# ---- timer_counter_prs ----
Figure 1. Gate families picked out (timer_counter_prs).
Scale bar: 20 um.
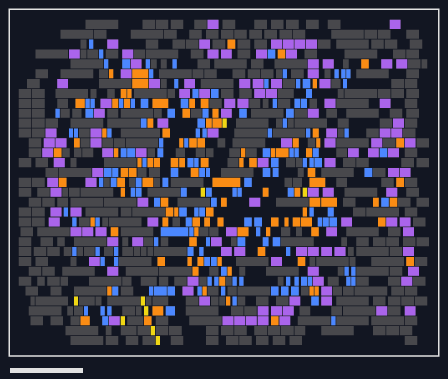
Figure 2. Clock distribution (timer_counter_prs).
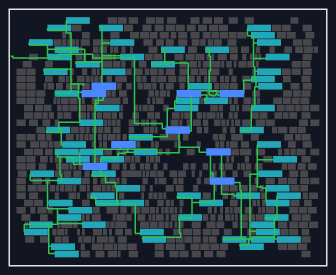
Figure 3. Routing congestion map (timer_counter_prs).
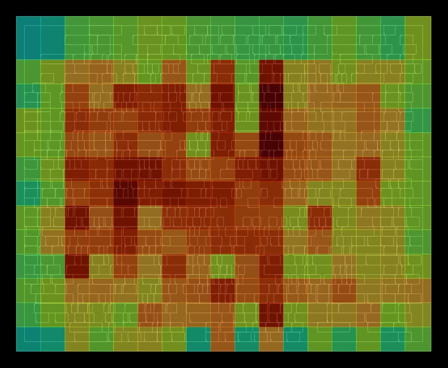
### config.mk
export PLATFORM = sky130hd
export DESIGN_NAME = timer_counter_prs
export DESIGN_NICKNAME = d
export VERILOG_FILES = /design/src/rtl/timer_counter_prs.sv
export SDC_FILE = /design/constraint.sdc
export NUM_CORES = 1
export LEC_CHECK = 0
export CORE_ASPECT_RATIO = 0.8
export CORE_MARGIN = 2
export CORE_UTILIZATION = 50
export DETAILED_ROUTE_END_ITERATION = 16
export PLACE_DENSITY = 0.91
export SLEW_MARGIN = 10
export SYNTH_ARGS = -nofsm -noshare
export SYNTH_HDL_FRONTEND = slang
export SYNTH_SLANG_ARGS = --single-unit
### constraint.sdc
create_clock -name sys_clk -period 4.61 [get_ports sys_clk]
set_input_delay 0.6915 -clock sys_clk [delete_from_list [all_inputs] [get_ports sys_clk]]
set_output_delay 0.6915 -clock sys_clk [all_outputs]
set_load 0.1 [all_outputs]
### src/rtl/timer_counter_prs.sv
// Timer count register with prescaler, debug halt handshake and compare-match interrupt.
// Optional sticky overflow flag is enabled by defining TIMER_CNT_OVF_EN.
module timer_counter_prs #(
  parameter int                 CNT_W       = 64,
  parameter int                 DIV_W       = 4,
  parameter logic [CNT_W-1:0]   CNT_DEFAULT = '0,
  localparam int                NWORD       = CNT_W / 32,
  localparam int                SEL_W       = (NWORD > 1) ? $clog2(NWORD) : 1
) (
  input  logic               sys_clk,
  input  logic               sys_rst_n,
  input  logic               cnt_en,
  input  logic               cnt_clr,
  input  logic               div_en,
  input  logic [DIV_W-1:0]   div_val,
  input  logic               halt_req,
  output logic               halt_ack,
  input  logic               wr_en,
  input  logic [SEL_W-1:0]   wr_word,
  input  logic [3:0]         pstrb,
  input  logic [31:0]        wdt,
  input  logic [CNT_W-1:0]   cmp_val,
  output logic [CNT_W-1:0]   cnt,
  output logic               cmp_match,
  output logic               cmp_int
`ifdef TIMER_CNT_OVF_EN
  ,
  output logic               ovf_flag,
  input  logic               ovf_clr
`endif
);

  logic [CNT_W-1:0] cnt_q, cnt_d;
  logic [CNT_W-1:0] cnt_inc;
  logic [DIV_W-1:0] div_cnt_q, div_cnt_d;
  logic             halt_ack_q, halt_ack_d;
  logic             cmp_match_q, cmp_match_d;
  logic             cmp_int_q, cmp_int_d;
  logic             armed_q;
  logic             run;
  logic             div_hit;
  logic             tick;
  logic [NWORD-1:0] wr_hit;
  logic             wr_any;
  logic             cnt_eq;

  // armed_q holds off counting for the first edge after reset release
  assign run     = cnt_en & ~halt_ack_q & armed_q;
  assign div_hit = (div_cnt_q >= div_val);
  assign tick    = run & (~div_en | div_hit);
  assign cnt_inc = cnt_q + CNT_W'(1);
  assign cnt_eq  = (cnt_q == cmp_val);

  // Out-of-range word indices never match any w, so such writes are dropped
  always_comb begin
    wr_hit = '0;
    for (int w = 0; w < NWORD; w++) begin
      wr_hit[w] = wr_en & (wr_word == SEL_W'(w));
    end
  end

  assign wr_any = |wr_hit;

  always_comb begin
    cnt_d = cnt_q;
    for (int w = 0; w < NWORD; w++) begin
      for (int b = 0; b < 4; b++) begin
        if (wr_hit[w] && pstrb[b]) begin
          cnt_d[w*32 + b*8 +: 8] = wdt[b*8 +: 8];
        end else if (cnt_clr) begin
          cnt_d[w*32 + b*8 +: 8] = CNT_DEFAULT[w*32 + b*8 +: 8];
        end else if (tick) begin
          cnt_d[w*32 + b*8 +: 8] = cnt_inc[w*32 + b*8 +: 8];
        end
      end
    end
  end

  always_comb begin
    div_cnt_d = div_cnt_q;
    if (wr_any || cnt_clr) begin
      div_cnt_d = '0;
    end else if (div_en && run) begin
      div_cnt_d = div_hit ? '0 : div_cnt_q + DIV_W'(1);
    end
  end

  assign halt_ack_d  = halt_req & cnt_en;
  assign cmp_match_d = cnt_eq;
  assign cmp_int_d   = cnt_eq & ~cmp_match_q;

  always_ff @(posedge sys_clk or negedge sys_rst_n) begin
    if (!sys_rst_n) begin
      cnt_q       <= CNT_DEFAULT;
      div_cnt_q   <= '0;
      halt_ack_q  <= 1'b0;
      cmp_match_q <= 1'b0;
      cmp_int_q   <= 1'b0;
      armed_q     <= 1'b0;
    end else begin
      cnt_q       <= cnt_d;
      div_cnt_q   <= div_cnt_d;
      halt_ack_q  <= halt_ack_d;
      cmp_match_q <= cmp_match_d;
      cmp_int_q   <= cmp_int_d;
      armed_q     <= 1'b1;
    end
  end

  assign cnt       = cnt_q;
  assign halt_ack  = halt_ack_q;
  assign cmp_match = cmp_match_q;
  assign cmp_int   = cmp_int_q;

`ifdef TIMER_CNT_OVF_EN
  logic ovf_q, ovf_d;
  logic wrap;

  // Only a genuine count wrap sets the flag, not a load that happens to land on zero
  assign wrap = tick & (&cnt_q) & ~cnt_clr & ~wr_any;

  always_comb begin
    ovf_d = ovf_q;
    if (wrap) begin
      ovf_d = 1'b1;
    end else if (ovf_clr) begin
      ovf_d = 1'b0;
    end
  end

  always_ff @(posedge sys_clk or negedge sys_rst_n) begin
    if (!sys_rst_n) begin
      ovf_q <= 1'b0;
    end else begin
      ovf_q <= ovf_d;
    end
  end

  assign ovf_flag = ovf_q;
`endif

endmodule

==> results.txt <==
The implementation run finished. The run finished with clean final reports. Before CTS, the worst setup slack after placement is ~1.3 ns. Combinational group power landed at 571 uW.

Signal routing reaches up to met4. Per the layout area report, the register area comes to 1800 um^2. The type recorded for the worst min-delay path is reg2reg. The cell family contributing the most delay on the critical path is simple AND/OR/NAND/NOR gates. There are slightly above 70 flip-flops and latches. The report lists the cells along the critical path as nand4_1, nor4_1, nand3_1, nor4_1, xor2_1, a22o_1. Summed over all nets, the switching power comes to 732 uW. Number of buffer and inverter stages on the critical path landed at 0. Initial antenna violation count landed at 1. Post-route period utilization is reported as ~70%.

Entering global routing, the biggest net connects ~49 pins. The count of buffers added on input and output ports is roughly 180. In the hold report, the worst path ends at cmp_int$_DFF_PN0_. In the final layout, excluding clock buffers the buffer count is between 150 and 200. Maximum level of the CTS H-tree landed at 3. The finished layout reports a core utilization of between 70 and 80%. Setup violations remaining at the end of the flow were counted as 0. Of the post-synthesis cell area, the part taken by muxes is less than 1%. Flip-flop and latch share of the layout cell area landed at roughly 25%. Clock insertion delay at the later pin of the skew report landed at ~0.34 ns.

Gates resized during post-CTS repair numbered 0. Placeable core region landed at between 10000 and 15000 um^2. Per the timing report, the most critical flop-to-flop path finishes at cnt[54]$_DFFE_PN0P_. Area fraction of the dominant cell type after synthesis landed at a little over a third. In this run the cell area measured after placement is approximately 7000 um^2.

dfrtp_1 takes more of the synthesized area than any other cell. The chip occupies 11200 um^2. Share of total power consumed by net switching landed at between 30% and 40%.

Final design area excluding fillers landed at ~7300 um^2. Wire length after detailed routing landed at between 20000 and 25000 um. Clock tree synthesis selected as its root buffer the cell clkbuf_16. Number of slew-limit violations in the final report landed at 0. The startpoint identified for the worst register-to-register timing path is cnt[37]$_DFFE_PN0P_. Synthesized area per cell landed at about 8.6 um^2. Met2 routed wirelength landed at between 8000 and 9000 um. Worst reg2reg path depth landed at 6.

In the per-layer summary, the met1 wirelength comes to around 8000 um. Per the synthesis report, the XOR/XNOR share of the synthesized area is roughly a fifth. The first global-routing pass estimated around 31000 um of wire.

Fraction of cell area in non-clock buffers landed at 24.5%. Per the detail_route report, the via count comes to 5733. Post-synthesis, Yosys gives the total cell area as 5180 um^2. After layout the clock buffers and inverters come to 4.07% of cell area. The library cells used most frequently in the layout, excluding fill and tap cells, are 177 x clkdlybuf4s50_1, 78 x nand2_1, 72 x dfrtp_1. Setup slack of the worst register-to-register path landed at around 1.3 ns.
Notes on Figure 1 above:
legend:
  yellow:
    family: inverters
    cells: 9
  blue:
    family: NAND gates
    cells: 148
  purple:
    family: XOR/XNOR gates
    cells: 122
    where: all over the die
  orange:
    family: NOR gates
    cells: 102
fin cells: 909
combinational fraction of the cell area: 43.9%
most frequent standard cell in the layout excluding fill and tap cells: clkdlybuf4s50_1

Notes on Figure 2 above:
legend:
  blue:
    item: cells driving clock nets
    count: 9
  cyan:
    item: flip-flops
    count: 72
  green:
    item: clock wires
    length: 1030 um
routed clock nets: 10
flops lie: all over the die
power in the clock group: 709 uW
final worst clock skew: 0.00858 ns

Notes on Figure 3 above:
post-detailed-route wirelength per cell: 22.4 um
global routing's busiest layer: met2


# ---- bcd_sub_result_disp_flat ----
File: src/rtl/bcd_sub_result_disp_if.sv
// Handshake bundle between the BCD subtractor and its result display stage.
//   in_valid  : upstream result valid
//   in_ready  : display stage can accept a result this cycle
//   diff_in   : BCD difference digit (10's complement when borrow_in=1)
//   borrow_in : 1 = result negative
// master = upstream subtractor, slave = display stage.
interface bcd_sub_result_disp_if;
    logic       in_valid;
    logic       in_ready;
    logic [3:0] diff_in;
    logic       borrow_in;

    modport master (output in_valid, output diff_in, output borrow_in, input in_ready);
    modport slave  (input in_valid, input diff_in, input borrow_in, output in_ready);
endinterface

File: src/rtl/bcd_sub_result_disp.sv
// Result display stage for a single-digit BCD subtractor.
// Captures {diff, borrow} over a valid/ready handshake, converts it to
// sign/magnitude (flagging unrepresentable values) and scans it onto a
// 2-digit multiplexed 7-segment display. After each capture the block
// refuses new data for MIN_HOLD cycles so every result stays readable.
// Ports:
//   clk, rst_n : clock, asynchronous active-low reset
//   clr        : synchronous clear (blank display, back to IDLE)
//   bus        : handshake bundle (slave side)
//   sign/mag/err : registered sign/magnitude of the last captured result
//   seg        : segments {g,f,e,d,c,b,a}, polarity set by SEG_ACTIVE_LOW
//   an         : digit enables, an[0] = magnitude digit, an[1] = sign digit
module bcd_sub_result_disp #(
    parameter int REFRESH_DIV    = 100000,
    parameter int MIN_HOLD       = 50000000,
    parameter bit SEG_ACTIVE_LOW = 1'b1
) (
    input  logic                 clk,
    input  logic                 rst_n,
    input  logic                 clr,
    bcd_sub_result_disp_if.slave bus,
    output logic                 sign,
    output logic [3:0]           mag,
    output logic                 err,
    output logic [6:0]           seg,
    output logic [1:0]           an
);

    typedef enum logic [1:0] {
        IDLE = 2'd0,
        HOLD = 2'd1,
        SHOW = 2'd2
    } state_t;

    localparam int SW = $clog2(REFRESH_DIV);
    localparam int HW = (MIN_HOLD > 1) ? $clog2(MIN_HOLD) : 1;
    localparam logic [6:0] SEG_OFF = SEG_ACTIVE_LOW ? 7'h7f : 7'h00;
    localparam logic [1:0] AN_OFF  = SEG_ACTIVE_LOW ? 2'b11 : 2'b00;

    state_t          state_r;
    logic [HW-1:0]   hold_r;
    logic [SW-1:0]   scan_r;
    logic            digit_sel_r;
    logic            run_r;
    logic            sign_r;
    logic [3:0]      mag_r;
    logic            err_r;
    logic [6:0]      seg_r;
    logic [1:0]      an_r;
    logic            xfer_s;
    logic [5:0]      conv_s;
    logic [6:0]      seg_s;
    logic [1:0]      an_s;

    // Returns {err, sign, mag} for a raw subtractor result.
    function automatic logic [5:0] convert(input logic [3:0] d, input logic b);
        logic [5:0] r;
        if (d > 4'd9) begin
            r = 6'b10_0000;
        end else if (b && (d == 4'd0)) begin
            r = 6'b10_0000;           // -10 has no single-digit magnitude
        end else if (b) begin
            r = {1'b0, 1'b1, 4'd10 - d};
        end else begin
            r = {1'b0, 1'b0, d};
        end
        return r;
    endfunction

    // Active-high gfedcba pattern for a BCD digit.
    function automatic logic [6:0] seg_decode(input logic [3:0] d);
        logic [6:0] s;
        case (d)
            4'd0:    s = 7'b0111111;
            4'd1:    s = 7'b0000110;
            4'd2:    s = 7'b1011011;
            4'd3:    s = 7'b1001111;
            4'd4:    s = 7'b1100110;
            4'd5:    s = 7'b1101101;
            4'd6:    s = 7'b1111101;
            4'd7:    s = 7'b0000111;
            4'd8:    s = 7'b1111111;
            4'd9:    s = 7'b1101111;
            default: s = 7'b0000000;
        endcase
        return s;
    endfunction

    // run_r keeps in_ready low during reset and for the first edge after it.
    assign bus.in_ready = run_r && ((state_r == IDLE) || (state_r == SHOW)) && !clr;
    assign xfer_s       = bus.in_valid && bus.in_ready;
    assign conv_s       = convert(bus.diff_in, bus.borrow_in);

    assign sign = sign_r;
    assign mag  = mag_r;
    assign err  = err_r;
    assign seg  = seg_r;
    assign an   = an_r;

    // Out-of-reset marker gating in_ready.
    always_ff @(posedge clk or negedge rst_n) begin
        if (!rst_n) begin
            run_r <= 1'b0;
        end else begin
            run_r <= 1'b1;
        end
    end

    // Capture FSM: IDLE -> HOLD (minimum display time) -> SHOW (accepting).
    always_ff @(posedge clk or negedge rst_n) begin
        if (!rst_n) begin
            state_r <= IDLE;
            hold_r  <= '0;
            sign_r  <= 1'b0;
            mag_r   <= 4'd0;
            err_r   <= 1'b0;
        end else if (clr) begin
            state_r <= IDLE;
            hold_r  <= '0;
            sign_r  <= 1'b0;
            mag_r   <= 4'd0;
            err_r   <= 1'b0;
        end else begin
            case (state_r)
                IDLE, SHOW: begin
                    if (xfer_s) begin
                        err_r   <= conv_s[5];
                        sign_r  <= conv_s[4];
                        mag_r   <= conv_s[3:0];
                        hold_r  <= HW'(MIN_HOLD - 1);
                        state_r <= HOLD;
                    end
                end
                HOLD: begin
                    if (hold_r == '0) begin
                        state_r <= SHOW;
                    end else begin
                        hold_r <= hold_r - 1'b1;
                    end
                end
                default: begin
                    state_r <= IDLE;
                end
            endcase
        end
    end

    // Free-running scan slot counter; digit select flips on every wrap.
    always_ff @(posedge clk or negedge rst_n) begin
        if (!rst_n) begin
            scan_r      <= '0;
            digit_sel_r <= 1'b0;
        end else if (scan_r == SW'(REFRESH_DIV - 1)) begin
            scan_r      <= '0;
            digit_sel_r <= ~digit_sel_r;
        end else begin
            scan_r <= scan_r + 1'b1;
        end
    end

    // Next display pattern, active-high, then polarity applied.
    always_comb begin
        seg_s = 7'b0000000;
        an_s  = 2'b00;
        if (state_r != IDLE) begin
            if (!digit_sel_r) begin
                an_s  = 2'b01;
                seg_s = err_r ? 7'b1111001 : seg_decode(mag_r);
            end else begin
                an_s  = 2'b10;
                seg_s = (sign_r && !err_r) ? 7'b1000000 : 7'b0000000;
            end
        end else begin
            an_s  = 2'b00;
            seg_s = 7'b0000000;
        end
        if (SEG_ACTIVE_LOW) begin
            seg_s = ~seg_s;
            an_s  = ~an_s;
        end else begin
            seg_s = seg_s;
            an_s  = an_s;
        end
    end

    // Registered display drive so digits switch cleanly on clock edges.
    always_ff @(posedge clk or negedge rst_n) begin
        if (!rst_n) begin
            seg_r <= SEG_OFF;
            an_r  <= AN_OFF;
        end else if (clr) begin
            seg_r <= SEG_OFF;
            an_r  <= AN_OFF;
        end else begin
            seg_r <= seg_s;
            an_r  <= an_s;
        end
    end

endmodule

File: src/flat_wrapper.sv
// flat-port wrapper written by rule: the top's interface ports become plain ports
module bcd_sub_result_disp_flat 
#(
    parameter int REFRESH_DIV    = 100000,
    parameter int MIN_HOLD       = 50000000,
    parameter bit SEG_ACTIVE_LOW = 1'b1
)
  (clk, rst_n, clr, sign, mag, err, seg, an, bus_in_valid, bus_diff_in, bus_borrow_in, bus_in_ready);
  bcd_sub_result_disp_if bus_i ();
  input  logic clk;
  input  logic rst_n;
  input  logic clr;
  output logic sign;
  output logic [3:0] mag;
  output logic err;
  output logic [6:0] seg;
  output logic [1:0] an;
  input wire logic [$bits(bus_i.in_valid)-1:0] bus_in_valid;
  input wire logic [$bits(bus_i.diff_in)-1:0] bus_diff_in;
  input wire logic [$bits(bus_i.borrow_in)-1:0] bus_borrow_in;
  output wire logic [$bits(bus_i.in_ready)-1:0] bus_in_ready;
  assign bus_i.in_valid = bus_in_valid;
  assign bus_i.diff_in = bus_diff_in;
  assign bus_i.borrow_in = bus_borrow_in;
  assign bus_in_ready = bus_i.in_ready;
  bcd_sub_result_disp #(.REFRESH_DIV(REFRESH_DIV), .MIN_HOLD(MIN_HOLD), .SEG_ACTIVE_LOW(SEG_ACTIVE_LOW)) u_core (.clk(clk), .rst_n(rst_n), .clr(clr), .bus(bus_i), .sign(sign), .mag(mag), .err(err), .seg(seg), .an(an));
endmodule
File: config.mk
export PLATFORM = sky130hd
export DESIGN_NAME = bcd_sub_result_disp_flat
export DESIGN_NICKNAME = d
export VERILOG_FILES = /design/src/rtl/bcd_sub_result_disp_if.sv /design/src/rtl/bcd_sub_result_disp.sv /design/src/flat_wrapper.sv
export SDC_FILE = /design/constraint.sdc
export NUM_CORES = 1
export LEC_CHECK = 0
export CORE_MARGIN = 3
export CORE_UTILIZATION = 58
export CTS_BUF_LIST = sky130_fd_sc_hd__clkbuf_4 sky130_fd_sc_hd__clkbuf_8 sky130_fd_sc_hd__clkbuf_16
export DETAILED_ROUTE_END_ITERATION = 12
export PLACE_DENSITY_LB_ADDON = 0.3
export RECOVER_POWER = 25
export SKIP_LAST_GASP = 1
export SYNTH_ARGS = -nofsm -noshare
export SYNTH_HDL_FRONTEND = slang
export SYNTH_SLANG_ARGS = --single-unit
File: constraint.sdc
create_clock -name clk -period 3.2 [get_ports clk]
set_clock_uncertainty 0.1 [all_clocks]
set_input_delay 0.64 -clock clk [delete_from_list [all_inputs] [get_ports clk]]
set_output_delay 0.64 -clock clk [all_outputs]
set_load 0.1 [all_outputs]
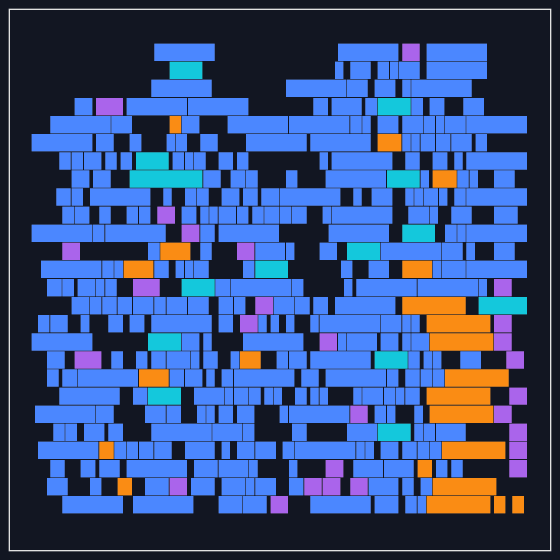
Figure 4: bcd_sub_result_disp_flat, cell sizes after repair.
legend:
  blue:
    size: drive 1 or less
    cells: 315
    share: 83%
    most_used: dfrtp_1
  purple:
    size: drive 3 to 4
    cells: 27
    share: 7.1%
    most_used: buf_4
  orange:
    size: drive 2
    cells: 22
    share: 5.8%
    most_used: dfstp_2
  cyan:
    size: drive 6 and up
    cells: 14
    share: 3.7%
    most_used: clkbuf_8
non-clock buffer count: 32
final instance area: 3800 um^2
final setup margin: 0.478 ns
growth of design area from synthesis to finish: 15.9%

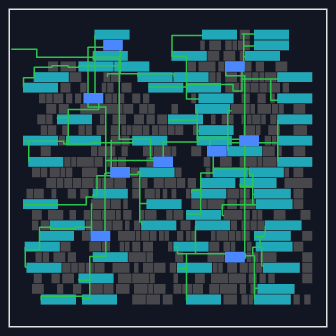
Figure 5: bcd_sub_result_disp_flat, clock distribution.
legend:
  cyan:
    item: flip-flops
    count: 62
  blue:
    item: cells driving clock nets
    count: 9
  green:
    item: clock wires
    length: 811 um
flops lie: all over the die
insertion delay to the later sink of the worst-skew pair: 0.34 ns
part of the power in the clock network: 38.2%

==> results.txt <==
The implementation run finished. The cell that appears most often on the critical path is or4_1. The synthesized netlist devotes 4.58% of its cell area to adder and majority cells. Cell depth of the worst setup path landed at 5. Synthesis instantiated roughly 49 different standard cells from the library. In the final layout, the multi-input gates occupy roughly 1600 um^2. The highest clock rate this design can be run at is roughly 370 MHz. Gates resized during post-CTS repair numbered 0. The run finished, with violations left. The final reports fail on capacitance limit. Across the whole layout, multi-input logic makes up 42.4% of the cell area.

The net count of the finished layout is roughly 390. Global routing consumed, on the met3 layer, ~4.5% of the routing resources. Counting tap cells, the placed design contains a total of 432 instances. Part of the cycle the worst path needs landed at roughly 85%. Global placement routability congestion landed at approximately 0.9.

The design has just over 60 sequential cells. After detailed routing, the number of vias per cell comes to approximately 6.1. The largest register by flop count is u_core.hold_r. Clock-pin slew of the registers on the worst-case setup and hold paths landed at 0.07 ns. Detailed-routed wire length on met3 landed at 374 um. Per report_power, the Clock row totals around 740 uW.

Summed over all instances, the cell type with the most area after synthesis is dfrtp_1. The worst register-to-register path ends at u_core.hold_r[3]$_DFFE_PN0P_. Pin placement for this block handled 25 I/O pins. The area taken by sequential standard cells is reported as ~1600 um^2.

Synthesized area per cell landed at ~9.6 um^2. After synthesis, the share of cell area in mux cells is less than 1%. The top cell type by area accounts for approximately two fifths of the synthesized area.

Per the cell usage report, the commonest logic cells after layout are 53 x dfrtp_1, 26 x o21ai_0, 26 x nand2_1. For this run, the detailed router's first-pass iteration total came to 4. The register with the most flip-flops in the layout has 26 of them.

Counting flops and latches in the post-synthesis netlist gives about 62. Yosys instantiated no cell more often than dfrtp_1. Cell area reported after detailed placement landed at 3580 um^2.

The via count of the first global-routing pass was roughly 2700. Total power per unit cell area landed at between 500 and 600 nW/um^2. Post-CTS timing repair inserted 0 buffers for setup. Hold analysis shows the worst path with a depth of 1. Count of mapped cells out of synthesis landed at around 340. For this run, the register share of the synthesized area comes to 47.7%. The final timing report counts setup violations totalling 0. Checking hold timing, the worst path is listed with class reg2reg. For this run, the number of standard cells in the final layout without fillers is approximately 450.

Post-synthesis instance area landed at roughly 3300 um^2. Largest fanout of any net on the critical path landed at 7. Utilization after layout landed at about 70%. Placeable core region landed at between 5000 and 6000 um^2. The pre-CTS setup check shows a worst slack of between 0.3 and 0.4 ns. Max-cap violations in this run came to 1.

Power in sequential cells landed at about 870 uW. Per the detail_route report, DRC violations left total 0. Per the synth stats, the flop cell with the highest instance count is dfrtp_1. Die area landed at between 6000 and 7000 um^2.

For reference, XOR and XNOR gates occupy around 5.1% of the area reported after synthesis. Number of buffer and inverter stages on the critical path landed at 0. Worst hold margin landed at roughly 0.39 ns. Number of cell rows landed at 26.

Number of warnings issued by yosys landed at 0. Sink count of the clock tree landed at between 60 and 70. Wire length after detailed routing landed at 7220 um.

The share of total power dissipated in sequential elements is between 40 and 50%. Counting flops with an async set or reset pin after synthesis yields a share of 100%. In this run the register-to-register setup slack is roughly 0.48 ns.

Maximum level of the CTS H-tree landed at 3. Number of fill cells landed at ~380. Arrival time at the worst endpoint landed at 2.83 ns.

# ---- imem_dmem_arbiter ----
Figure 6. Routing congestion map (imem_dmem_arbiter).
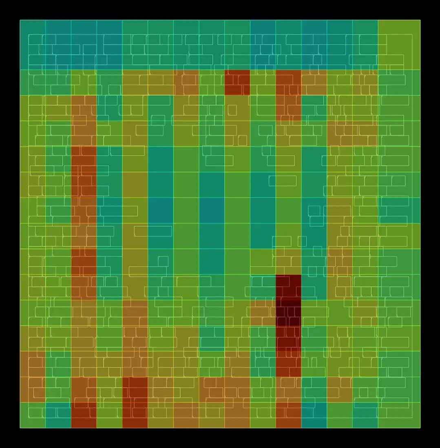
Figure 7. Cell sizes after repair (imem_dmem_arbiter).
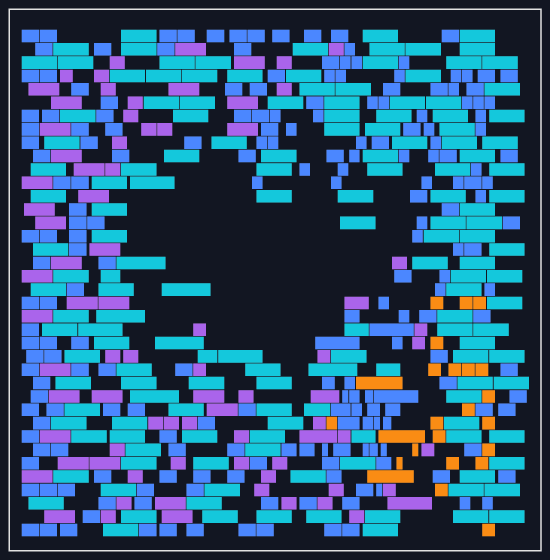
--- src/rtl/imem_dmem_arbiter.sv ---
// imem_dmem_arbiter
// Shares the single port of the unified instruction/data memory between the
// instruction-fetch stage and the load/store stage. Data requests have
// priority. A starvation counter forces a fetch grant after STARVE_LIMIT
// consecutive data grants while fetch was waiting. The one outstanding read
// (1-cycle memory latency) is tracked and returned to the requester that
// issued it.
//
// Handshake: a requester raises *_req with address/data and holds them stable
// until it sees *_gnt high in the same cycle (combinational grant). A granted
// read returns exactly one cycle later as *_rvalid with *_rdata. Writes never
// return rvalid. Non-owner rdata is held at zero.
module imem_dmem_arbiter #(
   parameter int ADDR_W       = 32,
   parameter int DATA_W       = 32,
   parameter int STARVE_LIMIT = 4
) (
   input  logic              clk,
   input  logic              reset,
   input  logic              if_req,
   input  logic [ADDR_W-1:0] if_addr,
   output logic              if_gnt,
   output logic              if_rvalid,
   output logic [DATA_W-1:0] if_rdata,
   input  logic              d_req,
   input  logic              d_we,
   input  logic [ADDR_W-1:0] d_addr,
   input  logic [DATA_W-1:0] d_wdata,
   output logic              d_gnt,
   output logic              d_rvalid,
   output logic [DATA_W-1:0] d_rdata,
   output logic              mem_en,
   output logic              mem_we,
   output logic [ADDR_W-1:0] mem_addr,
   output logic [DATA_W-1:0] mem_wdata,
   input  logic [DATA_W-1:0] mem_rdata,
   output logic              stall_if,
   output logic [1:0]        dbg_rd_owner,
   output logic [3:0]        dbg_starve_cnt
);

   localparam logic [1:0] OWN_IDLE  = 2'd0;
   localparam logic [1:0] OWN_FETCH = 2'd1;
   localparam logic [1:0] OWN_DATA  = 2'd2;

   localparam logic [3:0] LIMIT = 4'(STARVE_LIMIT);

   logic [1:0] rd_owner;
   logic [3:0] starve_cnt;

   // Arbitration: data wins unless fetch has waited LIMIT data grants; no grants in reset.
   always_comb begin
      if_gnt = 1'b0;
      d_gnt  = 1'b0;
      if (reset) begin
         if (d_req && !(if_req && (starve_cnt == LIMIT))) begin
            d_gnt = 1'b1;
         end else if (if_req) begin
            if_gnt = 1'b1;
         end
      end
   end

   // Memory port mux: winner drives address and write data; fetch writes nothing.
   always_comb begin
      mem_en    = if_gnt | d_gnt;
      mem_we    = d_gnt & d_we;
      mem_addr  = '0;
      mem_wdata = '0;
      if (d_gnt) begin
         mem_addr  = d_addr;
         mem_wdata = d_wdata;
      end else if (if_gnt) begin
         mem_addr  = if_addr;
      end
   end

   // Read return routing: only the owner of the returning read sees data.
   always_comb begin
      if_rvalid = (rd_owner == OWN_FETCH);
      d_rvalid  = (rd_owner == OWN_DATA);
      if_rdata  = if_rvalid ? mem_rdata : '0;
      d_rdata   = d_rvalid  ? mem_rdata : '0;
      stall_if  = reset & if_req & ~if_gnt;
   end

   // Remember who owns the read issued this cycle; writes leave no owner.
   always_ff @(posedge clk or negedge reset) begin
      if (!reset) begin
         rd_owner <= OWN_IDLE;
      end else if (if_gnt) begin
         rd_owner <= OWN_FETCH;
      end else if (d_gnt && !d_we) begin
         rd_owner <= OWN_DATA;
      end else begin
         rd_owner <= OWN_IDLE;
      end
   end

   // Count consecutive data grants while fetch waits, saturating at LIMIT.
   always_ff @(posedge clk or negedge reset) begin
      if (!reset) begin
         starve_cnt <= 4'd0;
      end else if (if_gnt || !if_req) begin
         starve_cnt <= 4'd0;
      end else if (d_gnt && (starve_cnt != LIMIT)) begin
         starve_cnt <= starve_cnt + 4'd1;
      end
   end

   assign dbg_rd_owner   = rd_owner;
   assign dbg_starve_cnt = starve_cnt;

endmodule

--- config.mk ---
export PLATFORM = sky130hd
export DESIGN_NAME = imem_dmem_arbiter
export DESIGN_NICKNAME = d
export VERILOG_FILES = /design/src/rtl/imem_dmem_arbiter.sv
export SDC_FILE = /design/constraint.sdc
export NUM_CORES = 1
export LEC_CHECK = 0
export CORE_AREA = 2 2 106 108
export CTS_CLUSTER_DIAMETER = 100
export DETAILED_ROUTE_END_ITERATION = 10
export DIE_AREA = 0 0 108 110
export SKIP_LAST_GASP = 1
export SYNTH_ARGS = -nofsm -noshare
export SYNTH_HDL_FRONTEND = slang
export SYNTH_SLANG_ARGS = --single-unit
--- constraint.sdc ---
create_clock -name clk -period 2.4 [get_ports clk]
set_clock_uncertainty 0.2 [all_clocks]
set_input_delay 0.48 -clock clk [delete_from_list [all_inputs] [get_ports clk]]
set_output_delay 0.48 -clock clk [all_outputs]
set_load 0.05 [all_outputs]
==> results.txt <==
The implementation run finished. The flow ran to the end, but the final reports show violations. The checks that failed: setup timing. The finished design was reported to have a net count of about 600. According to the CTS report, the clock sink count is 6.

Summing the sequential cell areas from Yosys gives roughly 11% of the chip area. Count of mapped cells out of synthesis landed at 180. Clock-pin slew of the registers on the worst-case setup and hold paths landed at 0.04 ns. Count of routing violations after the opening detailed-route iteration landed at about 57. Yosys synthesis chip area landed at 1310 um^2. Global routing finished with a remaining overflow of 0. Final design area excluding fillers landed at between 6000 and 7000 um^2. Grouping non-sequential cells by family puts the most area in simple AND/OR/NAND/NOR gates. Broken down by cell family, the worst path's largest delay share belongs to buffers and inverters. Fraction of cell area in non-clock buffers landed at a little over two thirds. Per the timing report, the most critical flop-to-flop path originates at dbg_starve_cnt[1]$_DFFE_PN0P_.

Looking at the critical path, the single cell with the biggest stage delay is dfrtp_2. Number of buffers other than clock buffers in the final layout landed at roughly 300. Multi-input combinational area share landed at 23.5%. In the per-layer summary, the met1 wirelength comes to roughly 3200 um. Across the whole layout, storage elements account for 154 um^2. TritonCTS built the clock tree. The power report lists the clock group at ~160 uW. The number of hold buffers added after CTS was 0. The root buffer cell chosen for the clock tree is clkbuf_8.

Sum of negative setup slack landed at -6.26 ns. The synthesis report lists the Yosys warning total as 0. According to the report, the first pass of detailed routing completed in 4 iterations.

Synthesis-stage register bit count landed at 6. Detailed routing placed a total of just under 6000 um of wire on met2. Power in sequential cells landed at approximately 110 uW.

Worst hold margin landed at between 0.15 and 0.2 ns. Total track usage landed at 15.7%. Number of placed cells counting well taps landed at 590. Number of logged tool warnings landed at 30.

Setup repair after global routing could not meet its margin everywhere. Looking at the post-CTS report, the setup buffer insertion count equals 2. Switching component of the power landed at 603 uW. Once routing completed, OpenROAD measured the worst setup slack at -0.154 ns. Post-synth tally of flip-flops with integrated enable landed at 0. The worst setup path is launched from a flip-flop. Half-perimeter wire length after placement landed at ~8000 um. In the power breakdown, the internal column shows between 800 and 900 uW.

STA reports the tightest min-delay check as being of type in2async. Hold violation count in the final report landed at 0. The core region is 10700 um^2. Combinational cells consume a total of ~1.2 mW. Per the TritonCTS log, the buffer count is 3. Per the finish-stage timing summary, setup violations number ~67.

The longest clock path from root to sink contains 2 buffers. The via count of the first global-routing pass is roughly 2700. Before placement the cells fill roughly an eighth of the core.

Of the post-synthesis cell area, the dominant cell type holds a little under half. The synthesis run shows multiplexers occupying 0% of the cell area. STA classifies the critical path endpoint as an output port.

In this run the number of H-tree levels came out at 1. Final sequential cell count landed at 6. Flip-flop and latch share of the layout cell area landed at under 10%. Dividing total power by cell area gives a power density of approximately 240 nW/um^2. The cell-mix breakdown from Yosys lists the adder-cell area share as under 10%. Summing all multi-input logic gate instances after layout gives around 1500 um^2. Summing the areas of all compound-gate instances in the mapped netlist gives 25.6% of the synthesized area.

Shortest period the worst path allows landed at between 2 and 3 ns.
About Figure 6:
GR Util met3: 4.29%
met2 demand-to-capacity share in global routing: 33.2%
post-detailed-route wirelength per cell: 17.1 um
fraction of the core area covered by cells at the end of the flow: 59.4%

About Figure 7:
legend:
  cyan:
    size: drive 6 and up
    cells: 152
    share: 33%
    most_used: buf_12
  blue:
    size: drive 1 or less
    cells: 210
    share: 45%
    most_used: clkdlybuf4s50_1
  purple:
    size: drive 3 to 4
    cells: 79
    share: 17%
    most_used: and2_4
  orange:
    size: drive 2
    cells: 24
    share: 5.2%
    most_used: and2_2
final setup margin: -0.154 ns
growth of design area from synthesis to finish: 386%


# ---- stream_demux_1to2_flat ----
Figure 8. Clock distribution (stream_demux_1to2_flat).
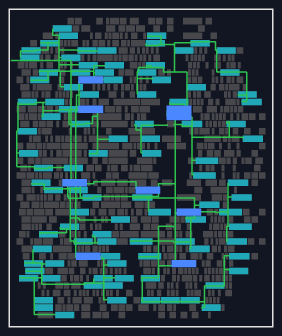
Figure 9. Gate families picked out (stream_demux_1to2_flat).
Scale bar: 20 um.
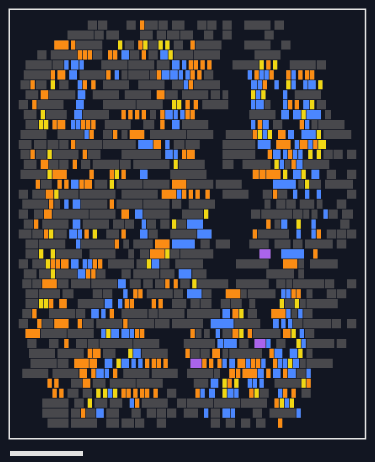
### config.mk
export PLATFORM = sky130hd
export DESIGN_NAME = stream_demux_1to2_flat
export DESIGN_NICKNAME = d
export VERILOG_FILES = /design/src/rtl/fpu_stream_pkg.sv /design/src/rtl/stream_demux_1to2_if.sv /design/src/rtl/stream_demux_1to2_slot.sv /design/src/rtl/stream_demux_1to2.sv /design/src/flat_wrapper.sv
export SDC_FILE = /design/constraint.sdc
export NUM_CORES = 1
export LEC_CHECK = 0
export ABC_AREA = 1
export CAP_MARGIN = 10
export CORE_AREA = 2 2 95 115
export CTS_BUF_LIST = sky130_fd_sc_hd__clkbuf_16
export CTS_CLUSTER_DIAMETER = 150
export CTS_CLUSTER_SIZE = 16
export DETAILED_ROUTE_END_ITERATION = 7
export DIE_AREA = 0 0 97 117
export PLACE_DENSITY = 0.76
export SYNTH_ARGS = -nofsm -noshare
export SYNTH_HDL_FRONTEND = slang
export SYNTH_SLANG_ARGS = --single-unit
### constraint.sdc
create_clock -name CLK -period 1.25 [get_ports CLK]
set_input_delay 0.25 -clock CLK [delete_from_list [all_inputs] [get_ports CLK]]
set_output_delay 0.25 -clock CLK [all_outputs]
set_load 0.03 [all_outputs]
### src/rtl/fpu_stream_pkg.sv
// Shared FPU stream constants and types for the 1-to-2 demux and 2-to-1 mux.
package fpu_stream_pkg;

  localparam int FP_W        = 32;
  localparam int DEMUX_CNT_W = 16;

  // Output / input port index encoding, shared with the 2-to-1 operand mux.
  localparam logic PORT_A = 1'b0;
  localparam logic PORT_B = 1'b1;

  // One-entry holding slot occupancy.
  typedef enum logic {
    SLOT_EMPTY = 1'b0,
    SLOT_FULL  = 1'b1
  } slot_state_e;

endpackage

### src/rtl/stream_demux_1to2_if.sv
// Handshake bundle for the 1-to-2 demux: one input stream, two output streams,
// plus the per-output delivered-word counters.
interface stream_demux_1to2_if #(
  parameter int W  = 32,
  parameter int CW = 16
);
  logic [W-1:0]  DIN;
  logic          DIN_SEL;
  logic          DIN_VALID;
  logic          DIN_READY;
  logic [W-1:0]  OUT0;
  logic          OUT0_VALID;
  logic          OUT0_READY;
  logic [W-1:0]  OUT1;
  logic          OUT1_VALID;
  logic          OUT1_READY;
  logic [CW-1:0] CNT0;
  logic [CW-1:0] CNT1;

  // Producer plus both consumers (the environment around the demux).
  modport master (
    output DIN, DIN_SEL, DIN_VALID, OUT0_READY, OUT1_READY,
    input  DIN_READY, OUT0, OUT0_VALID, OUT1, OUT1_VALID, CNT0, CNT1
  );

  // The demux itself.
  modport slave (
    input  DIN, DIN_SEL, DIN_VALID, OUT0_READY, OUT1_READY,
    output DIN_READY, OUT0, OUT0_VALID, OUT1, OUT1_VALID, CNT0, CNT1
  );
endinterface

### src/rtl/stream_demux_1to2_slot.sv
// One-entry output holding slot: data register, EMPTY/FULL state,
// load/drain handling and a wrapping delivered-word counter.
module demux_slot
  import fpu_stream_pkg::*;
#(
  parameter int W  = FP_W,
  parameter int CW = DEMUX_CNT_W
) (
  input  logic          CLK,
  input  logic          RST,
  input  logic          LOAD,
  input  logic [W-1:0]  LOAD_DATA,
  output logic [W-1:0]  DOUT,
  output logic          DOUT_VALID,
  input  logic          DOUT_READY,
  output logic [CW-1:0] CNT,
  output logic          FREE
);

  slot_state_e   state_q, state_d;
  logic [W-1:0]  data_q;
  logic [CW-1:0] cnt_q;
  logic          drain;

  // State register.
  always_ff @(posedge CLK) begin
    if (RST) state_q <= SLOT_EMPTY;
    else     state_q <= state_d;
  end

  // Next state: a load wins over a drain so drain+refill keeps the slot full.
  always_comb begin
    state_d = state_q;
    if (LOAD)       state_d = SLOT_FULL;
    else if (drain) state_d = SLOT_EMPTY;
  end

  // Outputs: valid comes straight from state, never from DOUT_READY.
  always_comb begin
    DOUT_VALID = (state_q == SLOT_FULL);
    drain      = DOUT_VALID & DOUT_READY;
    FREE       = ~DOUT_VALID | DOUT_READY;
  end

  // Data register: captured on load, otherwise held (including across a drain).
  always_ff @(posedge CLK) begin
    if (RST)       data_q <= '0;
    else if (LOAD) data_q <= LOAD_DATA;
  end

  // Delivered-word counter, wraps silently.
  always_ff @(posedge CLK) begin
    if (RST)        cnt_q <= '0;
    else if (drain) cnt_q <= cnt_q + 1'b1;
  end

  assign DOUT = data_q;
  assign CNT  = cnt_q;

endmodule

### src/rtl/stream_demux_1to2.sv
// Registered 1-to-2 stream demux: steers each input word to one of two
// independently back-pressured holding slots chosen by DIN_SEL.
module stream_demux_1to2
  import fpu_stream_pkg::*;
#(
  parameter int W  = FP_W,
  parameter int CW = DEMUX_CNT_W
) (
  input  logic                  CLK,
  input  logic                  RST,
  stream_demux_1to2_if.slave    bus
);

  logic free0, free1;
  logic acc, load0, load1;

  // Ready reflects only the addressed slot, so a stalled consumer blocks
  // just the words aimed at it.
  always_comb begin
    bus.DIN_READY = ~RST & ((bus.DIN_SEL == PORT_B) ? free1 : free0);
    acc           = bus.DIN_VALID & bus.DIN_READY;
    load0         = acc & (bus.DIN_SEL == PORT_A);
    load1         = acc & (bus.DIN_SEL == PORT_B);
  end

  demux_slot #(.W(W), .CW(CW)) u_slot0 (
    .CLK        (CLK),
    .RST        (RST),
    .LOAD       (load0),
    .LOAD_DATA  (bus.DIN),
    .DOUT       (bus.OUT0),
    .DOUT_VALID (bus.OUT0_VALID),
    .DOUT_READY (bus.OUT0_READY),
    .CNT        (bus.CNT0),
    .FREE       (free0)
  );

  demux_slot #(.W(W), .CW(CW)) u_slot1 (
    .CLK        (CLK),
    .RST        (RST),
    .LOAD       (load1),
    .LOAD_DATA  (bus.DIN),
    .DOUT       (bus.OUT1),
    .DOUT_VALID (bus.OUT1_VALID),
    .DOUT_READY (bus.OUT1_READY),
    .CNT        (bus.CNT1),
    .FREE       (free1)
  );

endmodule

### src/flat_wrapper.sv
// flat-port wrapper written by rule: the top's interface ports become plain ports
module stream_demux_1to2_flat import fpu_stream_pkg::*;
#(
  parameter int W  = FP_W,
  parameter int CW = DEMUX_CNT_W
)
  (CLK, RST, bus_DIN, bus_DIN_SEL, bus_DIN_VALID, bus_OUT0_READY, bus_OUT1_READY, bus_DIN_READY, bus_OUT0, bus_OUT0_VALID, bus_OUT1, bus_OUT1_VALID, bus_CNT0, bus_CNT1);
  stream_demux_1to2_if #(.W(W), .CW(CW)) bus_i ();
  input  logic CLK;
  input  logic RST;
  input wire logic [$bits(bus_i.DIN)-1:0] bus_DIN;
  input wire logic [$bits(bus_i.DIN_SEL)-1:0] bus_DIN_SEL;
  input wire logic [$bits(bus_i.DIN_VALID)-1:0] bus_DIN_VALID;
  input wire logic [$bits(bus_i.OUT0_READY)-1:0] bus_OUT0_READY;
  input wire logic [$bits(bus_i.OUT1_READY)-1:0] bus_OUT1_READY;
  output wire logic [$bits(bus_i.DIN_READY)-1:0] bus_DIN_READY;
  output wire logic [$bits(bus_i.OUT0)-1:0] bus_OUT0;
  output wire logic [$bits(bus_i.OUT0_VALID)-1:0] bus_OUT0_VALID;
  output wire logic [$bits(bus_i.OUT1)-1:0] bus_OUT1;
  output wire logic [$bits(bus_i.OUT1_VALID)-1:0] bus_OUT1_VALID;
  output wire logic [$bits(bus_i.CNT0)-1:0] bus_CNT0;
  output wire logic [$bits(bus_i.CNT1)-1:0] bus_CNT1;
  assign bus_i.DIN = bus_DIN;
  assign bus_i.DIN_SEL = bus_DIN_SEL;
  assign bus_i.DIN_VALID = bus_DIN_VALID;
  assign bus_i.OUT0_READY = bus_OUT0_READY;
  assign bus_i.OUT1_READY = bus_OUT1_READY;
  assign bus_DIN_READY = bus_i.DIN_READY;
  assign bus_OUT0 = bus_i.OUT0;
  assign bus_OUT0_VALID = bus_i.OUT0_VALID;
  assign bus_OUT1 = bus_i.OUT1;
  assign bus_OUT1_VALID = bus_i.OUT1_VALID;
  assign bus_CNT0 = bus_i.CNT0;
  assign bus_CNT1 = bus_i.CNT1;
  stream_demux_1to2 #(.W(W), .CW(CW)) u_core (.CLK(CLK), .RST(RST), .bus(bus_i));
endmodule
==> results.txt <==
The implementation run finished. The run finished, with violations left. The checks that failed: setup timing. Max-slew check failures listed in the final report amount to 0. Per the synth stats, the proportion of register bits with asynchronous set or reset is 0%. Maximum level of the CTS H-tree landed at 3. The startpoint identified for the worst register-to-register timing path is u_core.u_slot1.DOUT_VALID$_SDFFE_PP0P_. Total grt overflow landed at 0. Complex-gate fraction of the synthesized area landed at 7.23%.

Post-synth tally of flip-flops with integrated enable landed at 0. The layout report gives the register share of total cell area as ~29%. As logged by OpenROAD, the buffers inserted on ports number 136.

The via count of the first global-routing pass is 4362. Per the OpenROAD floorplan log, the height of the die is 117 um. Summed over all routing layers, the global router reports a total usage of 22.3%. The highest metal layer carrying signal wires in the routed design is met4.

Count of hold-fix buffers inserted at cts landed at 0. Number of buffers on the longest clock path landed at 2. Count of routing violations after the opening detailed-route iteration landed at between 150 and 200. The path with the worst hold slack has its endpoint at u_core.u_slot0.CNT[4]$_SDFFE_PP0P_. The finished design was reported to have a net count of 835.

The core region is between 10000 and 15000 um^2. The final hold violation count recorded for this run is 0. Met1 usage landed at a little under a quarter.

On the critical path, the stage with the largest delay is an instance of dfxtp_4. Note that the worst hold path type here is reg2reg. Utilization after layout landed at between 60% and 70%. The floorplan has ~41 rows. Share of total power consumed by net switching landed at between 20% and 30%. The initial antenna violation count is 1. Per the post-run analysis, buffers plus inverters along the critical path come to 2. The final timing report gives a worst setup slack of -0.169 ns.

Number of iterations in the first detailed-routing pass landed at 4. Sequential group share of total power landed at 44.9%. The registers of the reported paths see a clock transition of 0.06 ns. Per the detail_route report, vias per standard cell equal 4.98.

Once layout is done, the placed cells without fillers occupy between 6000 and 7000 um^2. Among all cell types in the netlist, the one instantiated most often is nor2_1. Looking at the clock tree report, the root buffer type is clkbuf_16. Area fraction of the dominant cell type after synthesis landed at 46.5%. Post-CTS repair ended up resizing roughly 73 cells. TritonCTS buffer count landed at 9. The last timing report of the flow puts the setup violation total at roughly 65. Headroom to the max-slew limit came out at between 60 and 70%. At the placement stage, the worst setup path has a slack of -0.557 ns. At the pin with the least slew margin, the transition time is 0.456 ns. Shortest period the worst path allows landed at approximately 1.4 ns. Multiplexer area fraction after synthesis landed at 0%. Number of I/O pins landed at 137.

In this run, distinct cell masters in the synthesized netlist total 21. The capture point of the worst register-to-register path is recorded as u_core.u_slot1.DOUT[26]$_SDFFE_PP0P_. The library cells used most frequently in the layout, excluding fill and tap cells, are 150 x nor2_1, 126 x buf_4, 86 x nand2_1.
About Figure 8:
legend:
  green:
    item: clock wires
    length: 1170 um
  blue:
    item: cells driving clock nets
    count: 9
  cyan:
    item: flip-flops
    count: 98
flops lie: all over the die
insertion delay to the later sink of the worst-skew pair: 0.34 ns
final worst clock skew: 0.00549 ns
power in the clock group: 2.87 mW
part of the power in the clock network: 39.4%

About Figure 9:
legend:
  orange:
    family: NOR gates
    cells: 194
    where: all over the die
  blue:
    family: NAND gates
    cells: 159
    where: all over the die
  purple:
    family: XOR/XNOR gates
    cells: 3
  yellow:
    family: inverters
    cells: 71
    where: all over the die
combinational fraction of the cell area: 32.9%
most frequent standard cell in the layout excluding fill and tap cells: nor2_1
fin cells: 929


# ---- serial_byte_loader_flat ----
Figure 10. Clock distribution (serial_byte_loader_flat).
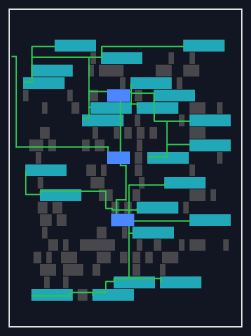
$ cat config.mk
export PLATFORM = sky130hd
export DESIGN_NAME = serial_byte_loader_flat
export DESIGN_NICKNAME = d
export VERILOG_FILES = /design/src/rtl/loader_pkg.sv /design/src/rtl/serial_byte_loader_if.sv /design/src/rtl/bit_counter.sv /design/src/rtl/serial_byte_loader.sv /design/src/flat_wrapper.sv
export SDC_FILE = /design/constraint.sdc
export NUM_CORES = 1
export LEC_CHECK = 0
export ABC_CLOCK_PERIOD_IN_PS = 5200
export CELL_PAD_IN_SITES_DETAIL_PLACEMENT = 1
export CELL_PAD_IN_SITES_GLOBAL_PLACEMENT = 1
export CORE_ASPECT_RATIO = 1.4
export CORE_MARGIN = 2
export CORE_UTILIZATION = 35
export CTS_BUF_LIST = sky130_fd_sc_hd__clkbuf_8
export CTS_CLUSTER_DIAMETER = 40
export DETAILED_ROUTE_END_ITERATION = 8
export DONT_BUFFER_PORTS = 1
export PLACE_DENSITY = 0.56
export SYNTH_ARGS = -nofsm -noshare
export SYNTH_HDL_FRONTEND = slang
export SYNTH_SLANG_ARGS = --single-unit
$ cat constraint.sdc
create_clock -name clk -period 5.2 [get_ports clk]
set_clock_uncertainty 0.05 [all_clocks]
set_input_delay 0.78 -clock clk [delete_from_list [all_inputs] [get_ports clk]]
set_output_delay 0.78 -clock clk [all_outputs]
set_load 0.005 [all_outputs]
$ cat src/rtl/loader_pkg.sv
// rtl/loader_pkg.sv - shared constants and state encoding for serial_byte_loader
package loader_pkg;

  localparam int DEFAULT_DATA_WIDTH = 8;
  // Wide enough to hold DATA_WIDTH itself, which the parity frame needs
  localparam int DATA_WIDTH_BITS = 4;

  typedef enum logic [1:0] {
    ST_IDLE  = 2'd0,
    ST_SHIFT = 2'd1,
    ST_SETUP = 2'd2,
    ST_STORE = 2'd3
  } state_t;

endpackage

$ cat src/rtl/serial_byte_loader_if.sv
// rtl/serial_byte_loader_if.sv - serial bit stream in, latch-side word/store out
interface serial_byte_loader_if
  import loader_pkg::*;
#(
  parameter int DATA_WIDTH = DEFAULT_DATA_WIDTH
) ();

  logic                       bit_in;
  logic                       bit_valid;
  logic                       bit_ready;
  logic                       flush;
  logic [DATA_WIDTH-1:0]      data_out;
  logic                       store_out;
  logic [DATA_WIDTH_BITS-1:0] bit_count;
  logic                       word_done;
`ifdef PARITY_CHECK_EN
  logic                       parity_err;
`endif

  modport master (
    output bit_in, bit_valid, flush,
    input  bit_ready, data_out, store_out, bit_count, word_done
`ifdef PARITY_CHECK_EN
    , input parity_err
`endif
  );

  modport slave (
    input  bit_in, bit_valid, flush,
    output bit_ready, data_out, store_out, bit_count, word_done
`ifdef PARITY_CHECK_EN
    , output parity_err
`endif
  );

endinterface

$ cat src/rtl/bit_counter.sv
// rtl/bit_counter.sv - up-counter with sync clear and terminal-count flag
module bit_counter
  import loader_pkg::*;
#(
  parameter int WIDTH = DATA_WIDTH_BITS
) (
  input  logic             clk,
  input  logic             reset_n,
  input  logic             clear,
  input  logic             enable,
  input  logic [WIDTH-1:0] last,
  output logic [WIDTH-1:0] count,
  output logic             tc
);

  always_ff @(posedge clk or negedge reset_n) begin
    if (!reset_n) begin
      count <= '0;
    end else if (clear) begin
      count <= '0;
    end else if (enable) begin
      count <= count + WIDTH'(1);
    end
  end

  assign tc = (count == last);

endmodule

$ cat src/rtl/serial_byte_loader.sv
// rtl/serial_byte_loader.sv - deserialises bits into a word and pulses a clean store window
// Optional even-parity frame check: define PARITY_CHECK_EN.
module serial_byte_loader
  import loader_pkg::*;
#(
  parameter int DATA_WIDTH   = DEFAULT_DATA_WIDTH,
  parameter int STORE_CYCLES = 2,
  parameter int MSB_FIRST    = 1
) (
  input  logic                clk,
  input  logic                reset_n,
  serial_byte_loader_if.slave bus
);

  localparam int CW = DATA_WIDTH_BITS;
`ifdef PARITY_CHECK_EN
  localparam logic [CW-1:0] BIT_LAST = CW'(DATA_WIDTH);
`else
  localparam logic [CW-1:0] BIT_LAST = CW'(DATA_WIDTH - 1);
`endif
  localparam int SW = (STORE_CYCLES > 1) ? $clog2(STORE_CYCLES) : 1;
  localparam logic [SW-1:0] STORE_LAST = SW'(STORE_CYCLES - 1);

  state_t                state;
  state_t                state_next;
  logic [DATA_WIDTH-1:0] shift_reg;
  logic [DATA_WIDTH-1:0] shift_base;
  logic [DATA_WIDTH-1:0] shift_next;
  logic [DATA_WIDTH-1:0] data_src;
  logic [DATA_WIDTH-1:0] data_q;
  logic                  store_q;
  logic [CW-1:0]         bit_cnt;
  logic                  bit_tc;
  logic [SW-1:0]         store_cnt_unused;
  logic                  store_tc;
  logic                  ready;
  logic                  cnt_clear;
  logic                  cnt_en;
  logic                  shift_load;
  logic                  shift_clear;
  logic                  data_load;
  logic                  perr_set;

  // A new word always starts from an empty register
  assign shift_base = (state == ST_IDLE) ? '0 : shift_reg;
  assign shift_next = (MSB_FIRST != 0) ? {shift_base[DATA_WIDTH-2:0], bus.bit_in}
                                       : {bus.bit_in, shift_base[DATA_WIDTH-1:1]};

`ifdef PARITY_CHECK_EN
  logic parity_ok;
  logic perr_q;
  assign parity_ok = ~(^shift_reg ^ bus.bit_in);
  assign data_src  = shift_reg;
`else
  assign data_src  = shift_next;
`endif

  bit_counter #(.WIDTH(CW)) u_bit_counter (
    .clk     (clk),
    .reset_n (reset_n),
    .clear   (cnt_clear),
    .enable  (cnt_en),
    .last    (BIT_LAST),
    .count   (bit_cnt),
    .tc      (bit_tc)
  );

  bit_counter #(.WIDTH(SW)) u_store_counter (
    .clk     (clk),
    .reset_n (reset_n),
    .clear   ((state != ST_STORE) || store_tc),
    .enable  (state == ST_STORE),
    .last    (STORE_LAST),
    .count   (store_cnt_unused),
    .tc      (store_tc)
  );

  always_ff @(posedge clk or negedge reset_n) begin
    if (!reset_n) begin
      state <= ST_IDLE;
    end else begin
      state <= state_next;
    end
  end

  always_comb begin
    state_next  = state;
    ready       = 1'b0;
    cnt_clear   = 1'b0;
    cnt_en      = 1'b0;
    shift_load  = 1'b0;
    shift_clear = 1'b0;
    data_load   = 1'b0;
    perr_set    = 1'b0;
    case (state)
      ST_IDLE, ST_SHIFT: begin
        ready = 1'b1;
        if (bus.flush) begin
          cnt_clear   = 1'b1;
          shift_clear = 1'b1;
          state_next  = ST_IDLE;
        end else if (bus.bit_valid) begin
          if (bit_tc) begin
            cnt_clear = 1'b1;
`ifdef PARITY_CHECK_EN
            if (parity_ok) begin
              data_load  = 1'b1;
              state_next = ST_SETUP;
            end else begin
              perr_set    = 1'b1;
              shift_clear = 1'b1;
              state_next  = ST_IDLE;
            end
`else
            shift_load = 1'b1;
            data_load  = 1'b1;
            state_next = ST_SETUP;
`endif
          end else begin
            cnt_en     = 1'b1;
            shift_load = 1'b1;
            state_next = ST_SHIFT;
          end
        end
      end
      ST_SETUP: state_next = ST_STORE;
      ST_STORE: begin
        if (store_tc) begin
          state_next = ST_IDLE;
        end
      end
      default: state_next = ST_IDLE;
    endcase
  end

  always_ff @(posedge clk or negedge reset_n) begin
    if (!reset_n) begin
      shift_reg <= '0;
      data_q    <= '0;
      store_q   <= 1'b0;
    end else begin
      if (shift_clear) begin
        shift_reg <= '0;
      end else if (shift_load) begin
        shift_reg <= shift_next;
      end
      if (data_load) begin
        data_q <= data_src;
      end
      // Registered from the next state so the strobe is glitch-free
      store_q <= (state_next == ST_STORE);
    end
  end

`ifdef PARITY_CHECK_EN
  always_ff @(posedge clk or negedge reset_n) begin
    if (!reset_n) begin
      perr_q <= 1'b0;
    end else begin
      perr_q <= perr_set;
    end
  end
  assign bus.parity_err = perr_q;
`endif

  assign bus.bit_ready = ready;
  assign bus.data_out  = data_q;
  assign bus.store_out = store_q;
  assign bus.bit_count = bit_cnt;
  assign bus.word_done = (state == ST_STORE) && store_tc;

endmodule
$ cat src/flat_wrapper.sv
// flat-port wrapper written by rule: the top's interface ports become plain ports
module serial_byte_loader_flat import loader_pkg::*;
#(
  parameter int DATA_WIDTH   = DEFAULT_DATA_WIDTH,
  parameter int STORE_CYCLES = 2,
  parameter int MSB_FIRST    = 1
)
  (clk, reset_n, bus_bit_in, bus_bit_valid, bus_flush, bus_bit_ready, bus_data_out, bus_store_out, bus_bit_count, bus_word_done);
  serial_byte_loader_if #(.DATA_WIDTH(DATA_WIDTH)) bus_i ();
  input  logic clk;
  input  logic reset_n;
  input wire logic [$bits(bus_i.bit_in)-1:0] bus_bit_in;
  input wire logic [$bits(bus_i.bit_valid)-1:0] bus_bit_valid;
  input wire logic [$bits(bus_i.flush)-1:0] bus_flush;
  output wire logic [$bits(bus_i.bit_ready)-1:0] bus_bit_ready;
  output wire logic [$bits(bus_i.data_out)-1:0] bus_data_out;
  output wire logic [$bits(bus_i.store_out)-1:0] bus_store_out;
  output wire logic [$bits(bus_i.bit_count)-1:0] bus_bit_count;
  output wire logic [$bits(bus_i.word_done)-1:0] bus_word_done;
  assign bus_i.bit_in = bus_bit_in;
  assign bus_i.bit_valid = bus_bit_valid;
  assign bus_i.flush = bus_flush;
  assign bus_bit_ready = bus_i.bit_ready;
  assign bus_data_out = bus_i.data_out;
  assign bus_store_out = bus_i.store_out;
  assign bus_bit_count = bus_i.bit_count;
  assign bus_word_done = bus_i.word_done;
  serial_byte_loader #(.DATA_WIDTH(DATA_WIDTH), .STORE_CYCLES(STORE_CYCLES), .MSB_FIRST(MSB_FIRST)) u_core (.clk(clk), .reset_n(reset_n), .bus(bus_i));
endmodule
==> results.txt <==
The implementation run finished. The flow ran to the end, and the final reports show no timing, DRC or antenna violations. Share of synthesized cell area in and, or, nand and nor gates landed at about 16%. For reference, the top cells by count after synthesis are 23 x dfrtp_1, 17 x nand2_1, 10 x o21ai_1, 9 x inv_1, 8 x mux2i_1.

The die covers between 3000 and 4000 um^2. Switching component of the power landed at between 70 and 80 uW. The routed design shows a wire length per standard cell of around 16 um. The cell-mix breakdown from Yosys lists the XOR/XNOR area share as 0%.

Clock tree buffer count of the final layout landed at 3. Placeable core region landed at around 2900 um^2. First-pass GRT wire length landed at around 3800 um. Total track usage landed at 15.0%. The most common logic cells in the final layout are 23 x dfrtp_1, 17 x nand2_1, 10 x o21ai_1.

Number of I/O pins landed at 20. Number of slew-limit violations in the final report landed at 0. After synthesis, flip-flops and latches occupy a little over half of the total area. Number of standard cells reported by yosys landed at ~110. STA lists the startpoint of the worst register-to-register path as u_core.state[1]$_DFF_PN0_. The layout contains a multi-input combinational cell count of about 70.

After synthesis the cells add up to between 1000 and 1500 um^2. For reference, the critical path is captured by bus_word_done. Total number of vias landed at 747.

The final layout report lists a non-clock buffer count of 0. The number of maximum-capacitance violations recorded for the run is 0. Number of cell rows landed at 23. Maximum level of the CTS H-tree landed at 1.

The area growth from synthesis to layout is 6.64%. In this run the cell area measured after placement is around 1100 um^2. Number of input and output port buffers inserted landed at 0. Number of remaining DRC errors landed at 0.

Via count of the first global-routing pass landed at 800. Per the final layout report, the fraction of cells sized above drive strength 1 comes to about 8.6%. Setup repair after global routing left no endpoint under its margin. The largest individual stage delay along the critical path comes from the cell dfrtp_1.

Per the post-place timing report, worst setup slack is around 3.2 ns. Looking at the group totals, the largest power group turns out to be sequential cells. Core utilization at floorplan landed at between 30% and 40%. Total inserted antenna cells landed at 0.

For reference, compound AND-OR and OR-AND cells occupy between 10 and 15% of the area reported after synthesis. Largest fanout of any net on the critical path landed at 21. Of the post-synthesis cell area, the part taken by muxes is a little under a tenth. The slew check shows that the tightest pin keeps a relative margin of about 52%. Number of warnings issued by yosys landed at 0. In this run, flip-flops and latches consume between 60% and 70% of the power. Non-clock inverter total of the final layout landed at 10. met3 track demand over resource after global routing is under 10%.

Sink count of the clock tree landed at 23. The initial antenna violation count was 0. Recorded from the global router log, the overflow total was 0. On the critical path the data arrives at 1.39 ns. All stages included, the depth of the critical timing path comes to 1. Counting every instance in the synthesized netlist gives 107.

Sequential power for this build is approximately 190 uW. Part of the power in combinational logic landed at 3.5%. Per the placement report, the placed cell count is 138. Of the total synthesized cell area, the portion taken by full adders, half adders and majority gates is around 1.2%. Sum of negative setup slack landed at 0 ns. Met2 routed wirelength landed at 1160 um. The worst setup path is of the reg2out kind.

Among the non-sequential cells, simple AND/OR/NAND/NOR gates take the most area.
## Picture notes: Figure 10
legend:
  green:
    item: clock wires
    length: 306 um
  cyan:
    item: flip-flops
    count: 23
  blue:
    item: cells driving clock nets
    count: 3
routed clock nets: 4
insertion delay to the later sink of the worst-skew pair: 0.26 ns
part of the power in the clock network: 35.9%


# ---- dmem_responder ----
File: src/rtl/dmem_responder.sv
// Wait-state data-memory responder for the MEM stage: stalls the pipeline, performs
// byte/half/word loads and stores, returns extended load data. Optional: MISALIGN_TRAP_EN.
module dmem_responder #(
    parameter int DEPTH_WORDS = 128,
    parameter int WAIT_CYCLES = 1
) (
    input  logic        clk,
    input  logic        reset,
    input  logic        req_rd,
    input  logic        req_wr,
    input  logic [31:0] req_addr,
    input  logic [31:0] req_wdata,
    input  logic [2:0]  req_func3,
    output logic        stall,
    output logic        rsp_valid,
    output logic [31:0] rsp_rdata,
    output logic        misaligned
);

    localparam int AW = $clog2(DEPTH_WORDS);

    typedef enum logic [1:0] {S_IDLE, S_WAIT, S_DONE} state_t;

    state_t          state, state_nxt;
    logic [3:0]      cnt;
    logic            is_wr_q;
    logic [AW+1:0]   addr_q;
    logic [31:0]     wdata_q;
    logic [2:0]      func3_q;
    logic [31:0]     rdata_q;
    logic [31:0]     mem [DEPTH_WORDS];

    logic            req;
    logic            is_half, is_word, mis;
    logic [1:0]      lane;
    logic [AW-1:0]   word_idx;
    logic [31:0]     rd_word, ld_data, done_data, wr_rep;
    logic [3:0]      be;
    logic            unused_addr_bits;

    assign req              = req_rd | req_wr;
    assign unused_addr_bits = ^req_addr[31:AW+2];

    // NOTE: sequential state uses non-blocking assignments so every flop samples pre-edge values.
    always_ff @(posedge clk or negedge reset) begin
        if (!reset) state <= S_IDLE;
        else        state <= state_nxt;
    end

    // NOTE: every always_comb output gets a default first, otherwise a latch is inferred.
    always_comb begin
        state_nxt = state;
        case (state)
            S_IDLE:  if (req) state_nxt = (WAIT_CYCLES > 0) ? S_WAIT : S_DONE;
            S_WAIT:  if (cnt == 4'd1) state_nxt = S_DONE;
            S_DONE:  state_nxt = S_IDLE;
            default: state_nxt = S_IDLE;
        endcase
    end

    always_ff @(posedge clk or negedge reset) begin
        if (!reset) begin
            cnt     <= '0;
            is_wr_q <= 1'b0;
            addr_q  <= '0;
            wdata_q <= '0;
            func3_q <= '0;
            rdata_q <= '0;
        end else begin
            case (state)
                S_IDLE: if (req) begin
                    cnt     <= WAIT_CYCLES[3:0];
                    is_wr_q <= req_wr;
                    addr_q  <= req_addr[AW+1:0];
                    wdata_q <= req_wdata;
                    func3_q <= req_func3;
                end
                S_WAIT: cnt <= cnt - 4'd1;
                S_DONE: if (!is_wr_q || mis) rdata_q <= done_data;
                default: ;
            endcase
        end
    end

    assign is_half = (func3_q[1:0] == 2'b01);
    assign is_word = (func3_q == 3'b010);
    // Lane is always the aligned-down position; the trap build only adds the check.
    assign lane    = {addr_q[1] & ~is_word, addr_q[0] & ~is_half & ~is_word};
`ifdef MISALIGN_TRAP_EN
    assign mis = (is_half & addr_q[0]) | (is_word & (addr_q[1:0] != 2'b00));
`else
    assign mis = 1'b0;
`endif

    assign word_idx = addr_q[AW+1:2];
    assign rd_word  = mem[word_idx];

    always_comb begin
        ld_data = '0;
        case (func3_q)
            3'b000: ld_data = {{24{rd_word[{lane, 3'b111}]}}, rd_word[{lane, 3'b000} +: 8]};
            3'b001: ld_data = {{16{rd_word[{lane[1], 4'b1111}]}}, rd_word[{lane[1], 4'b0000} +: 16]};
            3'b010: ld_data = rd_word;
            3'b100: ld_data = {24'b0, rd_word[{lane, 3'b000} +: 8]};
            3'b101: ld_data = {16'b0, rd_word[{lane[1], 4'b0000} +: 16]};
            default: ld_data = '0;
        endcase
    end

    assign done_data = mis ? 32'h0 : ld_data;

    always_comb begin
        be     = 4'b0000;
        wr_rep = wdata_q;
        case (func3_q)
            3'b000: begin be = 4'b0001 << lane; wr_rep = {4{wdata_q[7:0]}}; end
            3'b001: begin be = lane[1] ? 4'b1100 : 4'b0011; wr_rep = {2{wdata_q[15:0]}}; end
            3'b010: be = 4'b1111;
            default: be = 4'b0000;
        endcase
    end

    // NOTE: storage has no reset; contents survive reset and an async-reset RAM would not map to memory.
    always_ff @(posedge clk) begin
        if (reset && state == S_DONE && is_wr_q && !mis) begin
            for (int b = 0; b < 4; b++)
                if (be[b]) mem[word_idx][8*b +: 8] <= wr_rep[8*b +: 8];
        end
    end

    always_comb begin
        stall      = reset & (((state == S_IDLE) & req) | (state == S_WAIT));
        rsp_valid  = (state == S_DONE);
        misaligned = (state == S_DONE) & mis;
        rsp_rdata  = ((state == S_DONE) && (!is_wr_q || mis)) ? done_data : rdata_q;
    end

endmodule
File: config.mk
export PLATFORM = sky130hd
export DESIGN_NAME = dmem_responder
export DESIGN_NICKNAME = d
export VERILOG_FILES = /design/src/rtl/dmem_responder.sv
export SDC_FILE = /design/constraint.sdc
export NUM_CORES = 2
export LEC_CHECK = 0
export ABC_CLOCK_PERIOD_IN_PS = 14900
export CAP_MARGIN = 20
export CORE_UTILIZATION = 35
export CTS_CLUSTER_DIAMETER = 40
export DETAILED_ROUTE_END_ITERATION = 8
export PLACE_DENSITY_LB_ADDON = 0.15
export SLEW_MARGIN = 30
export SYNTH_ARGS = -nofsm -noshare
export SYNTH_HDL_FRONTEND = slang
export SYNTH_SLANG_ARGS = --single-unit
File: constraint.sdc
create_clock -name clk -period 14.9 [get_ports clk]
set_input_delay 2.98 -clock clk [delete_from_list [all_inputs] [get_ports clk]]
set_output_delay 2.98 -clock clk [all_outputs]
set_load 0.005 [all_outputs]
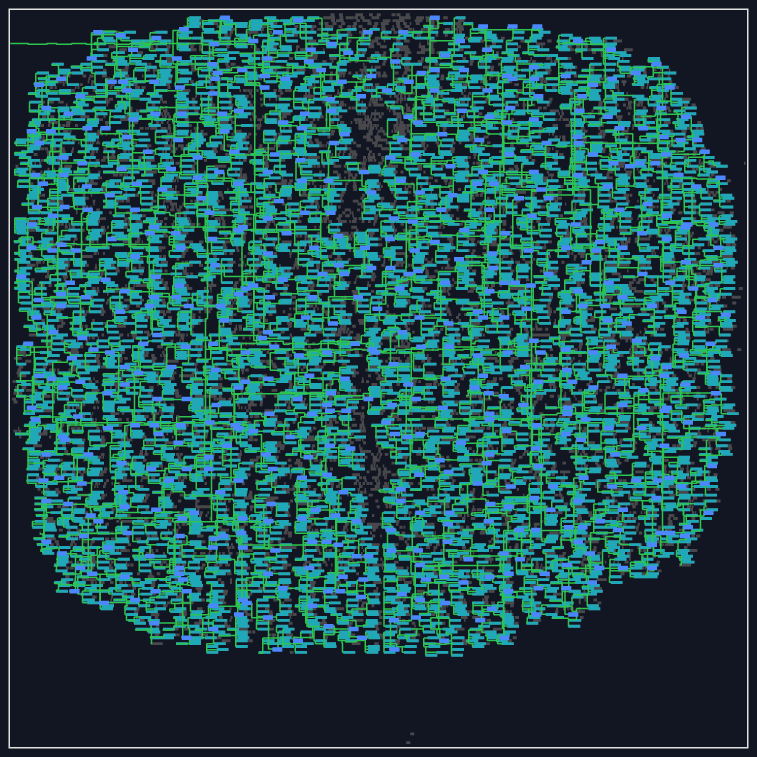
Figure 11: dmem_responder, clock distribution.
legend:
  cyan:
    item: flip-flops
    count: 4179
  blue:
    item: cells driving clock nets
    count: 577
  green:
    item: clock wires
    length: 53.8 mm
routed clock nets: 578
power in the clock group: 14.1 mW
insertion delay to the later sink of the worst-skew pair: 1.07 ns
final worst clock skew: 0.0477 ns
part of the power in the clock network: 30.3%

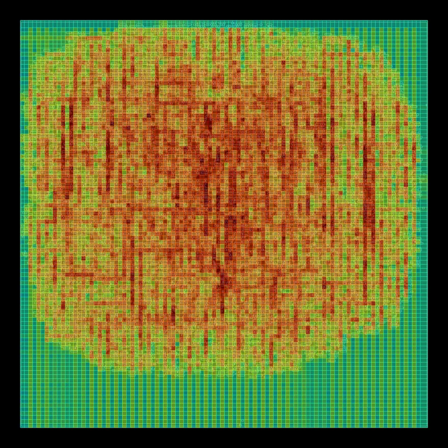
Figure 12: dmem_responder, routing congestion map.
GR Util met1: 36.6%
Total GRT Usage: 28.1%
met2 demand-to-capacity share in global routing: 42.1%

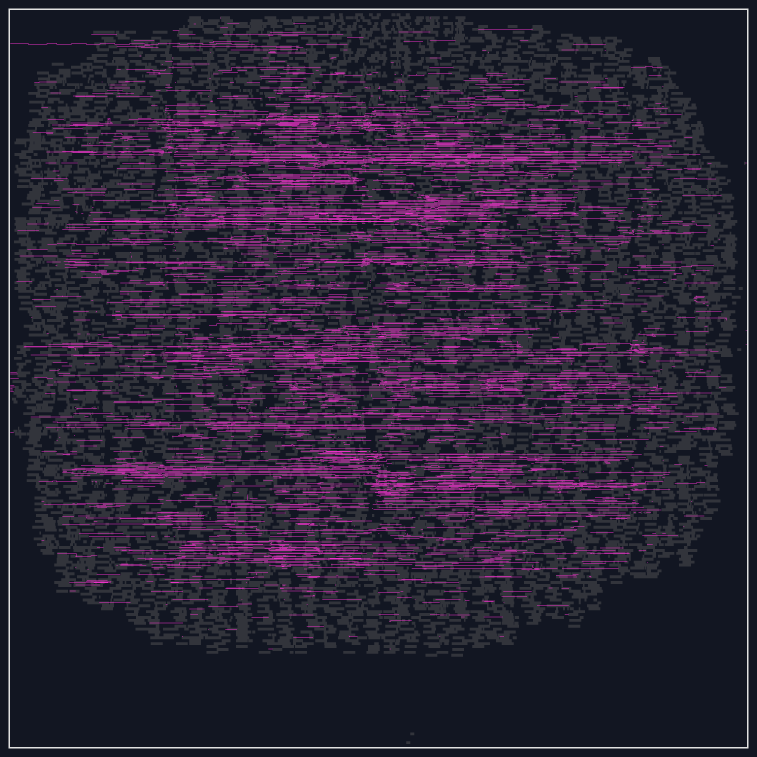
Figure 13: dmem_responder, M3 wires.
Cells faint in the background.
main direction: horizontal
longest straight run: 298 um
share of all routed wire: 11%
wire length on this layer: 74.9 mm
nets with wire on the layer: 1147
via count of the routed design: 103000
GR Util met3: 8.50%
drt total wl: 684000 um

==> results.txt <==
The implementation run finished. The power report lists cell-internal power as roughly 28 mW. Ranked by flip-flop count, first place goes to mem. Flip-flop count of the largest register, all copies and words added landed at roughly 4100. Hold violation count in the final report landed at 0.

Area fraction of the dominant cell type after synthesis landed at 74.6%. Headroom to the max-slew limit landed at a little under a quarter. Across all register-to-register paths, the minimum setup slack is about 8.5 ns. After Yosys synthesis, full adders, half adders and majority gates account for less than 1% of the synthesized area.

Share of total power consumed by net switching landed at 39.7%. The number of maximum-capacitance violations recorded for the run is 0. Number of remaining DRC errors landed at 0. Counting along the longest clock path gives a buffer depth of 4. Summed over all failing endpoints, the final setup total negative slack is 0 ns. In the final layout, the registers with the most flip-flops are mem x4096, rdata_q x32, wdata_q x32. Of the total standard cell area in the layout, the multi-input combinational portion is between 10% and 20%. CTS placed an instance of clkbuf_16 at the clock tree root. Number of logged tool warnings landed at approximately 81. The pin closest to its max-slew limit shows a slew of about 1.2 ns. Clock tree buffer count of the final layout landed at approximately 650. Among all flip-flop cells after synthesis, the most frequent one is edfxtp_1. Looking at the area split, the leading class of cells is registers. The tree built by TritonCTS fans out to between 4000 and 5000 sinks. Met1 layer wirelength in the final routing landed at approximately 270000 um. Part of the cycle the worst path needs landed at around 73%. Number of I/O pins landed at 106. Summing the sequential cell areas from Yosys gives about 76% of the chip area. The worst register-to-register path has a depth of 13. The timing report shows that the slowest cell on the worst path is dfrtp_4.

In the final layout, non-clock buffers account for between 2 and 2.5% of the cell area. The fraction of cell area in sequential cells is reported as between 60 and 70%. Die outline width landed at ~690 um. Part of the power in combinational logic landed at 35.5%.

The min-delay analysis places its worst path in the category reg2reg. In this design, the stage delay of the slowest critical-path cell is just under 0.9 ns. The endpoint of the worst hold path is reported as wdata_q[21]$_DFFE_PN0P_. The cell sequence reported for the critical path is buf_4, buf_12, nand2b_4, buf_4, o221ai_1, o21ai_0, o21ai_0, o22ai_2, a221o_1, a21oi_1, a221o_1, clkdlybuf4s50_1. Met2 routed wirelength landed at 302000 um. STA classifies the critical path endpoint as an output port. Max fanout on the critical path was recorded as about 110. After synthesis, the largest family of logic cells by area is AND-OR/OR-AND gates. For reference, compound AND-OR and OR-AND cells occupy 10.4% of the area reported after synthesis.

Per the GRT log, the top usage layer is met2. The synthesis stat section lists a flop and latch total of 4179. Number of placed cells counting well taps landed at ~16000. Using the TritonRoute via totals, the vias-per-cell ratio works out to approximately 6.1.

The layout has between 40000 and 50000 filler cells. The flow ran to the end, and the final reports show no timing, DRC or antenna violations. In this run the post-CTS setup repair buffer count came out at 0.

Fraction of registers with async set/reset landed at under 10%. The initial antenna violation count came to 64. The post-route netlist has 19.9% of its cells at a drive strength greater than 1. STA classifies the critical path startpoint as a flip-flop. Data required time of the worst path landed at about 12 ns.

Post-synthesis instance area landed at 165000 um^2. The first detailed-routing pass took 6 iterations. The cell family contributing the most delay on the critical path is AND-OR/OR-AND gates.

Number of resized instances in the post-cts repair step landed at 0. By count the netlist is led by 4096 x edfxtp_1, 824 x nor2_1, 655 x mux2i_1, 614 x a221oi_1, 450 x nand2_1. In the post-synthesis netlist, the biggest area contributors are edfxtp_1 75%, mux2i_1 4.0%, a221oi_1 3.3%. The detailed router finished its first iteration with roughly 14000 violations. Height of the die landed at 689 um. The number of cells reported by Yosys stat comes to 9899.

# ---- fp32_div_iterative ----
Figure 14. Routing congestion map (fp32_div_iterative).
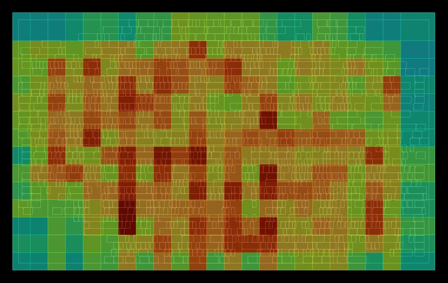
Figure 15. M3 wires (fp32_div_iterative).
Cells faint in the background.
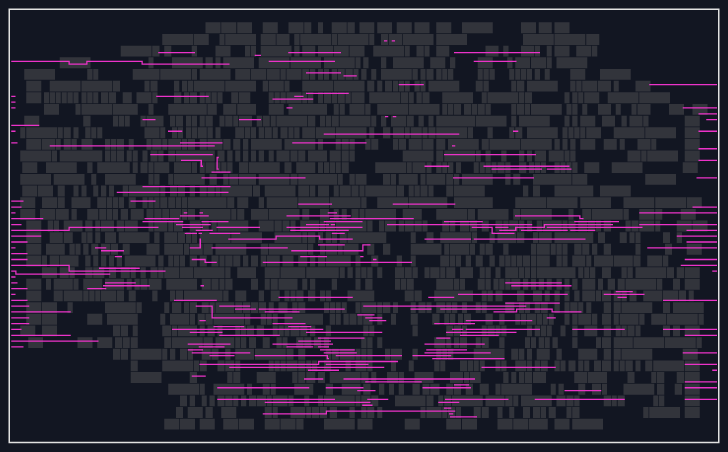
**src/rtl/fp32_pkg.sv**
```systemverilog
// Shared FP32 types and constants for the matrix datapath arithmetic units.
// Latency: n/a (types, constants and enums only).
// Backpressure: n/a.
package fp32_pkg;

  typedef struct packed {
    logic        sign;
    logic [7:0]  exp;
    logic [22:0] frac;
  } fp32_t;

  localparam int          FP32_BIAS    = 127;
  localparam int          FP32_EXP_MAX = 255;
  localparam logic [31:0] FP32_POS_INF = 32'h7F80_0000;
  localparam logic [31:0] FP32_QNAN    = 32'h7FC0_0000;

  typedef enum logic [1:0] {
    ST_IDLE,
    ST_DIVIDE,
    ST_NORM,
    ST_DONE
  } div_state_e;

endpackage

```
**src/rtl/fp32_div_core.sv**
```systemverilog
// Restoring mantissa divider: one quotient bit per clock from a 26-bit remainder.
// Latency: load on one edge, then QUOT_BITS step edges; count_done flags the last step cycle.
// Backpressure: none; the owner asserts step only while it wants another quotient bit.
// Ports: clk/rst (sync, active-high), load + ma/mb (24-bit mantissas with hidden one),
//        step (produce one bit), q (quotient, MSB = integer bit), count_done (last step now).
module fp32_div_core #(
  parameter int QUOT_BITS = 25
) (
  input  logic                 clk,
  input  logic                 rst,
  input  logic                 load,
  input  logic                 step,
  input  logic [23:0]          ma,
  input  logic [23:0]          mb,
  output logic [QUOT_BITS-1:0] q,
  output logic                 count_done
);

  localparam int CW = $clog2(QUOT_BITS);

  logic [25:0]          rem_q, rem_d;
  logic [23:0]          div_q, div_d;
  logic [QUOT_BITS-1:0] quo_q, quo_d;
  logic [CW-1:0]        cnt_q, cnt_d;
  logic [25:0]          diff;
  logic                 q_bit;

  assign diff  = rem_q - {2'b00, div_q};
  assign q_bit = (rem_q >= {2'b00, div_q});

  always_comb begin
    rem_d = rem_q;
    div_d = div_q;
    quo_d = quo_q;
    cnt_d = cnt_q;
    if (load) begin
      rem_d = {2'b00, ma};
      div_d = mb;
      quo_d = '0;
      cnt_d = '0;
    end else if (step) begin
      // Remainder stays below 2*mb, so the shifted value always fits 26 bits.
      rem_d = (q_bit ? diff : rem_q) << 1;
      quo_d = {quo_q[QUOT_BITS-2:0], q_bit};
      cnt_d = cnt_q + 1'b1;
    end
  end

  always_ff @(posedge clk) begin
    if (rst) begin
      rem_q <= '0;
      div_q <= '0;
      quo_q <= '0;
      cnt_q <= '0;
    end else begin
      rem_q <= rem_d;
      div_q <= div_d;
      quo_q <= quo_d;
      cnt_q <= cnt_d;
    end
  end

  assign q          = quo_q;
  assign count_done = (cnt_q == CW'(QUOT_BITS - 1));

endmodule

```
**src/rtl/fp32_div_iterative.sv**
```systemverilog
// FP32 divider (a/b), truncating, exponent-0 treated as zero, no NaN/subnormal inputs.
// Latency: done is high in the (QUOT_BITS+2)th cycle after the accept edge, constant for all operands.
// Backpressure: start is accepted only while busy==0; a start while busy is dropped, never queued.
// Ports: clk, rst (sync, active-high), start/a/b request; busy, done pulse, result and
//        mutually exclusive overflow/underflow/div_by_zero flags (registered, updated on done).
module fp32_div_iterative
  import fp32_pkg::*;
#(
  parameter int QUOT_BITS   = 25,
  parameter bit HOLD_RESULT = 1'b1
) (
  input  logic        clk,
  input  logic        rst,
  input  logic        start,
  input  logic [31:0] a,
  input  logic [31:0] b,
  output logic        busy,
  output logic        done,
  output logic [31:0] result,
  output logic        overflow,
  output logic        underflow,
  output logic        div_by_zero
);

  div_state_e         state_q, state_d;
  logic               sign_q, sign_d;
  logic signed [9:0]  exp_q, exp_d;
  logic               a_zero_q, a_zero_d;
  logic               b_zero_q, b_zero_d;
  logic               busy_q, busy_d;
  logic               done_q, done_d;
  logic [31:0]        result_q, result_d;
  logic               ovf_q, ovf_d;
  logic               unf_q, unf_d;
  logic               dbz_q, dbz_d;

  fp32_t                a_f, b_f;
  logic                 accept;
  logic                 core_step;
  logic                 core_done;
  logic [QUOT_BITS-1:0] quo;
  logic                 quo_int;
  logic [22:0]          mant;
  logic signed [9:0]    e_norm;
  logic [31:0]          res_n;
  logic                 ovf_n, unf_n, dbz_n;

  assign a_f       = a;
  assign b_f       = b;
  assign accept    = (state_q == ST_IDLE) && start;
  assign core_step = (state_q == ST_DIVIDE);

  fp32_div_core #(
    .QUOT_BITS (QUOT_BITS)
  ) u_core (
    .clk        (clk),
    .rst        (rst),
    .load       (accept),
    .step       (core_step),
    .ma         ({1'b1, a_f.frac}),
    .mb         ({1'b1, b_f.frac}),
    .q          (quo),
    .count_done (core_done)
  );

  // Mantissa ratio lies in (0.5, 2): either the integer bit is set, or the
  // next bit is and the result needs one left shift (exponent minus one).
  assign quo_int = quo[QUOT_BITS-1];
  assign mant    = quo_int ? quo[QUOT_BITS-2 -: 23] : quo[QUOT_BITS-3 -: 23];
  assign e_norm  = quo_int ? exp_q : exp_q - 10'sd1;

  // Special-case table, highest priority first.
  always_comb begin
    res_n = {sign_q, e_norm[7:0], mant};
    ovf_n = 1'b0;
    unf_n = 1'b0;
    dbz_n = 1'b0;
    if (b_zero_q && !a_zero_q) begin
      res_n = {sign_q, FP32_POS_INF[30:0]};
      dbz_n = 1'b1;
    end else if (b_zero_q && a_zero_q) begin
      res_n = FP32_QNAN;
      dbz_n = 1'b1;
    end else if (a_zero_q) begin
      res_n = {sign_q, 31'h0};
    end else if (e_norm >= 10'(FP32_EXP_MAX)) begin
      res_n = {sign_q, FP32_POS_INF[30:0]};
      ovf_n = 1'b1;
    end else if (e_norm <= 10'sd0) begin
      res_n = {sign_q, 31'h0};
      unf_n = 1'b1;
    end
  end

  always_comb begin
    state_d  = state_q;
    sign_d   = sign_q;
    exp_d    = exp_q;
    a_zero_d = a_zero_q;
    b_zero_d = b_zero_q;
    busy_d   = busy_q;
    done_d   = 1'b0;
    result_d = result_q;
    ovf_d    = ovf_q;
    unf_d    = unf_q;
    dbz_d    = dbz_q;
    unique case (state_q)
      ST_IDLE: begin
        if (start) begin
          sign_d   = a_f.sign ^ b_f.sign;
          exp_d    = $signed({2'b00, a_f.exp}) - $signed({2'b00, b_f.exp}) + 10'(FP32_BIAS);
          a_zero_d = (a_f.exp == 8'h00);
          b_zero_d = (b_f.exp == 8'h00);
          busy_d   = 1'b1;
          state_d  = ST_DIVIDE;
        end
      end
      ST_DIVIDE: begin
        if (core_done) state_d = ST_NORM;
      end
      ST_NORM: begin
        result_d = res_n;
        ovf_d    = ovf_n;
        unf_d    = unf_n;
        dbz_d    = dbz_n;
        done_d   = 1'b1;
        state_d  = ST_DONE;
      end
      ST_DONE: begin
        busy_d  = 1'b0;
        state_d = ST_IDLE;
        if (!HOLD_RESULT) begin
          result_d = '0;
          ovf_d    = 1'b0;
          unf_d    = 1'b0;
          dbz_d    = 1'b0;
        end
      end
      default: state_d = ST_IDLE;
    endcase
  end

  always_ff @(posedge clk) begin
    if (rst) begin
      state_q  <= ST_IDLE;
      sign_q   <= 1'b0;
      exp_q    <= '0;
      a_zero_q <= 1'b0;
      b_zero_q <= 1'b0;
      busy_q   <= 1'b0;
      done_q   <= 1'b0;
      result_q <= '0;
      ovf_q    <= 1'b0;
      unf_q    <= 1'b0;
      dbz_q    <= 1'b0;
    end else begin
      state_q  <= state_d;
      sign_q   <= sign_d;
      exp_q    <= exp_d;
      a_zero_q <= a_zero_d;
      b_zero_q <= b_zero_d;
      busy_q   <= busy_d;
      done_q   <= done_d;
      result_q <= result_d;
      ovf_q    <= ovf_d;
      unf_q    <= unf_d;
      dbz_q    <= dbz_d;
    end
  end

  assign busy        = busy_q;
  assign done        = done_q;
  assign result      = result_q;
  assign overflow    = ovf_q;
  assign underflow   = unf_q;
  assign div_by_zero = dbz_q;

endmodule
```
**config.mk**
```make
export PLATFORM = sky130hd
export DESIGN_NAME = fp32_div_iterative
export DESIGN_NICKNAME = d
export VERILOG_FILES = /design/src/rtl/fp32_pkg.sv /design/src/rtl/fp32_div_core.sv /design/src/rtl/fp32_div_iterative.sv
export SDC_FILE = /design/constraint.sdc
export NUM_CORES = 1
export LEC_CHECK = 0
export ABC_AREA = 1
export CORE_ASPECT_RATIO = 0.6
export CORE_MARGIN = 2
export CORE_UTILIZATION = 55
export DETAILED_ROUTE_END_ITERATION = 16
export PLACE_DENSITY = 0.9
export SETUP_SLACK_MARGIN = 0.4
export SLEW_MARGIN = 10
export SYNTH_ARGS = -nofsm -noshare
export SYNTH_HDL_FRONTEND = slang
export SYNTH_SLANG_ARGS = --single-unit
```
**constraint.sdc**
```tcl
create_clock -name clk -period 5.1 [get_ports clk]
set_clock_uncertainty 0.1 [all_clocks]
set_input_delay 1.02 -clock clk [delete_from_list [all_inputs] [get_ports clk]]
set_output_delay 1.02 -clock clk [all_outputs]
set_load 0.005 [all_outputs]
```
==> results.txt <==
The implementation run finished. The run finished with clean final reports. STA classifies the critical path startpoint as a primary input. The first routing iteration left roughly 940 violations.

Cell depth of the worst setup path landed at 9. The first global-routing pass estimated roughly 40000 um of wire. Power in sequential cells landed at approximately 1.4 mW. Post-route period utilization is reported as ~63%. Multiplexer area fraction after synthesis landed at 0%. 0 antenna diodes ended up in the layout.

Maximum level of the CTS H-tree landed at 4. Part of the power in combinational logic landed at between 60% and 70%. Number of buffer and inverter stages on the critical path landed at 5.

Die area landed at 16600 um^2. Count of mapped cells out of synthesis landed at 1298. met1 is the most crowded layer.

Met2 usage in global routing landed at between 40% and 50%. Final design area excluding fillers landed at between 10000 and 15000 um^2. Looking at the hold checks, the worst path lands on u_core.div_q[11]$_SDFFE_PP0P_. Registers take around 2600 um^2. The cell family contributing the most delay on the critical path is buffers and inverters.

Per the detailed placement report, the placed cell area equals between 9000 and 10000 um^2. At the floorplan stage, the core utilization is reported as approximately 56%. Slew at the pin with the worst max-slew slack landed at around 1.2 ns. Global routing used about 44% of the available met1 tracks. For this run the aggregate overflow at the end of global routing stands at 0. At the worst endpoint, the required time is approximately 5.4 ns. Number of buffers other than clock buffers in the final layout landed at roughly 110. Ranking logic cells in the layout by count gives the top entries 372 x nand2_1, 182 x inv_1, 132 x dfxtp_1. Combinational group power landed at 3.94 mW. Initial antenna violation count landed at 1. Looking at the critical path, the single cell with the biggest stage delay is inv_1. Yosys shows that the main logic family after synthesis is simple AND/OR/NAND/NOR gates.

Synthesized area per cell landed at around 6.6 um^2. STA lists the maximum fanout along the critical path as 39. Post-CTS repair ended up resizing 0 cells. Largest net degree at the start of global routing landed at 62. Total power landed at around 6.5 mW. Worst hold margin landed at approximately 0.36 ns. The synthesis report gives the async set-or-reset register share as 0%. For reference, the placement row count at floorplan is 35.

At floorplan, the net count of the design was reported as 1407. Per report_power, the top consumer among the power groups is combinational logic. The worst setup path is of the in2reg kind. Number of input and output port buffers inserted landed at a little over 100.

Total power per unit cell area landed at between 600 and 700 nW/um^2. Share of post-route cells with drive strength above 1 landed at between 8 and 9%. The leakage power in the latest report is roughly 4.5 nW. Sequential cells burn between 20% and 30% of the power. Per the detail_route log, the uppermost layer with routed signals is met5. For reference, the final report shows the max-slew violation count at 0.

Clock-pin slew of the registers on the worst-case setup and hold paths landed at approximately 0.06 ns. The CTS report gives the tree buffer count as 17. For the final routed database, the setup TNS stands at 0 ns. Per the detail_route report, vias per standard cell equal 5.52. Hold-check failures listed in the final report amount to 0. Headroom to the max-slew limit landed at 21.9%. Area fraction of the dominant cell type after synthesis landed at slightly above 30%. The cell-mix breakdown from Yosys lists the compound-gate area share as about 15%. Adder-cell share of the synthesized area landed at under 10%. The register with the most flip-flops in the layout has 32 of them. TritonCTS built the clock tree.

Number of buffers on the longest clock path landed at 2. Per the layout report, the design carries 17 clock buffers.
About Figure 14:
fraction of the core area covered by cells at the end of the flow: 66.8%
post-detailed-route wirelength per cell: 15.0 um

About Figure 15:
wire length on this layer: 2410 um
longest straight run: 38.2 um
GR Util met3: 5.96%
via count of the routed design: 8790
drt total wl: 23800 um


# ---- systolic_feeder_flat ----
Figure 16. Gate families picked out (systolic_feeder_flat).
Scale bar: 50 um.
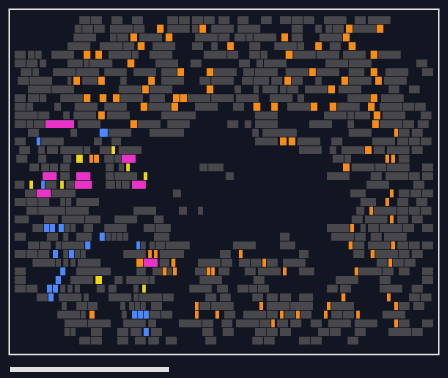
Figure 17. M3 wires (systolic_feeder_flat).
Cells faint in the background.
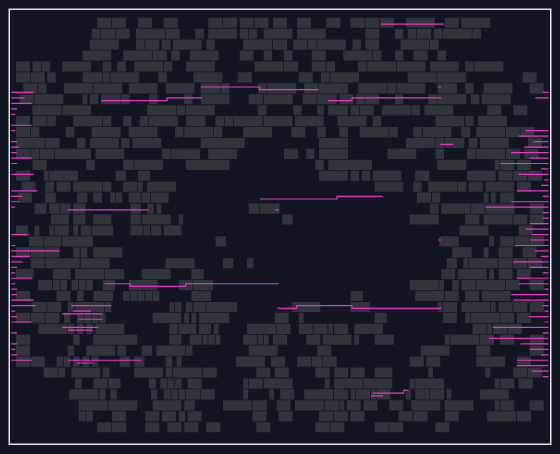
$ cat config.mk
export PLATFORM = sky130hd
export DESIGN_NAME = systolic_feeder_flat
export DESIGN_NICKNAME = d
export VERILOG_FILES = /design/src/rtl/systolic_feeder_pkg.sv /design/src/rtl/systolic_feeder_if.sv /design/src/rtl/systolic_feeder_skew_line.sv /design/src/rtl/systolic_feeder.sv /design/src/flat_wrapper.sv
export SDC_FILE = /design/constraint.sdc
export NUM_CORES = 1
export LEC_CHECK = 0
export CAP_MARGIN = 15
export CELL_PAD_IN_SITES_DETAIL_PLACEMENT = 0
export CELL_PAD_IN_SITES_GLOBAL_PLACEMENT = 1
export CORE_ASPECT_RATIO = 0.8
export CORE_UTILIZATION = 34
export CTS_BUF_LIST = sky130_fd_sc_hd__clkbuf_8
export DETAILED_ROUTE_END_ITERATION = 6
export HOLD_SLACK_MARGIN = 0.02
export MAX_ROUTING_LAYER = met4
export PLACE_DENSITY = 0.8
export SYNTH_ARGS = -nofsm -noshare
export SYNTH_HDL_FRONTEND = slang
export SYNTH_SLANG_ARGS = --single-unit
$ cat constraint.sdc
create_clock -name clk -period 2 [get_ports clk]
set_input_delay 0.6 -clock clk [delete_from_list [all_inputs] [get_ports clk]]
set_output_delay 0.6 -clock clk [all_outputs]
set_load 0.01 [all_outputs]
$ cat src/rtl/systolic_feeder_pkg.sv
// Shared configuration for the systolic array feeder: array geometry, datapath
// widths, counter sizing and the two FSM state types.
package systolic_feeder_pkg;

  localparam int unsigned sys_rows     = 4;
  localparam int unsigned sys_cols     = 2;
  localparam int unsigned A_BITWIDTH   = 8;
  localparam int unsigned W_BITWIDTH   = 8;
  localparam int unsigned P_BITWIDTH   = 32;
  localparam int unsigned DRAIN_CYCLES = sys_rows + sys_cols;

  function automatic int unsigned cnt_width(input int unsigned n);
    return (n > 1) ? $clog2(n) : 1;
  endfunction

  localparam int unsigned BEAT_W  = cnt_width(sys_rows);
  localparam int unsigned DRAIN_W = cnt_width(DRAIN_CYCLES);

  typedef enum logic [1:0] {
    W_IDLE = 2'd0,
    W_LOAD = 2'd1,
    W_FULL = 2'd2
  } w_state_e;

  typedef enum logic [1:0] {
    S_IDLE   = 2'd0,
    S_SWITCH = 2'd1,
    S_STREAM = 2'd2,
    S_DRAIN  = 2'd3
  } s_state_e;

  typedef logic [sys_cols-1:0][W_BITWIDTH-1:0] wrow_t;
  typedef logic [sys_rows-1:0][A_BITWIDTH-1:0] avec_t;

endpackage

$ cat src/rtl/systolic_feeder_if.sv
// Weight/activation handshakes and array drive bundle of the systolic feeder.
interface systolic_feeder_if;
  import systolic_feeder_pkg::*;

  logic                  w_valid;
  logic                  w_ready;
  wrow_t                 w_data;
  logic                  a_valid;
  logic                  a_ready;
  avec_t                 a_data;
  logic                  a_last;
  logic [P_BITWIDTH-1:0] bias_in;
  logic                  switch;
  logic [sys_cols-1:0]   wfetch;
  wrow_t                 i_wdata;
  logic [sys_rows-1:0]   if_en;
  avec_t                 if_data;
  logic [P_BITWIDTH-1:0] bias;
  logic                  busy;
  logic                  done;

  modport slave (
    input  w_valid, w_data, a_valid, a_data, a_last, bias_in,
    output w_ready, a_ready, switch, wfetch, i_wdata, if_en, if_data, bias, busy, done
  );

  modport master (
    output w_valid, w_data, a_valid, a_data, a_last, bias_in,
    input  w_ready, a_ready, switch, wfetch, i_wdata, if_en, if_data, bias, busy, done
  );

endinterface

$ cat src/rtl/systolic_feeder_skew_line.sv
// Registered valid+data delay line; one instance per array row provides the
// diagonal input skew.
module skew_line #(
  parameter int unsigned DEPTH = 1,
  parameter int unsigned WIDTH = 8
) (
  input  logic             clk,
  input  logic             rst,
  input  logic             i_valid,
  input  logic [WIDTH-1:0] i_data,
  output logic             o_valid,
  output logic [WIDTH-1:0] o_data
);

  logic [DEPTH-1:0]            r_valid;
  logic [DEPTH-1:0][WIDTH-1:0] r_data;

  always_ff @(posedge clk) begin
    if (rst) begin
      r_valid <= '0;
      r_data  <= '0;
    end else begin
      r_valid[0] <= i_valid;
      r_data[0]  <= i_valid ? i_data : '0;
      for (int unsigned k = 1; k < DEPTH; k++) begin
        r_valid[k] <= r_valid[k-1];
        r_data[k]  <= r_data[k-1];
      end
    end
  end

  assign o_valid = r_valid[DEPTH-1];
  assign o_data  = r_data[DEPTH-1];

endmodule

$ cat src/rtl/systolic_feeder.sv
// Systolic array feeder: double-buffered weight loading FSM plus a tile stream
// FSM that switches weights, skews activations and drains the array.
module systolic_feeder
  import systolic_feeder_pkg::*;
(
  input logic              clk,
  input logic              rst,
  systolic_feeder_if.slave bus
);

  w_state_e              r_wstate;
  s_state_e              r_sstate;
  logic [BEAT_W-1:0]     r_wcnt;
  logic [DRAIN_W-1:0]    r_dcnt;
  logic [sys_cols-1:0]   r_wfetch;
  wrow_t                 r_wdata;
  logic [P_BITWIDTH-1:0] r_bias;
  logic                  r_done;

  logic                  w_wready;
  logic                  w_aready;
  logic                  w_wacc;
  logic                  w_aacc;
  logic [sys_rows-1:0]   w_if_en;
  avec_t                 w_if_data;

  assign w_wready = (r_wstate != W_FULL);
  assign w_aready = (r_sstate == S_STREAM);
  assign w_wacc   = bus.w_valid & w_wready;
  assign w_aacc   = bus.a_valid & w_aready;

  // Weight loader: rows arrive bottom row first; the buffer stays full until
  // the stream FSM consumes it with a switch.
  always_ff @(posedge clk) begin
    if (rst) begin
      r_wstate <= W_IDLE;
      r_wcnt   <= '0;
      r_wfetch <= '0;
      r_wdata  <= '0;
    end else begin
      r_wfetch <= w_wacc ? '1 : '0;
      if (w_wacc) begin
        r_wdata <= bus.w_data;
      end
      case (r_wstate)
        W_IDLE, W_LOAD: begin
          if (w_wacc) begin
            if (r_wcnt == BEAT_W'(sys_rows - 1)) begin
              r_wcnt   <= '0;
              r_wstate <= W_FULL;
            end else begin
              r_wcnt   <= r_wcnt + BEAT_W'(1);
              r_wstate <= W_LOAD;
            end
          end
        end
        W_FULL: begin
          if (r_sstate == S_SWITCH) begin
            r_wstate <= W_IDLE;
          end
        end
        default: r_wstate <= W_IDLE;
      endcase
    end
  end

  always_ff @(posedge clk) begin
    if (rst) begin
      r_sstate <= S_IDLE;
      r_dcnt   <= '0;
      r_bias   <= '0;
      r_done   <= 1'b0;
    end else begin
      r_done <= 1'b0;
      case (r_sstate)
        S_IDLE: begin
          if (r_wstate == W_FULL) begin
            r_sstate <= S_SWITCH;
          end
        end
        S_SWITCH: begin
          r_bias   <= bus.bias_in;
          r_sstate <= S_STREAM;
        end
        S_STREAM: begin
          if (w_aacc && bus.a_last) begin
            r_dcnt   <= '0;
            r_sstate <= S_DRAIN;
          end
        end
        S_DRAIN: begin
          if (r_dcnt == DRAIN_W'(DRAIN_CYCLES - 1)) begin
            r_done   <= 1'b1;
            r_sstate <= S_IDLE;
          end else begin
            r_dcnt <= r_dcnt + DRAIN_W'(1);
          end
        end
        default: r_sstate <= S_IDLE;
      endcase
    end
  end

  // Row r sees the accepted vector r+1 cycles later.
  for (genvar r = 0; r < sys_rows; r++) begin : g_skew
    skew_line #(
      .DEPTH (r + 1),
      .WIDTH (A_BITWIDTH)
    ) u_skew (
      .clk     (clk),
      .rst     (rst),
      .i_valid (w_aacc),
      .i_data  (bus.a_data[r]),
      .o_valid (w_if_en[r]),
      .o_data  (w_if_data[r])
    );
  end

  assign bus.w_ready = w_wready;
  assign bus.a_ready = w_aready;
  assign bus.switch  = (r_sstate == S_SWITCH);
  assign bus.wfetch  = r_wfetch;
  assign bus.i_wdata = r_wdata;
  assign bus.if_en   = w_if_en;
  assign bus.if_data = w_if_data;
  assign bus.bias    = r_bias;
  assign bus.busy    = (r_sstate != S_IDLE);
  assign bus.done    = r_done;

endmodule
$ cat src/flat_wrapper.sv
// flat-port wrapper written by rule: the top's interface ports become plain ports
module systolic_feeder_flat import systolic_feeder_pkg::*;
  (clk, rst, bus_w_valid, bus_w_data, bus_a_valid, bus_a_data, bus_a_last, bus_bias_in, bus_w_ready, bus_a_ready, bus_switch, bus_wfetch, bus_i_wdata, bus_if_en, bus_if_data, bus_bias, bus_busy, bus_done);
  systolic_feeder_if bus_i ();
  input logic clk;
  input logic rst;
  input wire logic [$bits(bus_i.w_valid)-1:0] bus_w_valid;
  input wire logic [$bits(bus_i.w_data)-1:0] bus_w_data;
  input wire logic [$bits(bus_i.a_valid)-1:0] bus_a_valid;
  input wire logic [$bits(bus_i.a_data)-1:0] bus_a_data;
  input wire logic [$bits(bus_i.a_last)-1:0] bus_a_last;
  input wire logic [$bits(bus_i.bias_in)-1:0] bus_bias_in;
  output wire logic [$bits(bus_i.w_ready)-1:0] bus_w_ready;
  output wire logic [$bits(bus_i.a_ready)-1:0] bus_a_ready;
  output wire logic [$bits(bus_i.switch)-1:0] bus_switch;
  output wire logic [$bits(bus_i.wfetch)-1:0] bus_wfetch;
  output wire logic [$bits(bus_i.i_wdata)-1:0] bus_i_wdata;
  output wire logic [$bits(bus_i.if_en)-1:0] bus_if_en;
  output wire logic [$bits(bus_i.if_data)-1:0] bus_if_data;
  output wire logic [$bits(bus_i.bias)-1:0] bus_bias;
  output wire logic [$bits(bus_i.busy)-1:0] bus_busy;
  output wire logic [$bits(bus_i.done)-1:0] bus_done;
  assign bus_i.w_valid = bus_w_valid;
  assign bus_i.w_data = bus_w_data;
  assign bus_i.a_valid = bus_a_valid;
  assign bus_i.a_data = bus_a_data;
  assign bus_i.a_last = bus_a_last;
  assign bus_i.bias_in = bus_bias_in;
  assign bus_w_ready = bus_i.w_ready;
  assign bus_a_ready = bus_i.a_ready;
  assign bus_switch = bus_i.switch;
  assign bus_wfetch = bus_i.wfetch;
  assign bus_i_wdata = bus_i.i_wdata;
  assign bus_if_en = bus_i.if_en;
  assign bus_if_data = bus_i.if_data;
  assign bus_bias = bus_i.bias;
  assign bus_busy = bus_i.busy;
  assign bus_done = bus_i.done;
  systolic_feeder u_core (.clk(clk), .rst(rst), .bus(bus_i));
endmodule
==> results.txt <==
The implementation run finished. At the end of routability-driven placement, the weighted congestion stood at between 0.7 and 0.8. Overall routing resource usage recorded by global route was around 14%. Counting flops with a built-in enable in the synthesized netlist gives 0. The worst-case max-slew headroom was logged as a little under two thirds.

After Yosys synthesis, AND-OR and OR-AND compound gates account for under 10% of the synthesized area. Nets still carrying antenna violations after routing amount to 0. Clock tree buffers and inverters occupy 6.09% of the routed design's cell area.

Maximum level of the CTS H-tree landed at 4. The CTS log lists the clock sinks for this run as 143. Shortest period the worst path allows landed at roughly 1.9 ns. The first routing iteration left ~140 violations.

Area fraction of the dominant cell type after synthesis landed at 60.1%. Per STA, the worst path accumulates the most delay in the family buffers and inverters. Among the non-sequential cells, simple AND/OR/NAND/NOR gates take the most area. In this run, post-CTS hold repair placed 0 buffers. The longest clock path from root to sink contains 2 buffers. Signed area change from the synthesized netlist to the final layout landed at 46.2%. Final setup skew landed at ~0.011 ns. STA shows the worst min-delay path finishing at u_core.r_wstate[0]$_SDFFE_PP0P_. Per the synth stats, the flop cell with the highest instance count is dfxtp_1. Data required time of the worst path landed at around 1.4 ns.

The script computed the net switching share of total power as between 20% and 30%. After synthesis, the design contains roughly 450 cells according to Yosys. The run finished with clean final reports. The most common logic cells in the final layout are 167 x clkdlybuf4s50_1, 139 x dfxtp_1, 52 x nor2b_1.

The STA report counts the stages on the worst setup path as 1. For the completed layout, the total cell area is recorded as 6970 um^2. The chip occupies between 10000 and 15000 um^2. Combinational power for this build is about 1.1 mW. In this run the worst path has a maximum fanout of 2. Non-clock inverter total of the final layout landed at 8. STA classifies the critical path endpoint as an output port. The layer flagged by global routing as most heavily used is met2.

Fraction of cell area in non-clock buffers landed at between 20% and 30%. Across the placement rows, the number of tap cells is around 180.
## Picture notes: Figure 16
legend:
  yellow:
    family: inverters
    cells: 8
    where: left middle
  orange:
    family: NOR gates
    cells: 92
    where: all over the die
  blue:
    family: NAND gates
    cells: 20
  magenta:
    family: adder and majority cells
    cells: 8
    where: left middle
most frequent standard cell in the layout excluding fill and tap cells: clkdlybuf4s50_1
fin cells: 790
combinational fraction of the cell area: 22.4%

## Picture notes: Figure 17
longest straight run: 23.0 um
nets with wire on the layer: 97
wire length on this layer: 667 um
share of all routed wire: 6.9%
main direction: horizontal
drt total wl: 9690 um
GR Util met3: 4.61%


# ---- jtag_host ----
File: config.mk
export PLATFORM = sky130hd
export DESIGN_NAME = jtag_host
export DESIGN_NICKNAME = d
export VERILOG_FILES = /design/src/rtl/jtag_host_pkg.sv /design/src/rtl/jtag_tck_gen.sv /design/src/rtl/jtag_host.sv
export SDC_FILE = /design/constraint.sdc
export NUM_CORES = 1
export LEC_CHECK = 0
export ABC_AREA = 1
export CAP_MARGIN = 25
export CORE_ASPECT_RATIO = 1.2
export CORE_MARGIN = 4
export CORE_UTILIZATION = 50
export CTS_CLUSTER_SIZE = 16
export DETAILED_ROUTE_END_ITERATION = 10
export GPL_TIMING_DRIVEN = 0
export PLACE_DENSITY = 0.76
export RECOVER_POWER = 50
export SLEW_MARGIN = 20
export SYNTH_ARGS = -nofsm -noshare
export SYNTH_HDL_FRONTEND = slang
export SYNTH_HIERARCHICAL = 1
export SYNTH_SLANG_ARGS = --single-unit
File: constraint.sdc
create_clock -name clk -period 1.8 [get_ports clk]
set_clock_uncertainty 0.1 [all_clocks]
set_input_delay 0.36 -clock clk [delete_from_list [all_inputs] [get_ports clk]]
set_output_delay 0.36 -clock clk [all_outputs]
set_load 0.01 [all_outputs]
File: src/rtl/jtag_host_pkg.sv
// Shared types and TMS sequencing constants for the jtag_host JTAG initiator.
// Patterns are stored LSB first: bit 0 is the TMS value of the first TCK.
package jtag_host_pkg;

    typedef enum logic [1:0] {
        OP_RESET   = 2'd0,
        OP_SCAN_IR = 2'd1,
        OP_SCAN_DR = 2'd2,
        OP_RSVD    = 2'd3
    } op_e;

    typedef enum logic [2:0] {
        ST_IDLE,
        ST_PRE,
        ST_SHIFT,
        ST_POST,
        ST_DONE
    } state_e;

    typedef struct packed {
        op_e         op;
        logic [15:0] data;
    } cmd_t;

    localparam logic [4:0] HDR_LEN_RST  = 5'd5;
    localparam logic [4:0] HDR_LEN_IR   = 5'd4;
    localparam logic [4:0] HDR_LEN_DR   = 5'd3;
    localparam logic [4:0] TRL_LEN_RST  = 5'd1;
    localparam logic [4:0] TRL_LEN_SCAN = 5'd2;

    localparam logic [4:0] HDR_PAT_RST  = 5'b11111;
    localparam logic [4:0] HDR_PAT_IR   = 5'b00011;
    localparam logic [4:0] HDR_PAT_DR   = 5'b00001;
    localparam logic [1:0] TRL_PAT_RST  = 2'b00;
    localparam logic [1:0] TRL_PAT_SCAN = 2'b01;

    function automatic logic [4:0] hdr_len(op_e op);
        case (op)
            OP_RESET:   hdr_len = HDR_LEN_RST;
            OP_SCAN_IR: hdr_len = HDR_LEN_IR;
            default:    hdr_len = HDR_LEN_DR;
        endcase
    endfunction

    function automatic logic [4:0] hdr_pat(op_e op);
        case (op)
            OP_RESET:   hdr_pat = HDR_PAT_RST;
            OP_SCAN_IR: hdr_pat = HDR_PAT_IR;
            default:    hdr_pat = HDR_PAT_DR;
        endcase
    endfunction

    function automatic logic [4:0] trl_len(op_e op);
        trl_len = (op == OP_RESET) ? TRL_LEN_RST : TRL_LEN_SCAN;
    endfunction

    function automatic logic [1:0] trl_pat(op_e op);
        trl_pat = (op == OP_RESET) ? TRL_PAT_RST : TRL_PAT_SCAN;
    endfunction

endpackage

File: src/rtl/jtag_tck_gen.sv
// TCK divider: each bit is TCK_HALF clk low then TCK_HALF clk high.
// Both strobes mark the last high clk; the edge ending it samples tdo and drops tck.
module jtag_tck_gen #(
    parameter int TCK_HALF = 4
) (
    input  logic clk,
    input  logic rstn,
    input  logic en,
    output logic tck,
    output logic fall_stb,
    output logic sample_stb
);
    localparam int CW = $clog2(2 * TCK_HALF);
    localparam logic [CW-1:0] LAST = CW'(2 * TCK_HALF - 1);
    localparam logic [CW-1:0] HALF = CW'(TCK_HALF);

    logic [CW-1:0] cnt, cnt_n;

    always_comb cnt_n = (cnt == LAST) ? '0 : cnt + CW'(1);

    always_ff @(posedge clk or negedge rstn) begin
        if (!rstn) begin
            cnt <= '0;
            tck <= 1'b0;
        end else if (!en) begin
            cnt <= '0;
            tck <= 1'b0;
        end else begin
            cnt <= cnt_n;
            tck <= (cnt_n >= HALF);
        end
    end

    assign sample_stb = en && (cnt == LAST);
    assign fall_stb   = en && (cnt == LAST);
endmodule

File: src/rtl/jtag_host.sv
// Host-side JTAG driver: one RESET / SCAN_IR / SCAN_DR command at a time, TDO returned on rsp.
// Optional JTAG_HOST_LOOPBACK_EN adds loop_en, which samples the driven tdi instead of the tdo pin.
module jtag_host
    import jtag_host_pkg::*;
#(
    parameter int TCK_HALF = 4,
    parameter int IR_LEN   = 8,
    parameter int DR_LEN   = 16
) (
    input  logic        clk,
    input  logic        rstn,
`ifdef JTAG_HOST_LOOPBACK_EN
    input  logic        loop_en,
`endif
    input  logic        cmd_valid,
    output logic        cmd_ready,
    input  logic [1:0]  cmd_op,
    input  logic [15:0] cmd_data,
    output logic        rsp_valid,
    output logic [15:0] rsp_data,
    output logic        rsp_err,
    output logic        tck,
    output logic        tms,
    output logic        tdi,
    input  logic        tdo
);
    localparam logic [4:0] IR_L = 5'(IR_LEN);
    localparam logic [4:0] DR_L = 5'(DR_LEN);

    state_e      state, state_n;
    cmd_t        cmd, cmd_n;
    logic [4:0]  idx, idx_n;
    logic [15:0] cap, cap_n;
    logic        tms_n, tdi_n;
    logic        rsp_valid_n, rsp_err_n;
    logic [15:0] rsp_data_n;
    logic        en, fall_stb, sample_stb, tdo_s;
    logic [4:0]  len, hlen, tlen, hpat, new_pat;
    logic [1:0]  tpat;

    jtag_tck_gen #(.TCK_HALF(TCK_HALF)) u_tck (
        .clk        (clk),
        .rstn       (rstn),
        .en         (en),
        .tck        (tck),
        .fall_stb   (fall_stb),
        .sample_stb (sample_stb)
    );

    assign en        = (state == ST_PRE) || (state == ST_SHIFT) || (state == ST_POST);
    assign cmd_ready = (state == ST_IDLE);
    assign len       = (cmd.op == OP_SCAN_IR) ? IR_L : DR_L;
    assign hlen      = hdr_len(cmd.op);
    assign hpat      = hdr_pat(cmd.op);
    assign tlen      = trl_len(cmd.op);
    assign tpat      = trl_pat(cmd.op);

`ifdef JTAG_HOST_LOOPBACK_EN
    assign tdo_s = loop_en ? tdi : tdo;
`else
    assign tdo_s = tdo;
`endif

    always_ff @(posedge clk or negedge rstn) begin
        if (!rstn) begin
            state     <= ST_IDLE;
            cmd       <= '0;
            idx       <= '0;
            cap       <= '0;
            tms       <= 1'b1;
            tdi       <= 1'b0;
            rsp_valid <= 1'b0;
            rsp_err   <= 1'b0;
            rsp_data  <= '0;
        end else begin
            state     <= state_n;
            cmd       <= cmd_n;
            idx       <= idx_n;
            cap       <= cap_n;
            tms       <= tms_n;
            tdi       <= tdi_n;
            rsp_valid <= rsp_valid_n;
            rsp_err   <= rsp_err_n;
            rsp_data  <= rsp_data_n;
        end
    end

    // tms/tdi for the next bit are loaded on the edge that drops tck (fall_stb).
    always_comb begin
        state_n     = state;
        cmd_n       = cmd;
        idx_n       = idx;
        cap_n       = cap;
        tms_n       = tms;
        tdi_n       = tdi;
        rsp_valid_n = 1'b0;
        rsp_err_n   = rsp_err;
        rsp_data_n  = rsp_data;
        new_pat     = hdr_pat(op_e'(cmd_op));
        case (state)
            ST_IDLE: begin
                if (cmd_valid) begin
                    cmd_n.op   = op_e'(cmd_op);
                    cmd_n.data = cmd_data;
                    idx_n      = '0;
                    cap_n      = '0;
                    if (op_e'(cmd_op) == OP_RSVD) begin
                        state_n = ST_DONE;
                    end else begin
                        state_n = ST_PRE;
                        tms_n   = new_pat[0];
                        tdi_n   = 1'b0;
                    end
                end
            end
            ST_PRE: begin
                if (fall_stb) begin
                    if (idx == hlen - 5'd1) begin
                        idx_n = '0;
                        if (cmd.op == OP_RESET) begin
                            state_n = ST_POST;
                            tms_n   = tpat[0];
                            tdi_n   = 1'b0;
                        end else begin
                            state_n = ST_SHIFT;
                            tms_n   = (len == 5'd1);
                            tdi_n   = cmd.data[0];
                        end
                    end else begin
                        idx_n = idx + 5'd1;
                        tms_n = hpat[idx_n[2:0]];
                    end
                end
            end
            ST_SHIFT: begin
                if (sample_stb)
                    cap_n = {tdo_s, cap[15:1]};
                if (fall_stb) begin
                    if (idx == len - 5'd1) begin
                        state_n = ST_POST;
                        idx_n   = '0;
                        tms_n   = tpat[0];
                        tdi_n   = 1'b0;
                    end else begin
                        idx_n = idx + 5'd1;
                        tms_n = (idx_n == len - 5'd1);
                        tdi_n = cmd.data[idx_n[3:0]];
                    end
                end
            end
            ST_POST: begin
                if (fall_stb) begin
                    if (idx == tlen - 5'd1) begin
                        state_n = ST_DONE;
                    end else begin
                        idx_n = idx + 5'd1;
                        tms_n = tpat[idx_n[0]];
                    end
                end
            end
            ST_DONE: begin
                // cap is zero for RESET and reserved ops, so the shift is harmless there
                state_n     = ST_IDLE;
                rsp_valid_n = 1'b1;
                rsp_err_n   = (cmd.op == OP_RSVD);
                rsp_data_n  = cap >> (5'd16 - len);
            end
            default: state_n = ST_IDLE;
        endcase
    end
endmodule

==> results.txt <==
The implementation run finished. The flow ran to the end, but the final reports show violations. The final reports fail on setup timing. Share of post-route cells with drive strength above 1 landed at a little under a quarter. On the final layout, the worst hold slack is about 0.33 ns. Sequential power for this build is ~2.2 mW.

Across all setup checks in the final design, the least slack found is -0.0297 ns. In the final layout, excluding clock inverters the inverter count is 30. The most numerous cell type found on the critical path is buf_6. Dividing the final minimum period by the clock period gives 102%. The largest part of the power goes to combinational logic. Number of standard cells reported by yosys landed at 392. The synthesis run shows the most used standard cells to be 105 x nand2_1, 70 x nand3_1, 64 x dfrtp_1, 28 x nor2_1, 25 x inv_1. Tally of unique sky130hd cells used after synthesis landed at 29. In this run, the number of DRC markers left after iteration 0 of detailed routing was about 130. The critical path's slowest stage uses the library cell dfrtp_1. Setup repair after global routing could not meet its margin everywhere. Of the total standard cell area in the layout, the sequential portion is roughly 37%.

Sequential cells account for a little under a third of the total power. The first TritonRoute pass finished after 4 iterations. The floorplan step set the die width to between 80 and 90 um.

The number of hold buffers added after CTS was 1. Final-report setup violation count landed at 1. Headroom to the max-slew limit landed at between 40% and 50%. Via count of the first global-routing pass landed at between 2000 and 3000. Ranked by flip-flop count, first place goes to cmd.

The critical path maximum fanout is 5. In this run, synthesis inferred 0 flip-flops with an integrated enable. The initial antenna violation count is 0.

Data required time of the worst path landed at between 1 and 1.5 ns. OpenSTA lists the critical path endpoint as cmd_ready. Per the run report, area growth between synthesis and finish was 28.9%. Counting pins that exceed their max-slew limit in the final report gives 0.

Detailed placement finished with a half-perimeter wire length of roughly 5500 um. First-pass GRT wire length landed at ~13000 um. The tree is rooted in a clkbuf_8. The registers reported with the highest flop counts are cmd x18, cap x16, rsp_data x16. All stages included, the depth of the critical timing path comes to 5. In this run the tools logged warnings totalling 29.

Yosys printed 6 warnings. Sequential cell area in the final layout landed at approximately 1600 um^2. Clock share of power landed at between 10% and 20%.

Non-clock buffers in the final layout number 72. In this run the critical path is formed by buf_6, nor2_4, inv_4, nor2_8, buf_6. Average wire length per cell after detail routing landed at approximately 14 um. Standby leakage power landed at about 2.2 nW. The detail route stage leaves a number of antenna-violating nets equal to 0. The overall die size recorded for this design is 8160 um^2. Share of total power consumed by net switching landed at between 40% and 50%.

Number of tap cells inserted landed at 85. The top cell types in the final layout, fill and taps aside, are 102 x nand2_1, 69 x nand3_1, 59 x dfrtp_1. Core utilization at floorplan landed at around half. Number of fill cells landed at 549. The timing report attributes the biggest portion of critical-path delay to flip-flops. The min-delay analysis places its worst path in the category reg2reg. Final sequential cell count landed at 65. Max capacitance violation total landed at 0. TritonCTS buffer count landed at 9.
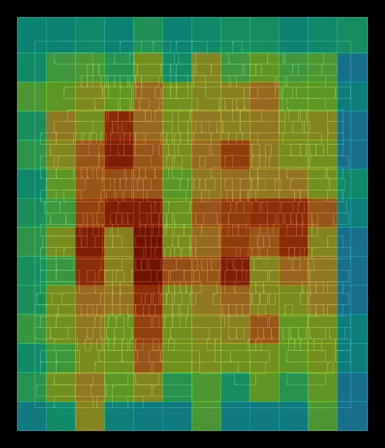
Figure 18: jtag_host, routing congestion map.
GR Util met1: 22.7%
global routing's busiest layer: met2

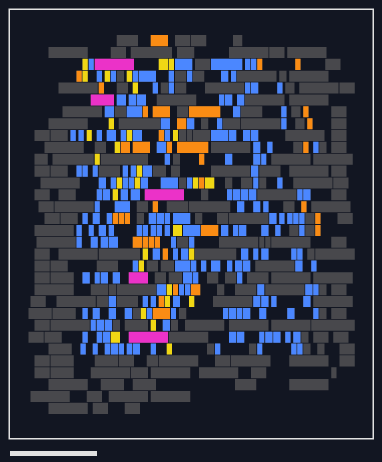
Figure 19: jtag_host, gate families picked out.
Scale bar: 20 um.
legend:
  yellow:
    family: inverters
    cells: 30
  orange:
    family: NOR gates
    cells: 36
  blue:
    family: NAND gates
    cells: 194
  magenta:
    family: adder and majority cells
    cells: 5
most frequent standard cell in the layout excluding fill and tap cells: nand2_1
combinational fraction of the cell area: 37.7%
fin cells: 551


# ---- bcd_sub_serial ----
Figure 20. Gate families picked out (bcd_sub_serial).
Scale bar: 20 um.
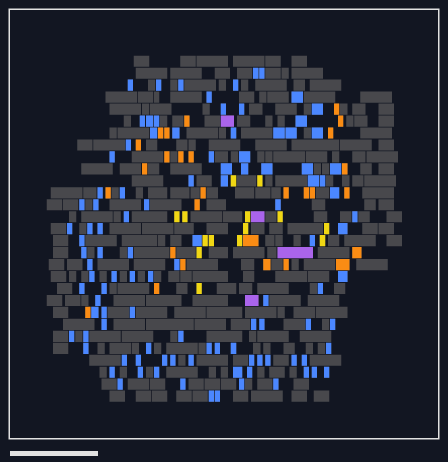
Figure 21. Routing congestion map (bcd_sub_serial).
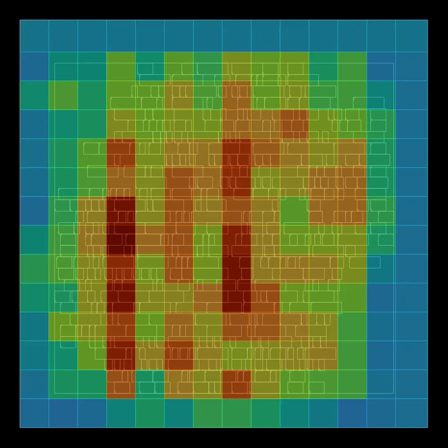
Figure 22. Cell sizes after repair (bcd_sub_serial).
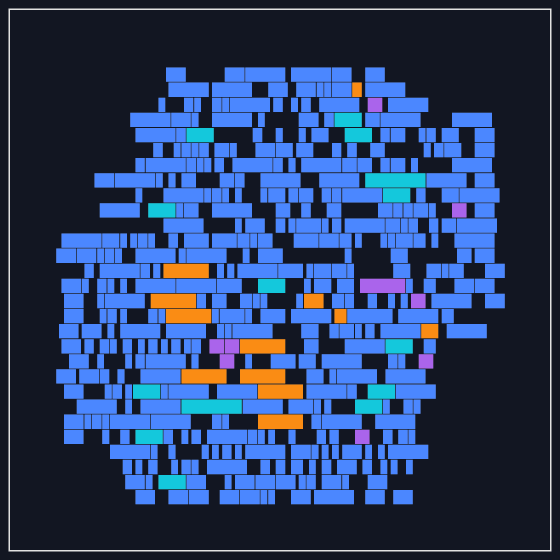
[config.mk]
export PLATFORM = sky130hd
export DESIGN_NAME = bcd_sub_serial
export DESIGN_NICKNAME = d
export VERILOG_FILES = /design/src/rtl/bcd_sub_serial.sv
export SDC_FILE = /design/constraint.sdc
export NUM_CORES = 1
export LEC_CHECK = 0
export CAP_MARGIN = 15
export CORE_MARGIN = 8
export CORE_UTILIZATION = 47
export DETAILED_ROUTE_END_ITERATION = 16
export PLACE_DENSITY = 0.75
export SYNTH_ARGS = -nofsm -noshare
export SYNTH_HDL_FRONTEND = slang
export SYNTH_SLANG_ARGS = --single-unit
[constraint.sdc]
create_clock -name clk -period 3.7 [get_ports clk]
set_input_delay 0.37 -clock clk [delete_from_list [all_inputs] [get_ports clk]]
set_output_delay 0.37 -clock clk [all_outputs]
set_load 0.02 [all_outputs]
[src/rtl/bcd_sub_serial.sv]
// Digit-serial packed-BCD subtractor: one decimal digit per clock, least-significant first.
// Start/busy/done handshake lets one instance serve several BCD counters.
module bcd_sub_serial #(
  parameter int DIGITS   = 4,
  parameter bit SATURATE = 1'b1
) (
  input  logic                   clk,
  input  logic                   reset,
  input  logic                   start,
  input  logic [DIGITS-1:0][3:0] minuend,
  input  logic [DIGITS-1:0][3:0] subtrahend,
  output logic                   busy,
  output logic                   done,
  output logic [DIGITS-1:0][3:0] result,
  output logic                   underflow,
  output logic                   invalid
);

  localparam int IDXW = (DIGITS > 1) ? $clog2(DIGITS) : 1;
  localparam logic [IDXW-1:0] LAST_IDX = IDXW'(DIGITS - 1);

  typedef enum logic [1:0] {
    ST_IDLE,
    ST_RUN,
    ST_DONE
  } state_t;

  state_t                  state_q, state_d;
  logic [DIGITS-1:0][3:0]  a_q, a_d;
  logic [DIGITS-1:0][3:0]  b_q, b_d;
  logic [DIGITS-1:0][3:0]  sh_q, sh_d;
  logic [IDXW-1:0]         idx_q, idx_d;
  logic                    borrow_q, borrow_d;
  logic                    inv_acc_q, inv_acc_d;
  logic [DIGITS-1:0][3:0]  result_q, result_d;
  logic                    underflow_q, underflow_d;
  logic                    invalid_q, invalid_d;

  logic [3:0]        a_digit;
  logic [3:0]        b_digit;
  logic signed [5:0] diff;
  logic signed [5:0] diff_adj;
  logic              diff_neg;
  logic [3:0]        digit_out;
  logic              any_invalid;

  // Current digit difference; a negative value borrows ten from the next digit.
  always_comb begin
    a_digit   = a_q[idx_q];
    b_digit   = b_q[idx_q];
    diff      = $signed({2'b00, a_digit}) - $signed({2'b00, b_digit})
                - $signed({5'b00000, borrow_q});
    diff_adj  = diff + 6'sd10;
    diff_neg  = diff[5];
    digit_out = diff_neg ? diff_adj[3:0] : diff[3:0];
  end

  always_comb begin
    any_invalid = 1'b0;
    for (int i = 0; i < DIGITS; i++) begin
      if (minuend[i] > 4'd9 || subtrahend[i] > 4'd9) begin
        any_invalid = 1'b1;
      end
    end
  end

  always_comb begin
    state_d     = state_q;
    a_d         = a_q;
    b_d         = b_q;
    sh_d        = sh_q;
    idx_d       = idx_q;
    borrow_d    = borrow_q;
    inv_acc_d   = inv_acc_q;
    result_d    = result_q;
    underflow_d = underflow_q;
    invalid_d   = invalid_q;

    unique case (state_q)
      ST_IDLE, ST_DONE: begin
        // DONE also accepts start so back-to-back operations lose no cycle.
        if (start) begin
          a_d       = minuend;
          b_d       = subtrahend;
          sh_d      = '0;
          idx_d     = '0;
          borrow_d  = 1'b0;
          inv_acc_d = any_invalid;
          state_d   = ST_RUN;
        end else begin
          state_d = ST_IDLE;
        end
      end
      ST_RUN: begin
        sh_d[idx_q] = digit_out;
        borrow_d    = diff_neg;
        idx_d       = idx_q + IDXW'(1);
        // Outputs load on the last digit so they are already valid in the done cycle.
        if (idx_q == LAST_IDX) begin
          idx_d       = '0;
          state_d     = ST_DONE;
          underflow_d = diff_neg;
          invalid_d   = inv_acc_q;
          result_d    = (SATURATE && diff_neg) ? '0 : sh_d;
        end
      end
      default: state_d = ST_IDLE;
    endcase
  end

  always_ff @(posedge clk) begin
    if (reset) begin
      state_q     <= ST_IDLE;
      a_q         <= '0;
      b_q         <= '0;
      sh_q        <= '0;
      idx_q       <= '0;
      borrow_q    <= 1'b0;
      inv_acc_q   <= 1'b0;
      result_q    <= '0;
      underflow_q <= 1'b0;
      invalid_q   <= 1'b0;
    end else begin
      state_q     <= state_d;
      a_q         <= a_d;
      b_q         <= b_d;
      sh_q        <= sh_d;
      idx_q       <= idx_d;
      borrow_q    <= borrow_d;
      inv_acc_q   <= inv_acc_d;
      result_q    <= result_d;
      underflow_q <= underflow_d;
      invalid_q   <= invalid_d;
    end
  end

  assign busy      = (state_q == ST_RUN);
  assign done      = (state_q == ST_DONE);
  assign result    = result_q;
  assign underflow = underflow_q;
  assign invalid   = invalid_q;

endmodule

==> results.txt <==
The implementation run finished. Number of input and output port buffers inserted landed at 54. The critical path endpoint has a required time of around 4 ns. Clock tree buffers and inverters occupy under 10% of the routed design's cell area. STA lists the startpoint of the worst hold path as reset.

In the finished design the tool counted flip-flops and latches totalling 68. The first global-routing pass estimated approximately 13000 um of wire. Number of placed cells counting well taps landed at just under 500. Recorded from the global router log, the overflow total was 0. The detailed router placed 2747 vias in this run.

Number of tap cells inserted landed at roughly 77. Hold path depth landed at 2. In this run, synthesis inferred 0 flip-flops with an integrated enable. For this run, the leading register cell type out of synthesis is dfxtp_1.

The worst register-to-register path begins at idx_q[0]$_SDFFE_PP0P_. Clock tree buffer count of the final layout landed at 13. Number of slew-limit violations in the final report landed at 0. Via count of the first global-routing pass landed at 2707. Initial antenna violation count landed at 0. Power spread over the standard cell area amounts to roughly 480 nW/um^2. Number of buffers other than clock buffers in the final layout landed at approximately 61. Half-perimeter wire length after placement landed at between 5000 and 6000 um.

In the detailed route, the total length drawn on met3 is 353 um. STA reports the tightest min-delay check as being of type in2reg. At the pin with the least slew margin, the transition time is about 0.63 ns. Per the TritonCTS log, the buffer count is 9. Die outline width landed at 97.3 um. The critical path is of the reg2reg type. The run finished with clean final reports. Wire length after detailed routing landed at 7420 um. OpenSTA lists the critical path startpoint as idx_q[0]$_SDFFE_PP0P_.

In the final layout, excluding clock inverters the inverter count is 14. Parity-gate share of the synthesized area counting xor and xnor cells landed at under 10%. Sequential cell area in the final layout landed at ~1400 um^2. Hold-check failures listed in the final report amount to 0. Signal nets in the final route climb as high as met4. After synthesis, the largest area contributor takes up a little over two fifths of total cell area. Per report_power, the Clock row totals just over 700 uW. Post-CTS repair timing setup buffer count landed at 0. Looking at area per cell type in the netlist, the leader is dfxtp_1. Worst reg2reg path depth landed at 13. Placeable core region landed at roughly 6400 um^2. The library cell used most frequently in the layout, excluding fill and tap cells, is nand2_1. Headroom to the max-slew limit landed at between 50% and 60%.
About Figure 20:
legend:
  blue:
    family: NAND gates
    cells: 106
  yellow:
    family: inverters
    cells: 14
    where: middle
  orange:
    family: NOR gates
    cells: 28
  purple:
    family: XOR/XNOR gates
    cells: 4
    where: middle
fin cells: 498
combinational fraction of the cell area: 40.7%

About Figure 21:
met2 demand-to-capacity share in global routing: 26.3%
fraction of the core area covered by cells at the end of the flow: 61.7%
post-detailed-route wirelength per cell: 14.9 um
global routing's busiest layer: met2
GR Util met1: 20.0%

About Figure 22:
legend:
  cyan:
    size: drive 6 and up
    cells: 14
    share: 3.3%
    most_used: clkbuf_8
  orange:
    size: drive 2
    cells: 12
    share: 2.9%
    most_used: mux4_2
  purple:
    size: drive 3 to 4
    cells: 9
    share: 2.1%
    most_used: buf_4
  blue:
    size: drive 1 or less
    cells: 386
    share: 92%
    most_used: nand2_1
final setup margin: 0.320 ns
growth of design area from synthesis to finish: 26.6%
final instance area: 3940 um^2



==> screenshots <==
Clock distribution.
shot_01.png
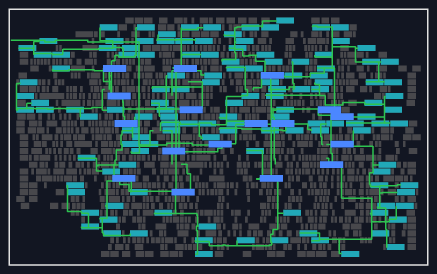
shot_02.png
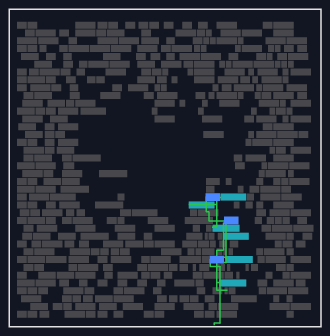
shot_03.png
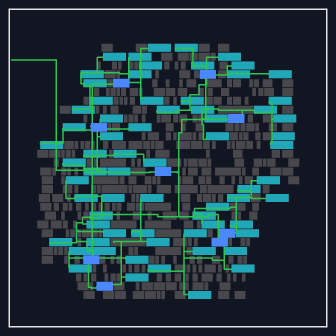
shot_04.png
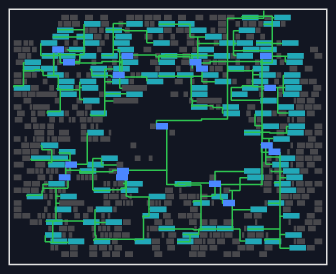
shot_05.png
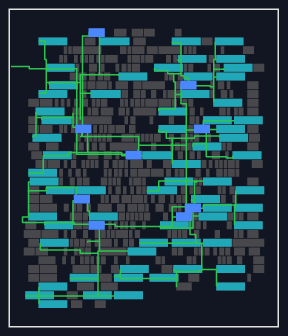
imem_dmem_arbiter -> shot_02.png
jtag_host -> shot_05.png
bcd_sub_serial -> shot_03.png
fp32_div_iterative -> shot_01.png
systolic_feeder_flat -> shot_04.png


==> screenshots <==
Gate families picked out.
(a)
Scale bar: 20 um.
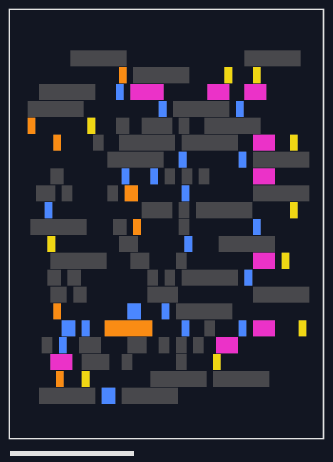
(b)
Scale bar: 20 um.
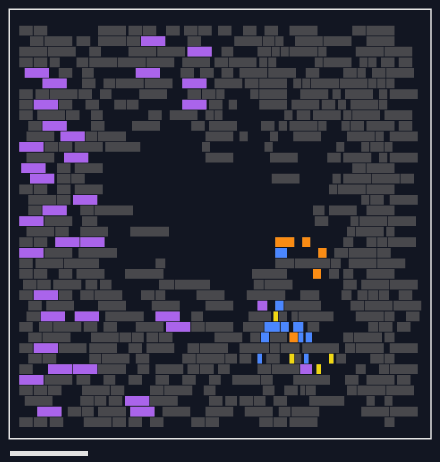
(c)
Scale bar: 20 um.
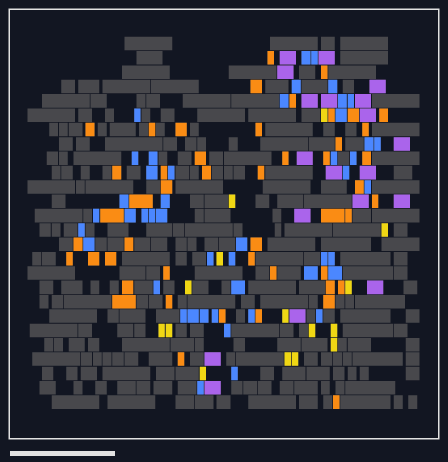
(d)
Scale bar: 50 um.
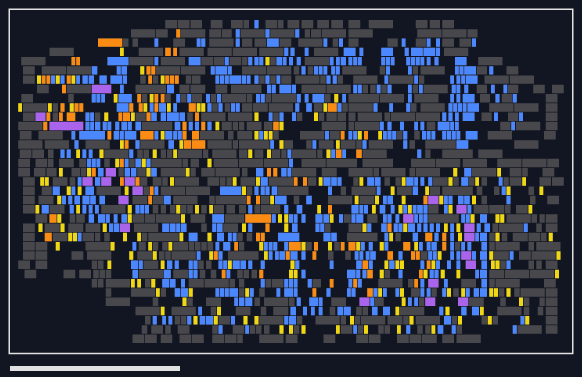
Of these, most cells: (d)
Of these, largest die: (d)
| from | picture |
|---|---|
| bcd_sub_result_disp_flat | (c) |
| serial_byte_loader_flat | (a) |
| imem_dmem_arbiter | (b) |
| fp32_div_iterative | (d) |

Key to (d):
legend:
  orange:
    family: NOR gates
    cells: 96
  blue:
    family: NAND gates
    cells: 520
    where: all over the die
  yellow:
    family: inverters
    cells: 187
  purple:
    family: XOR/XNOR gates
    cells: 21

No activity file was given, so power comes from the tool's default toggle rates.
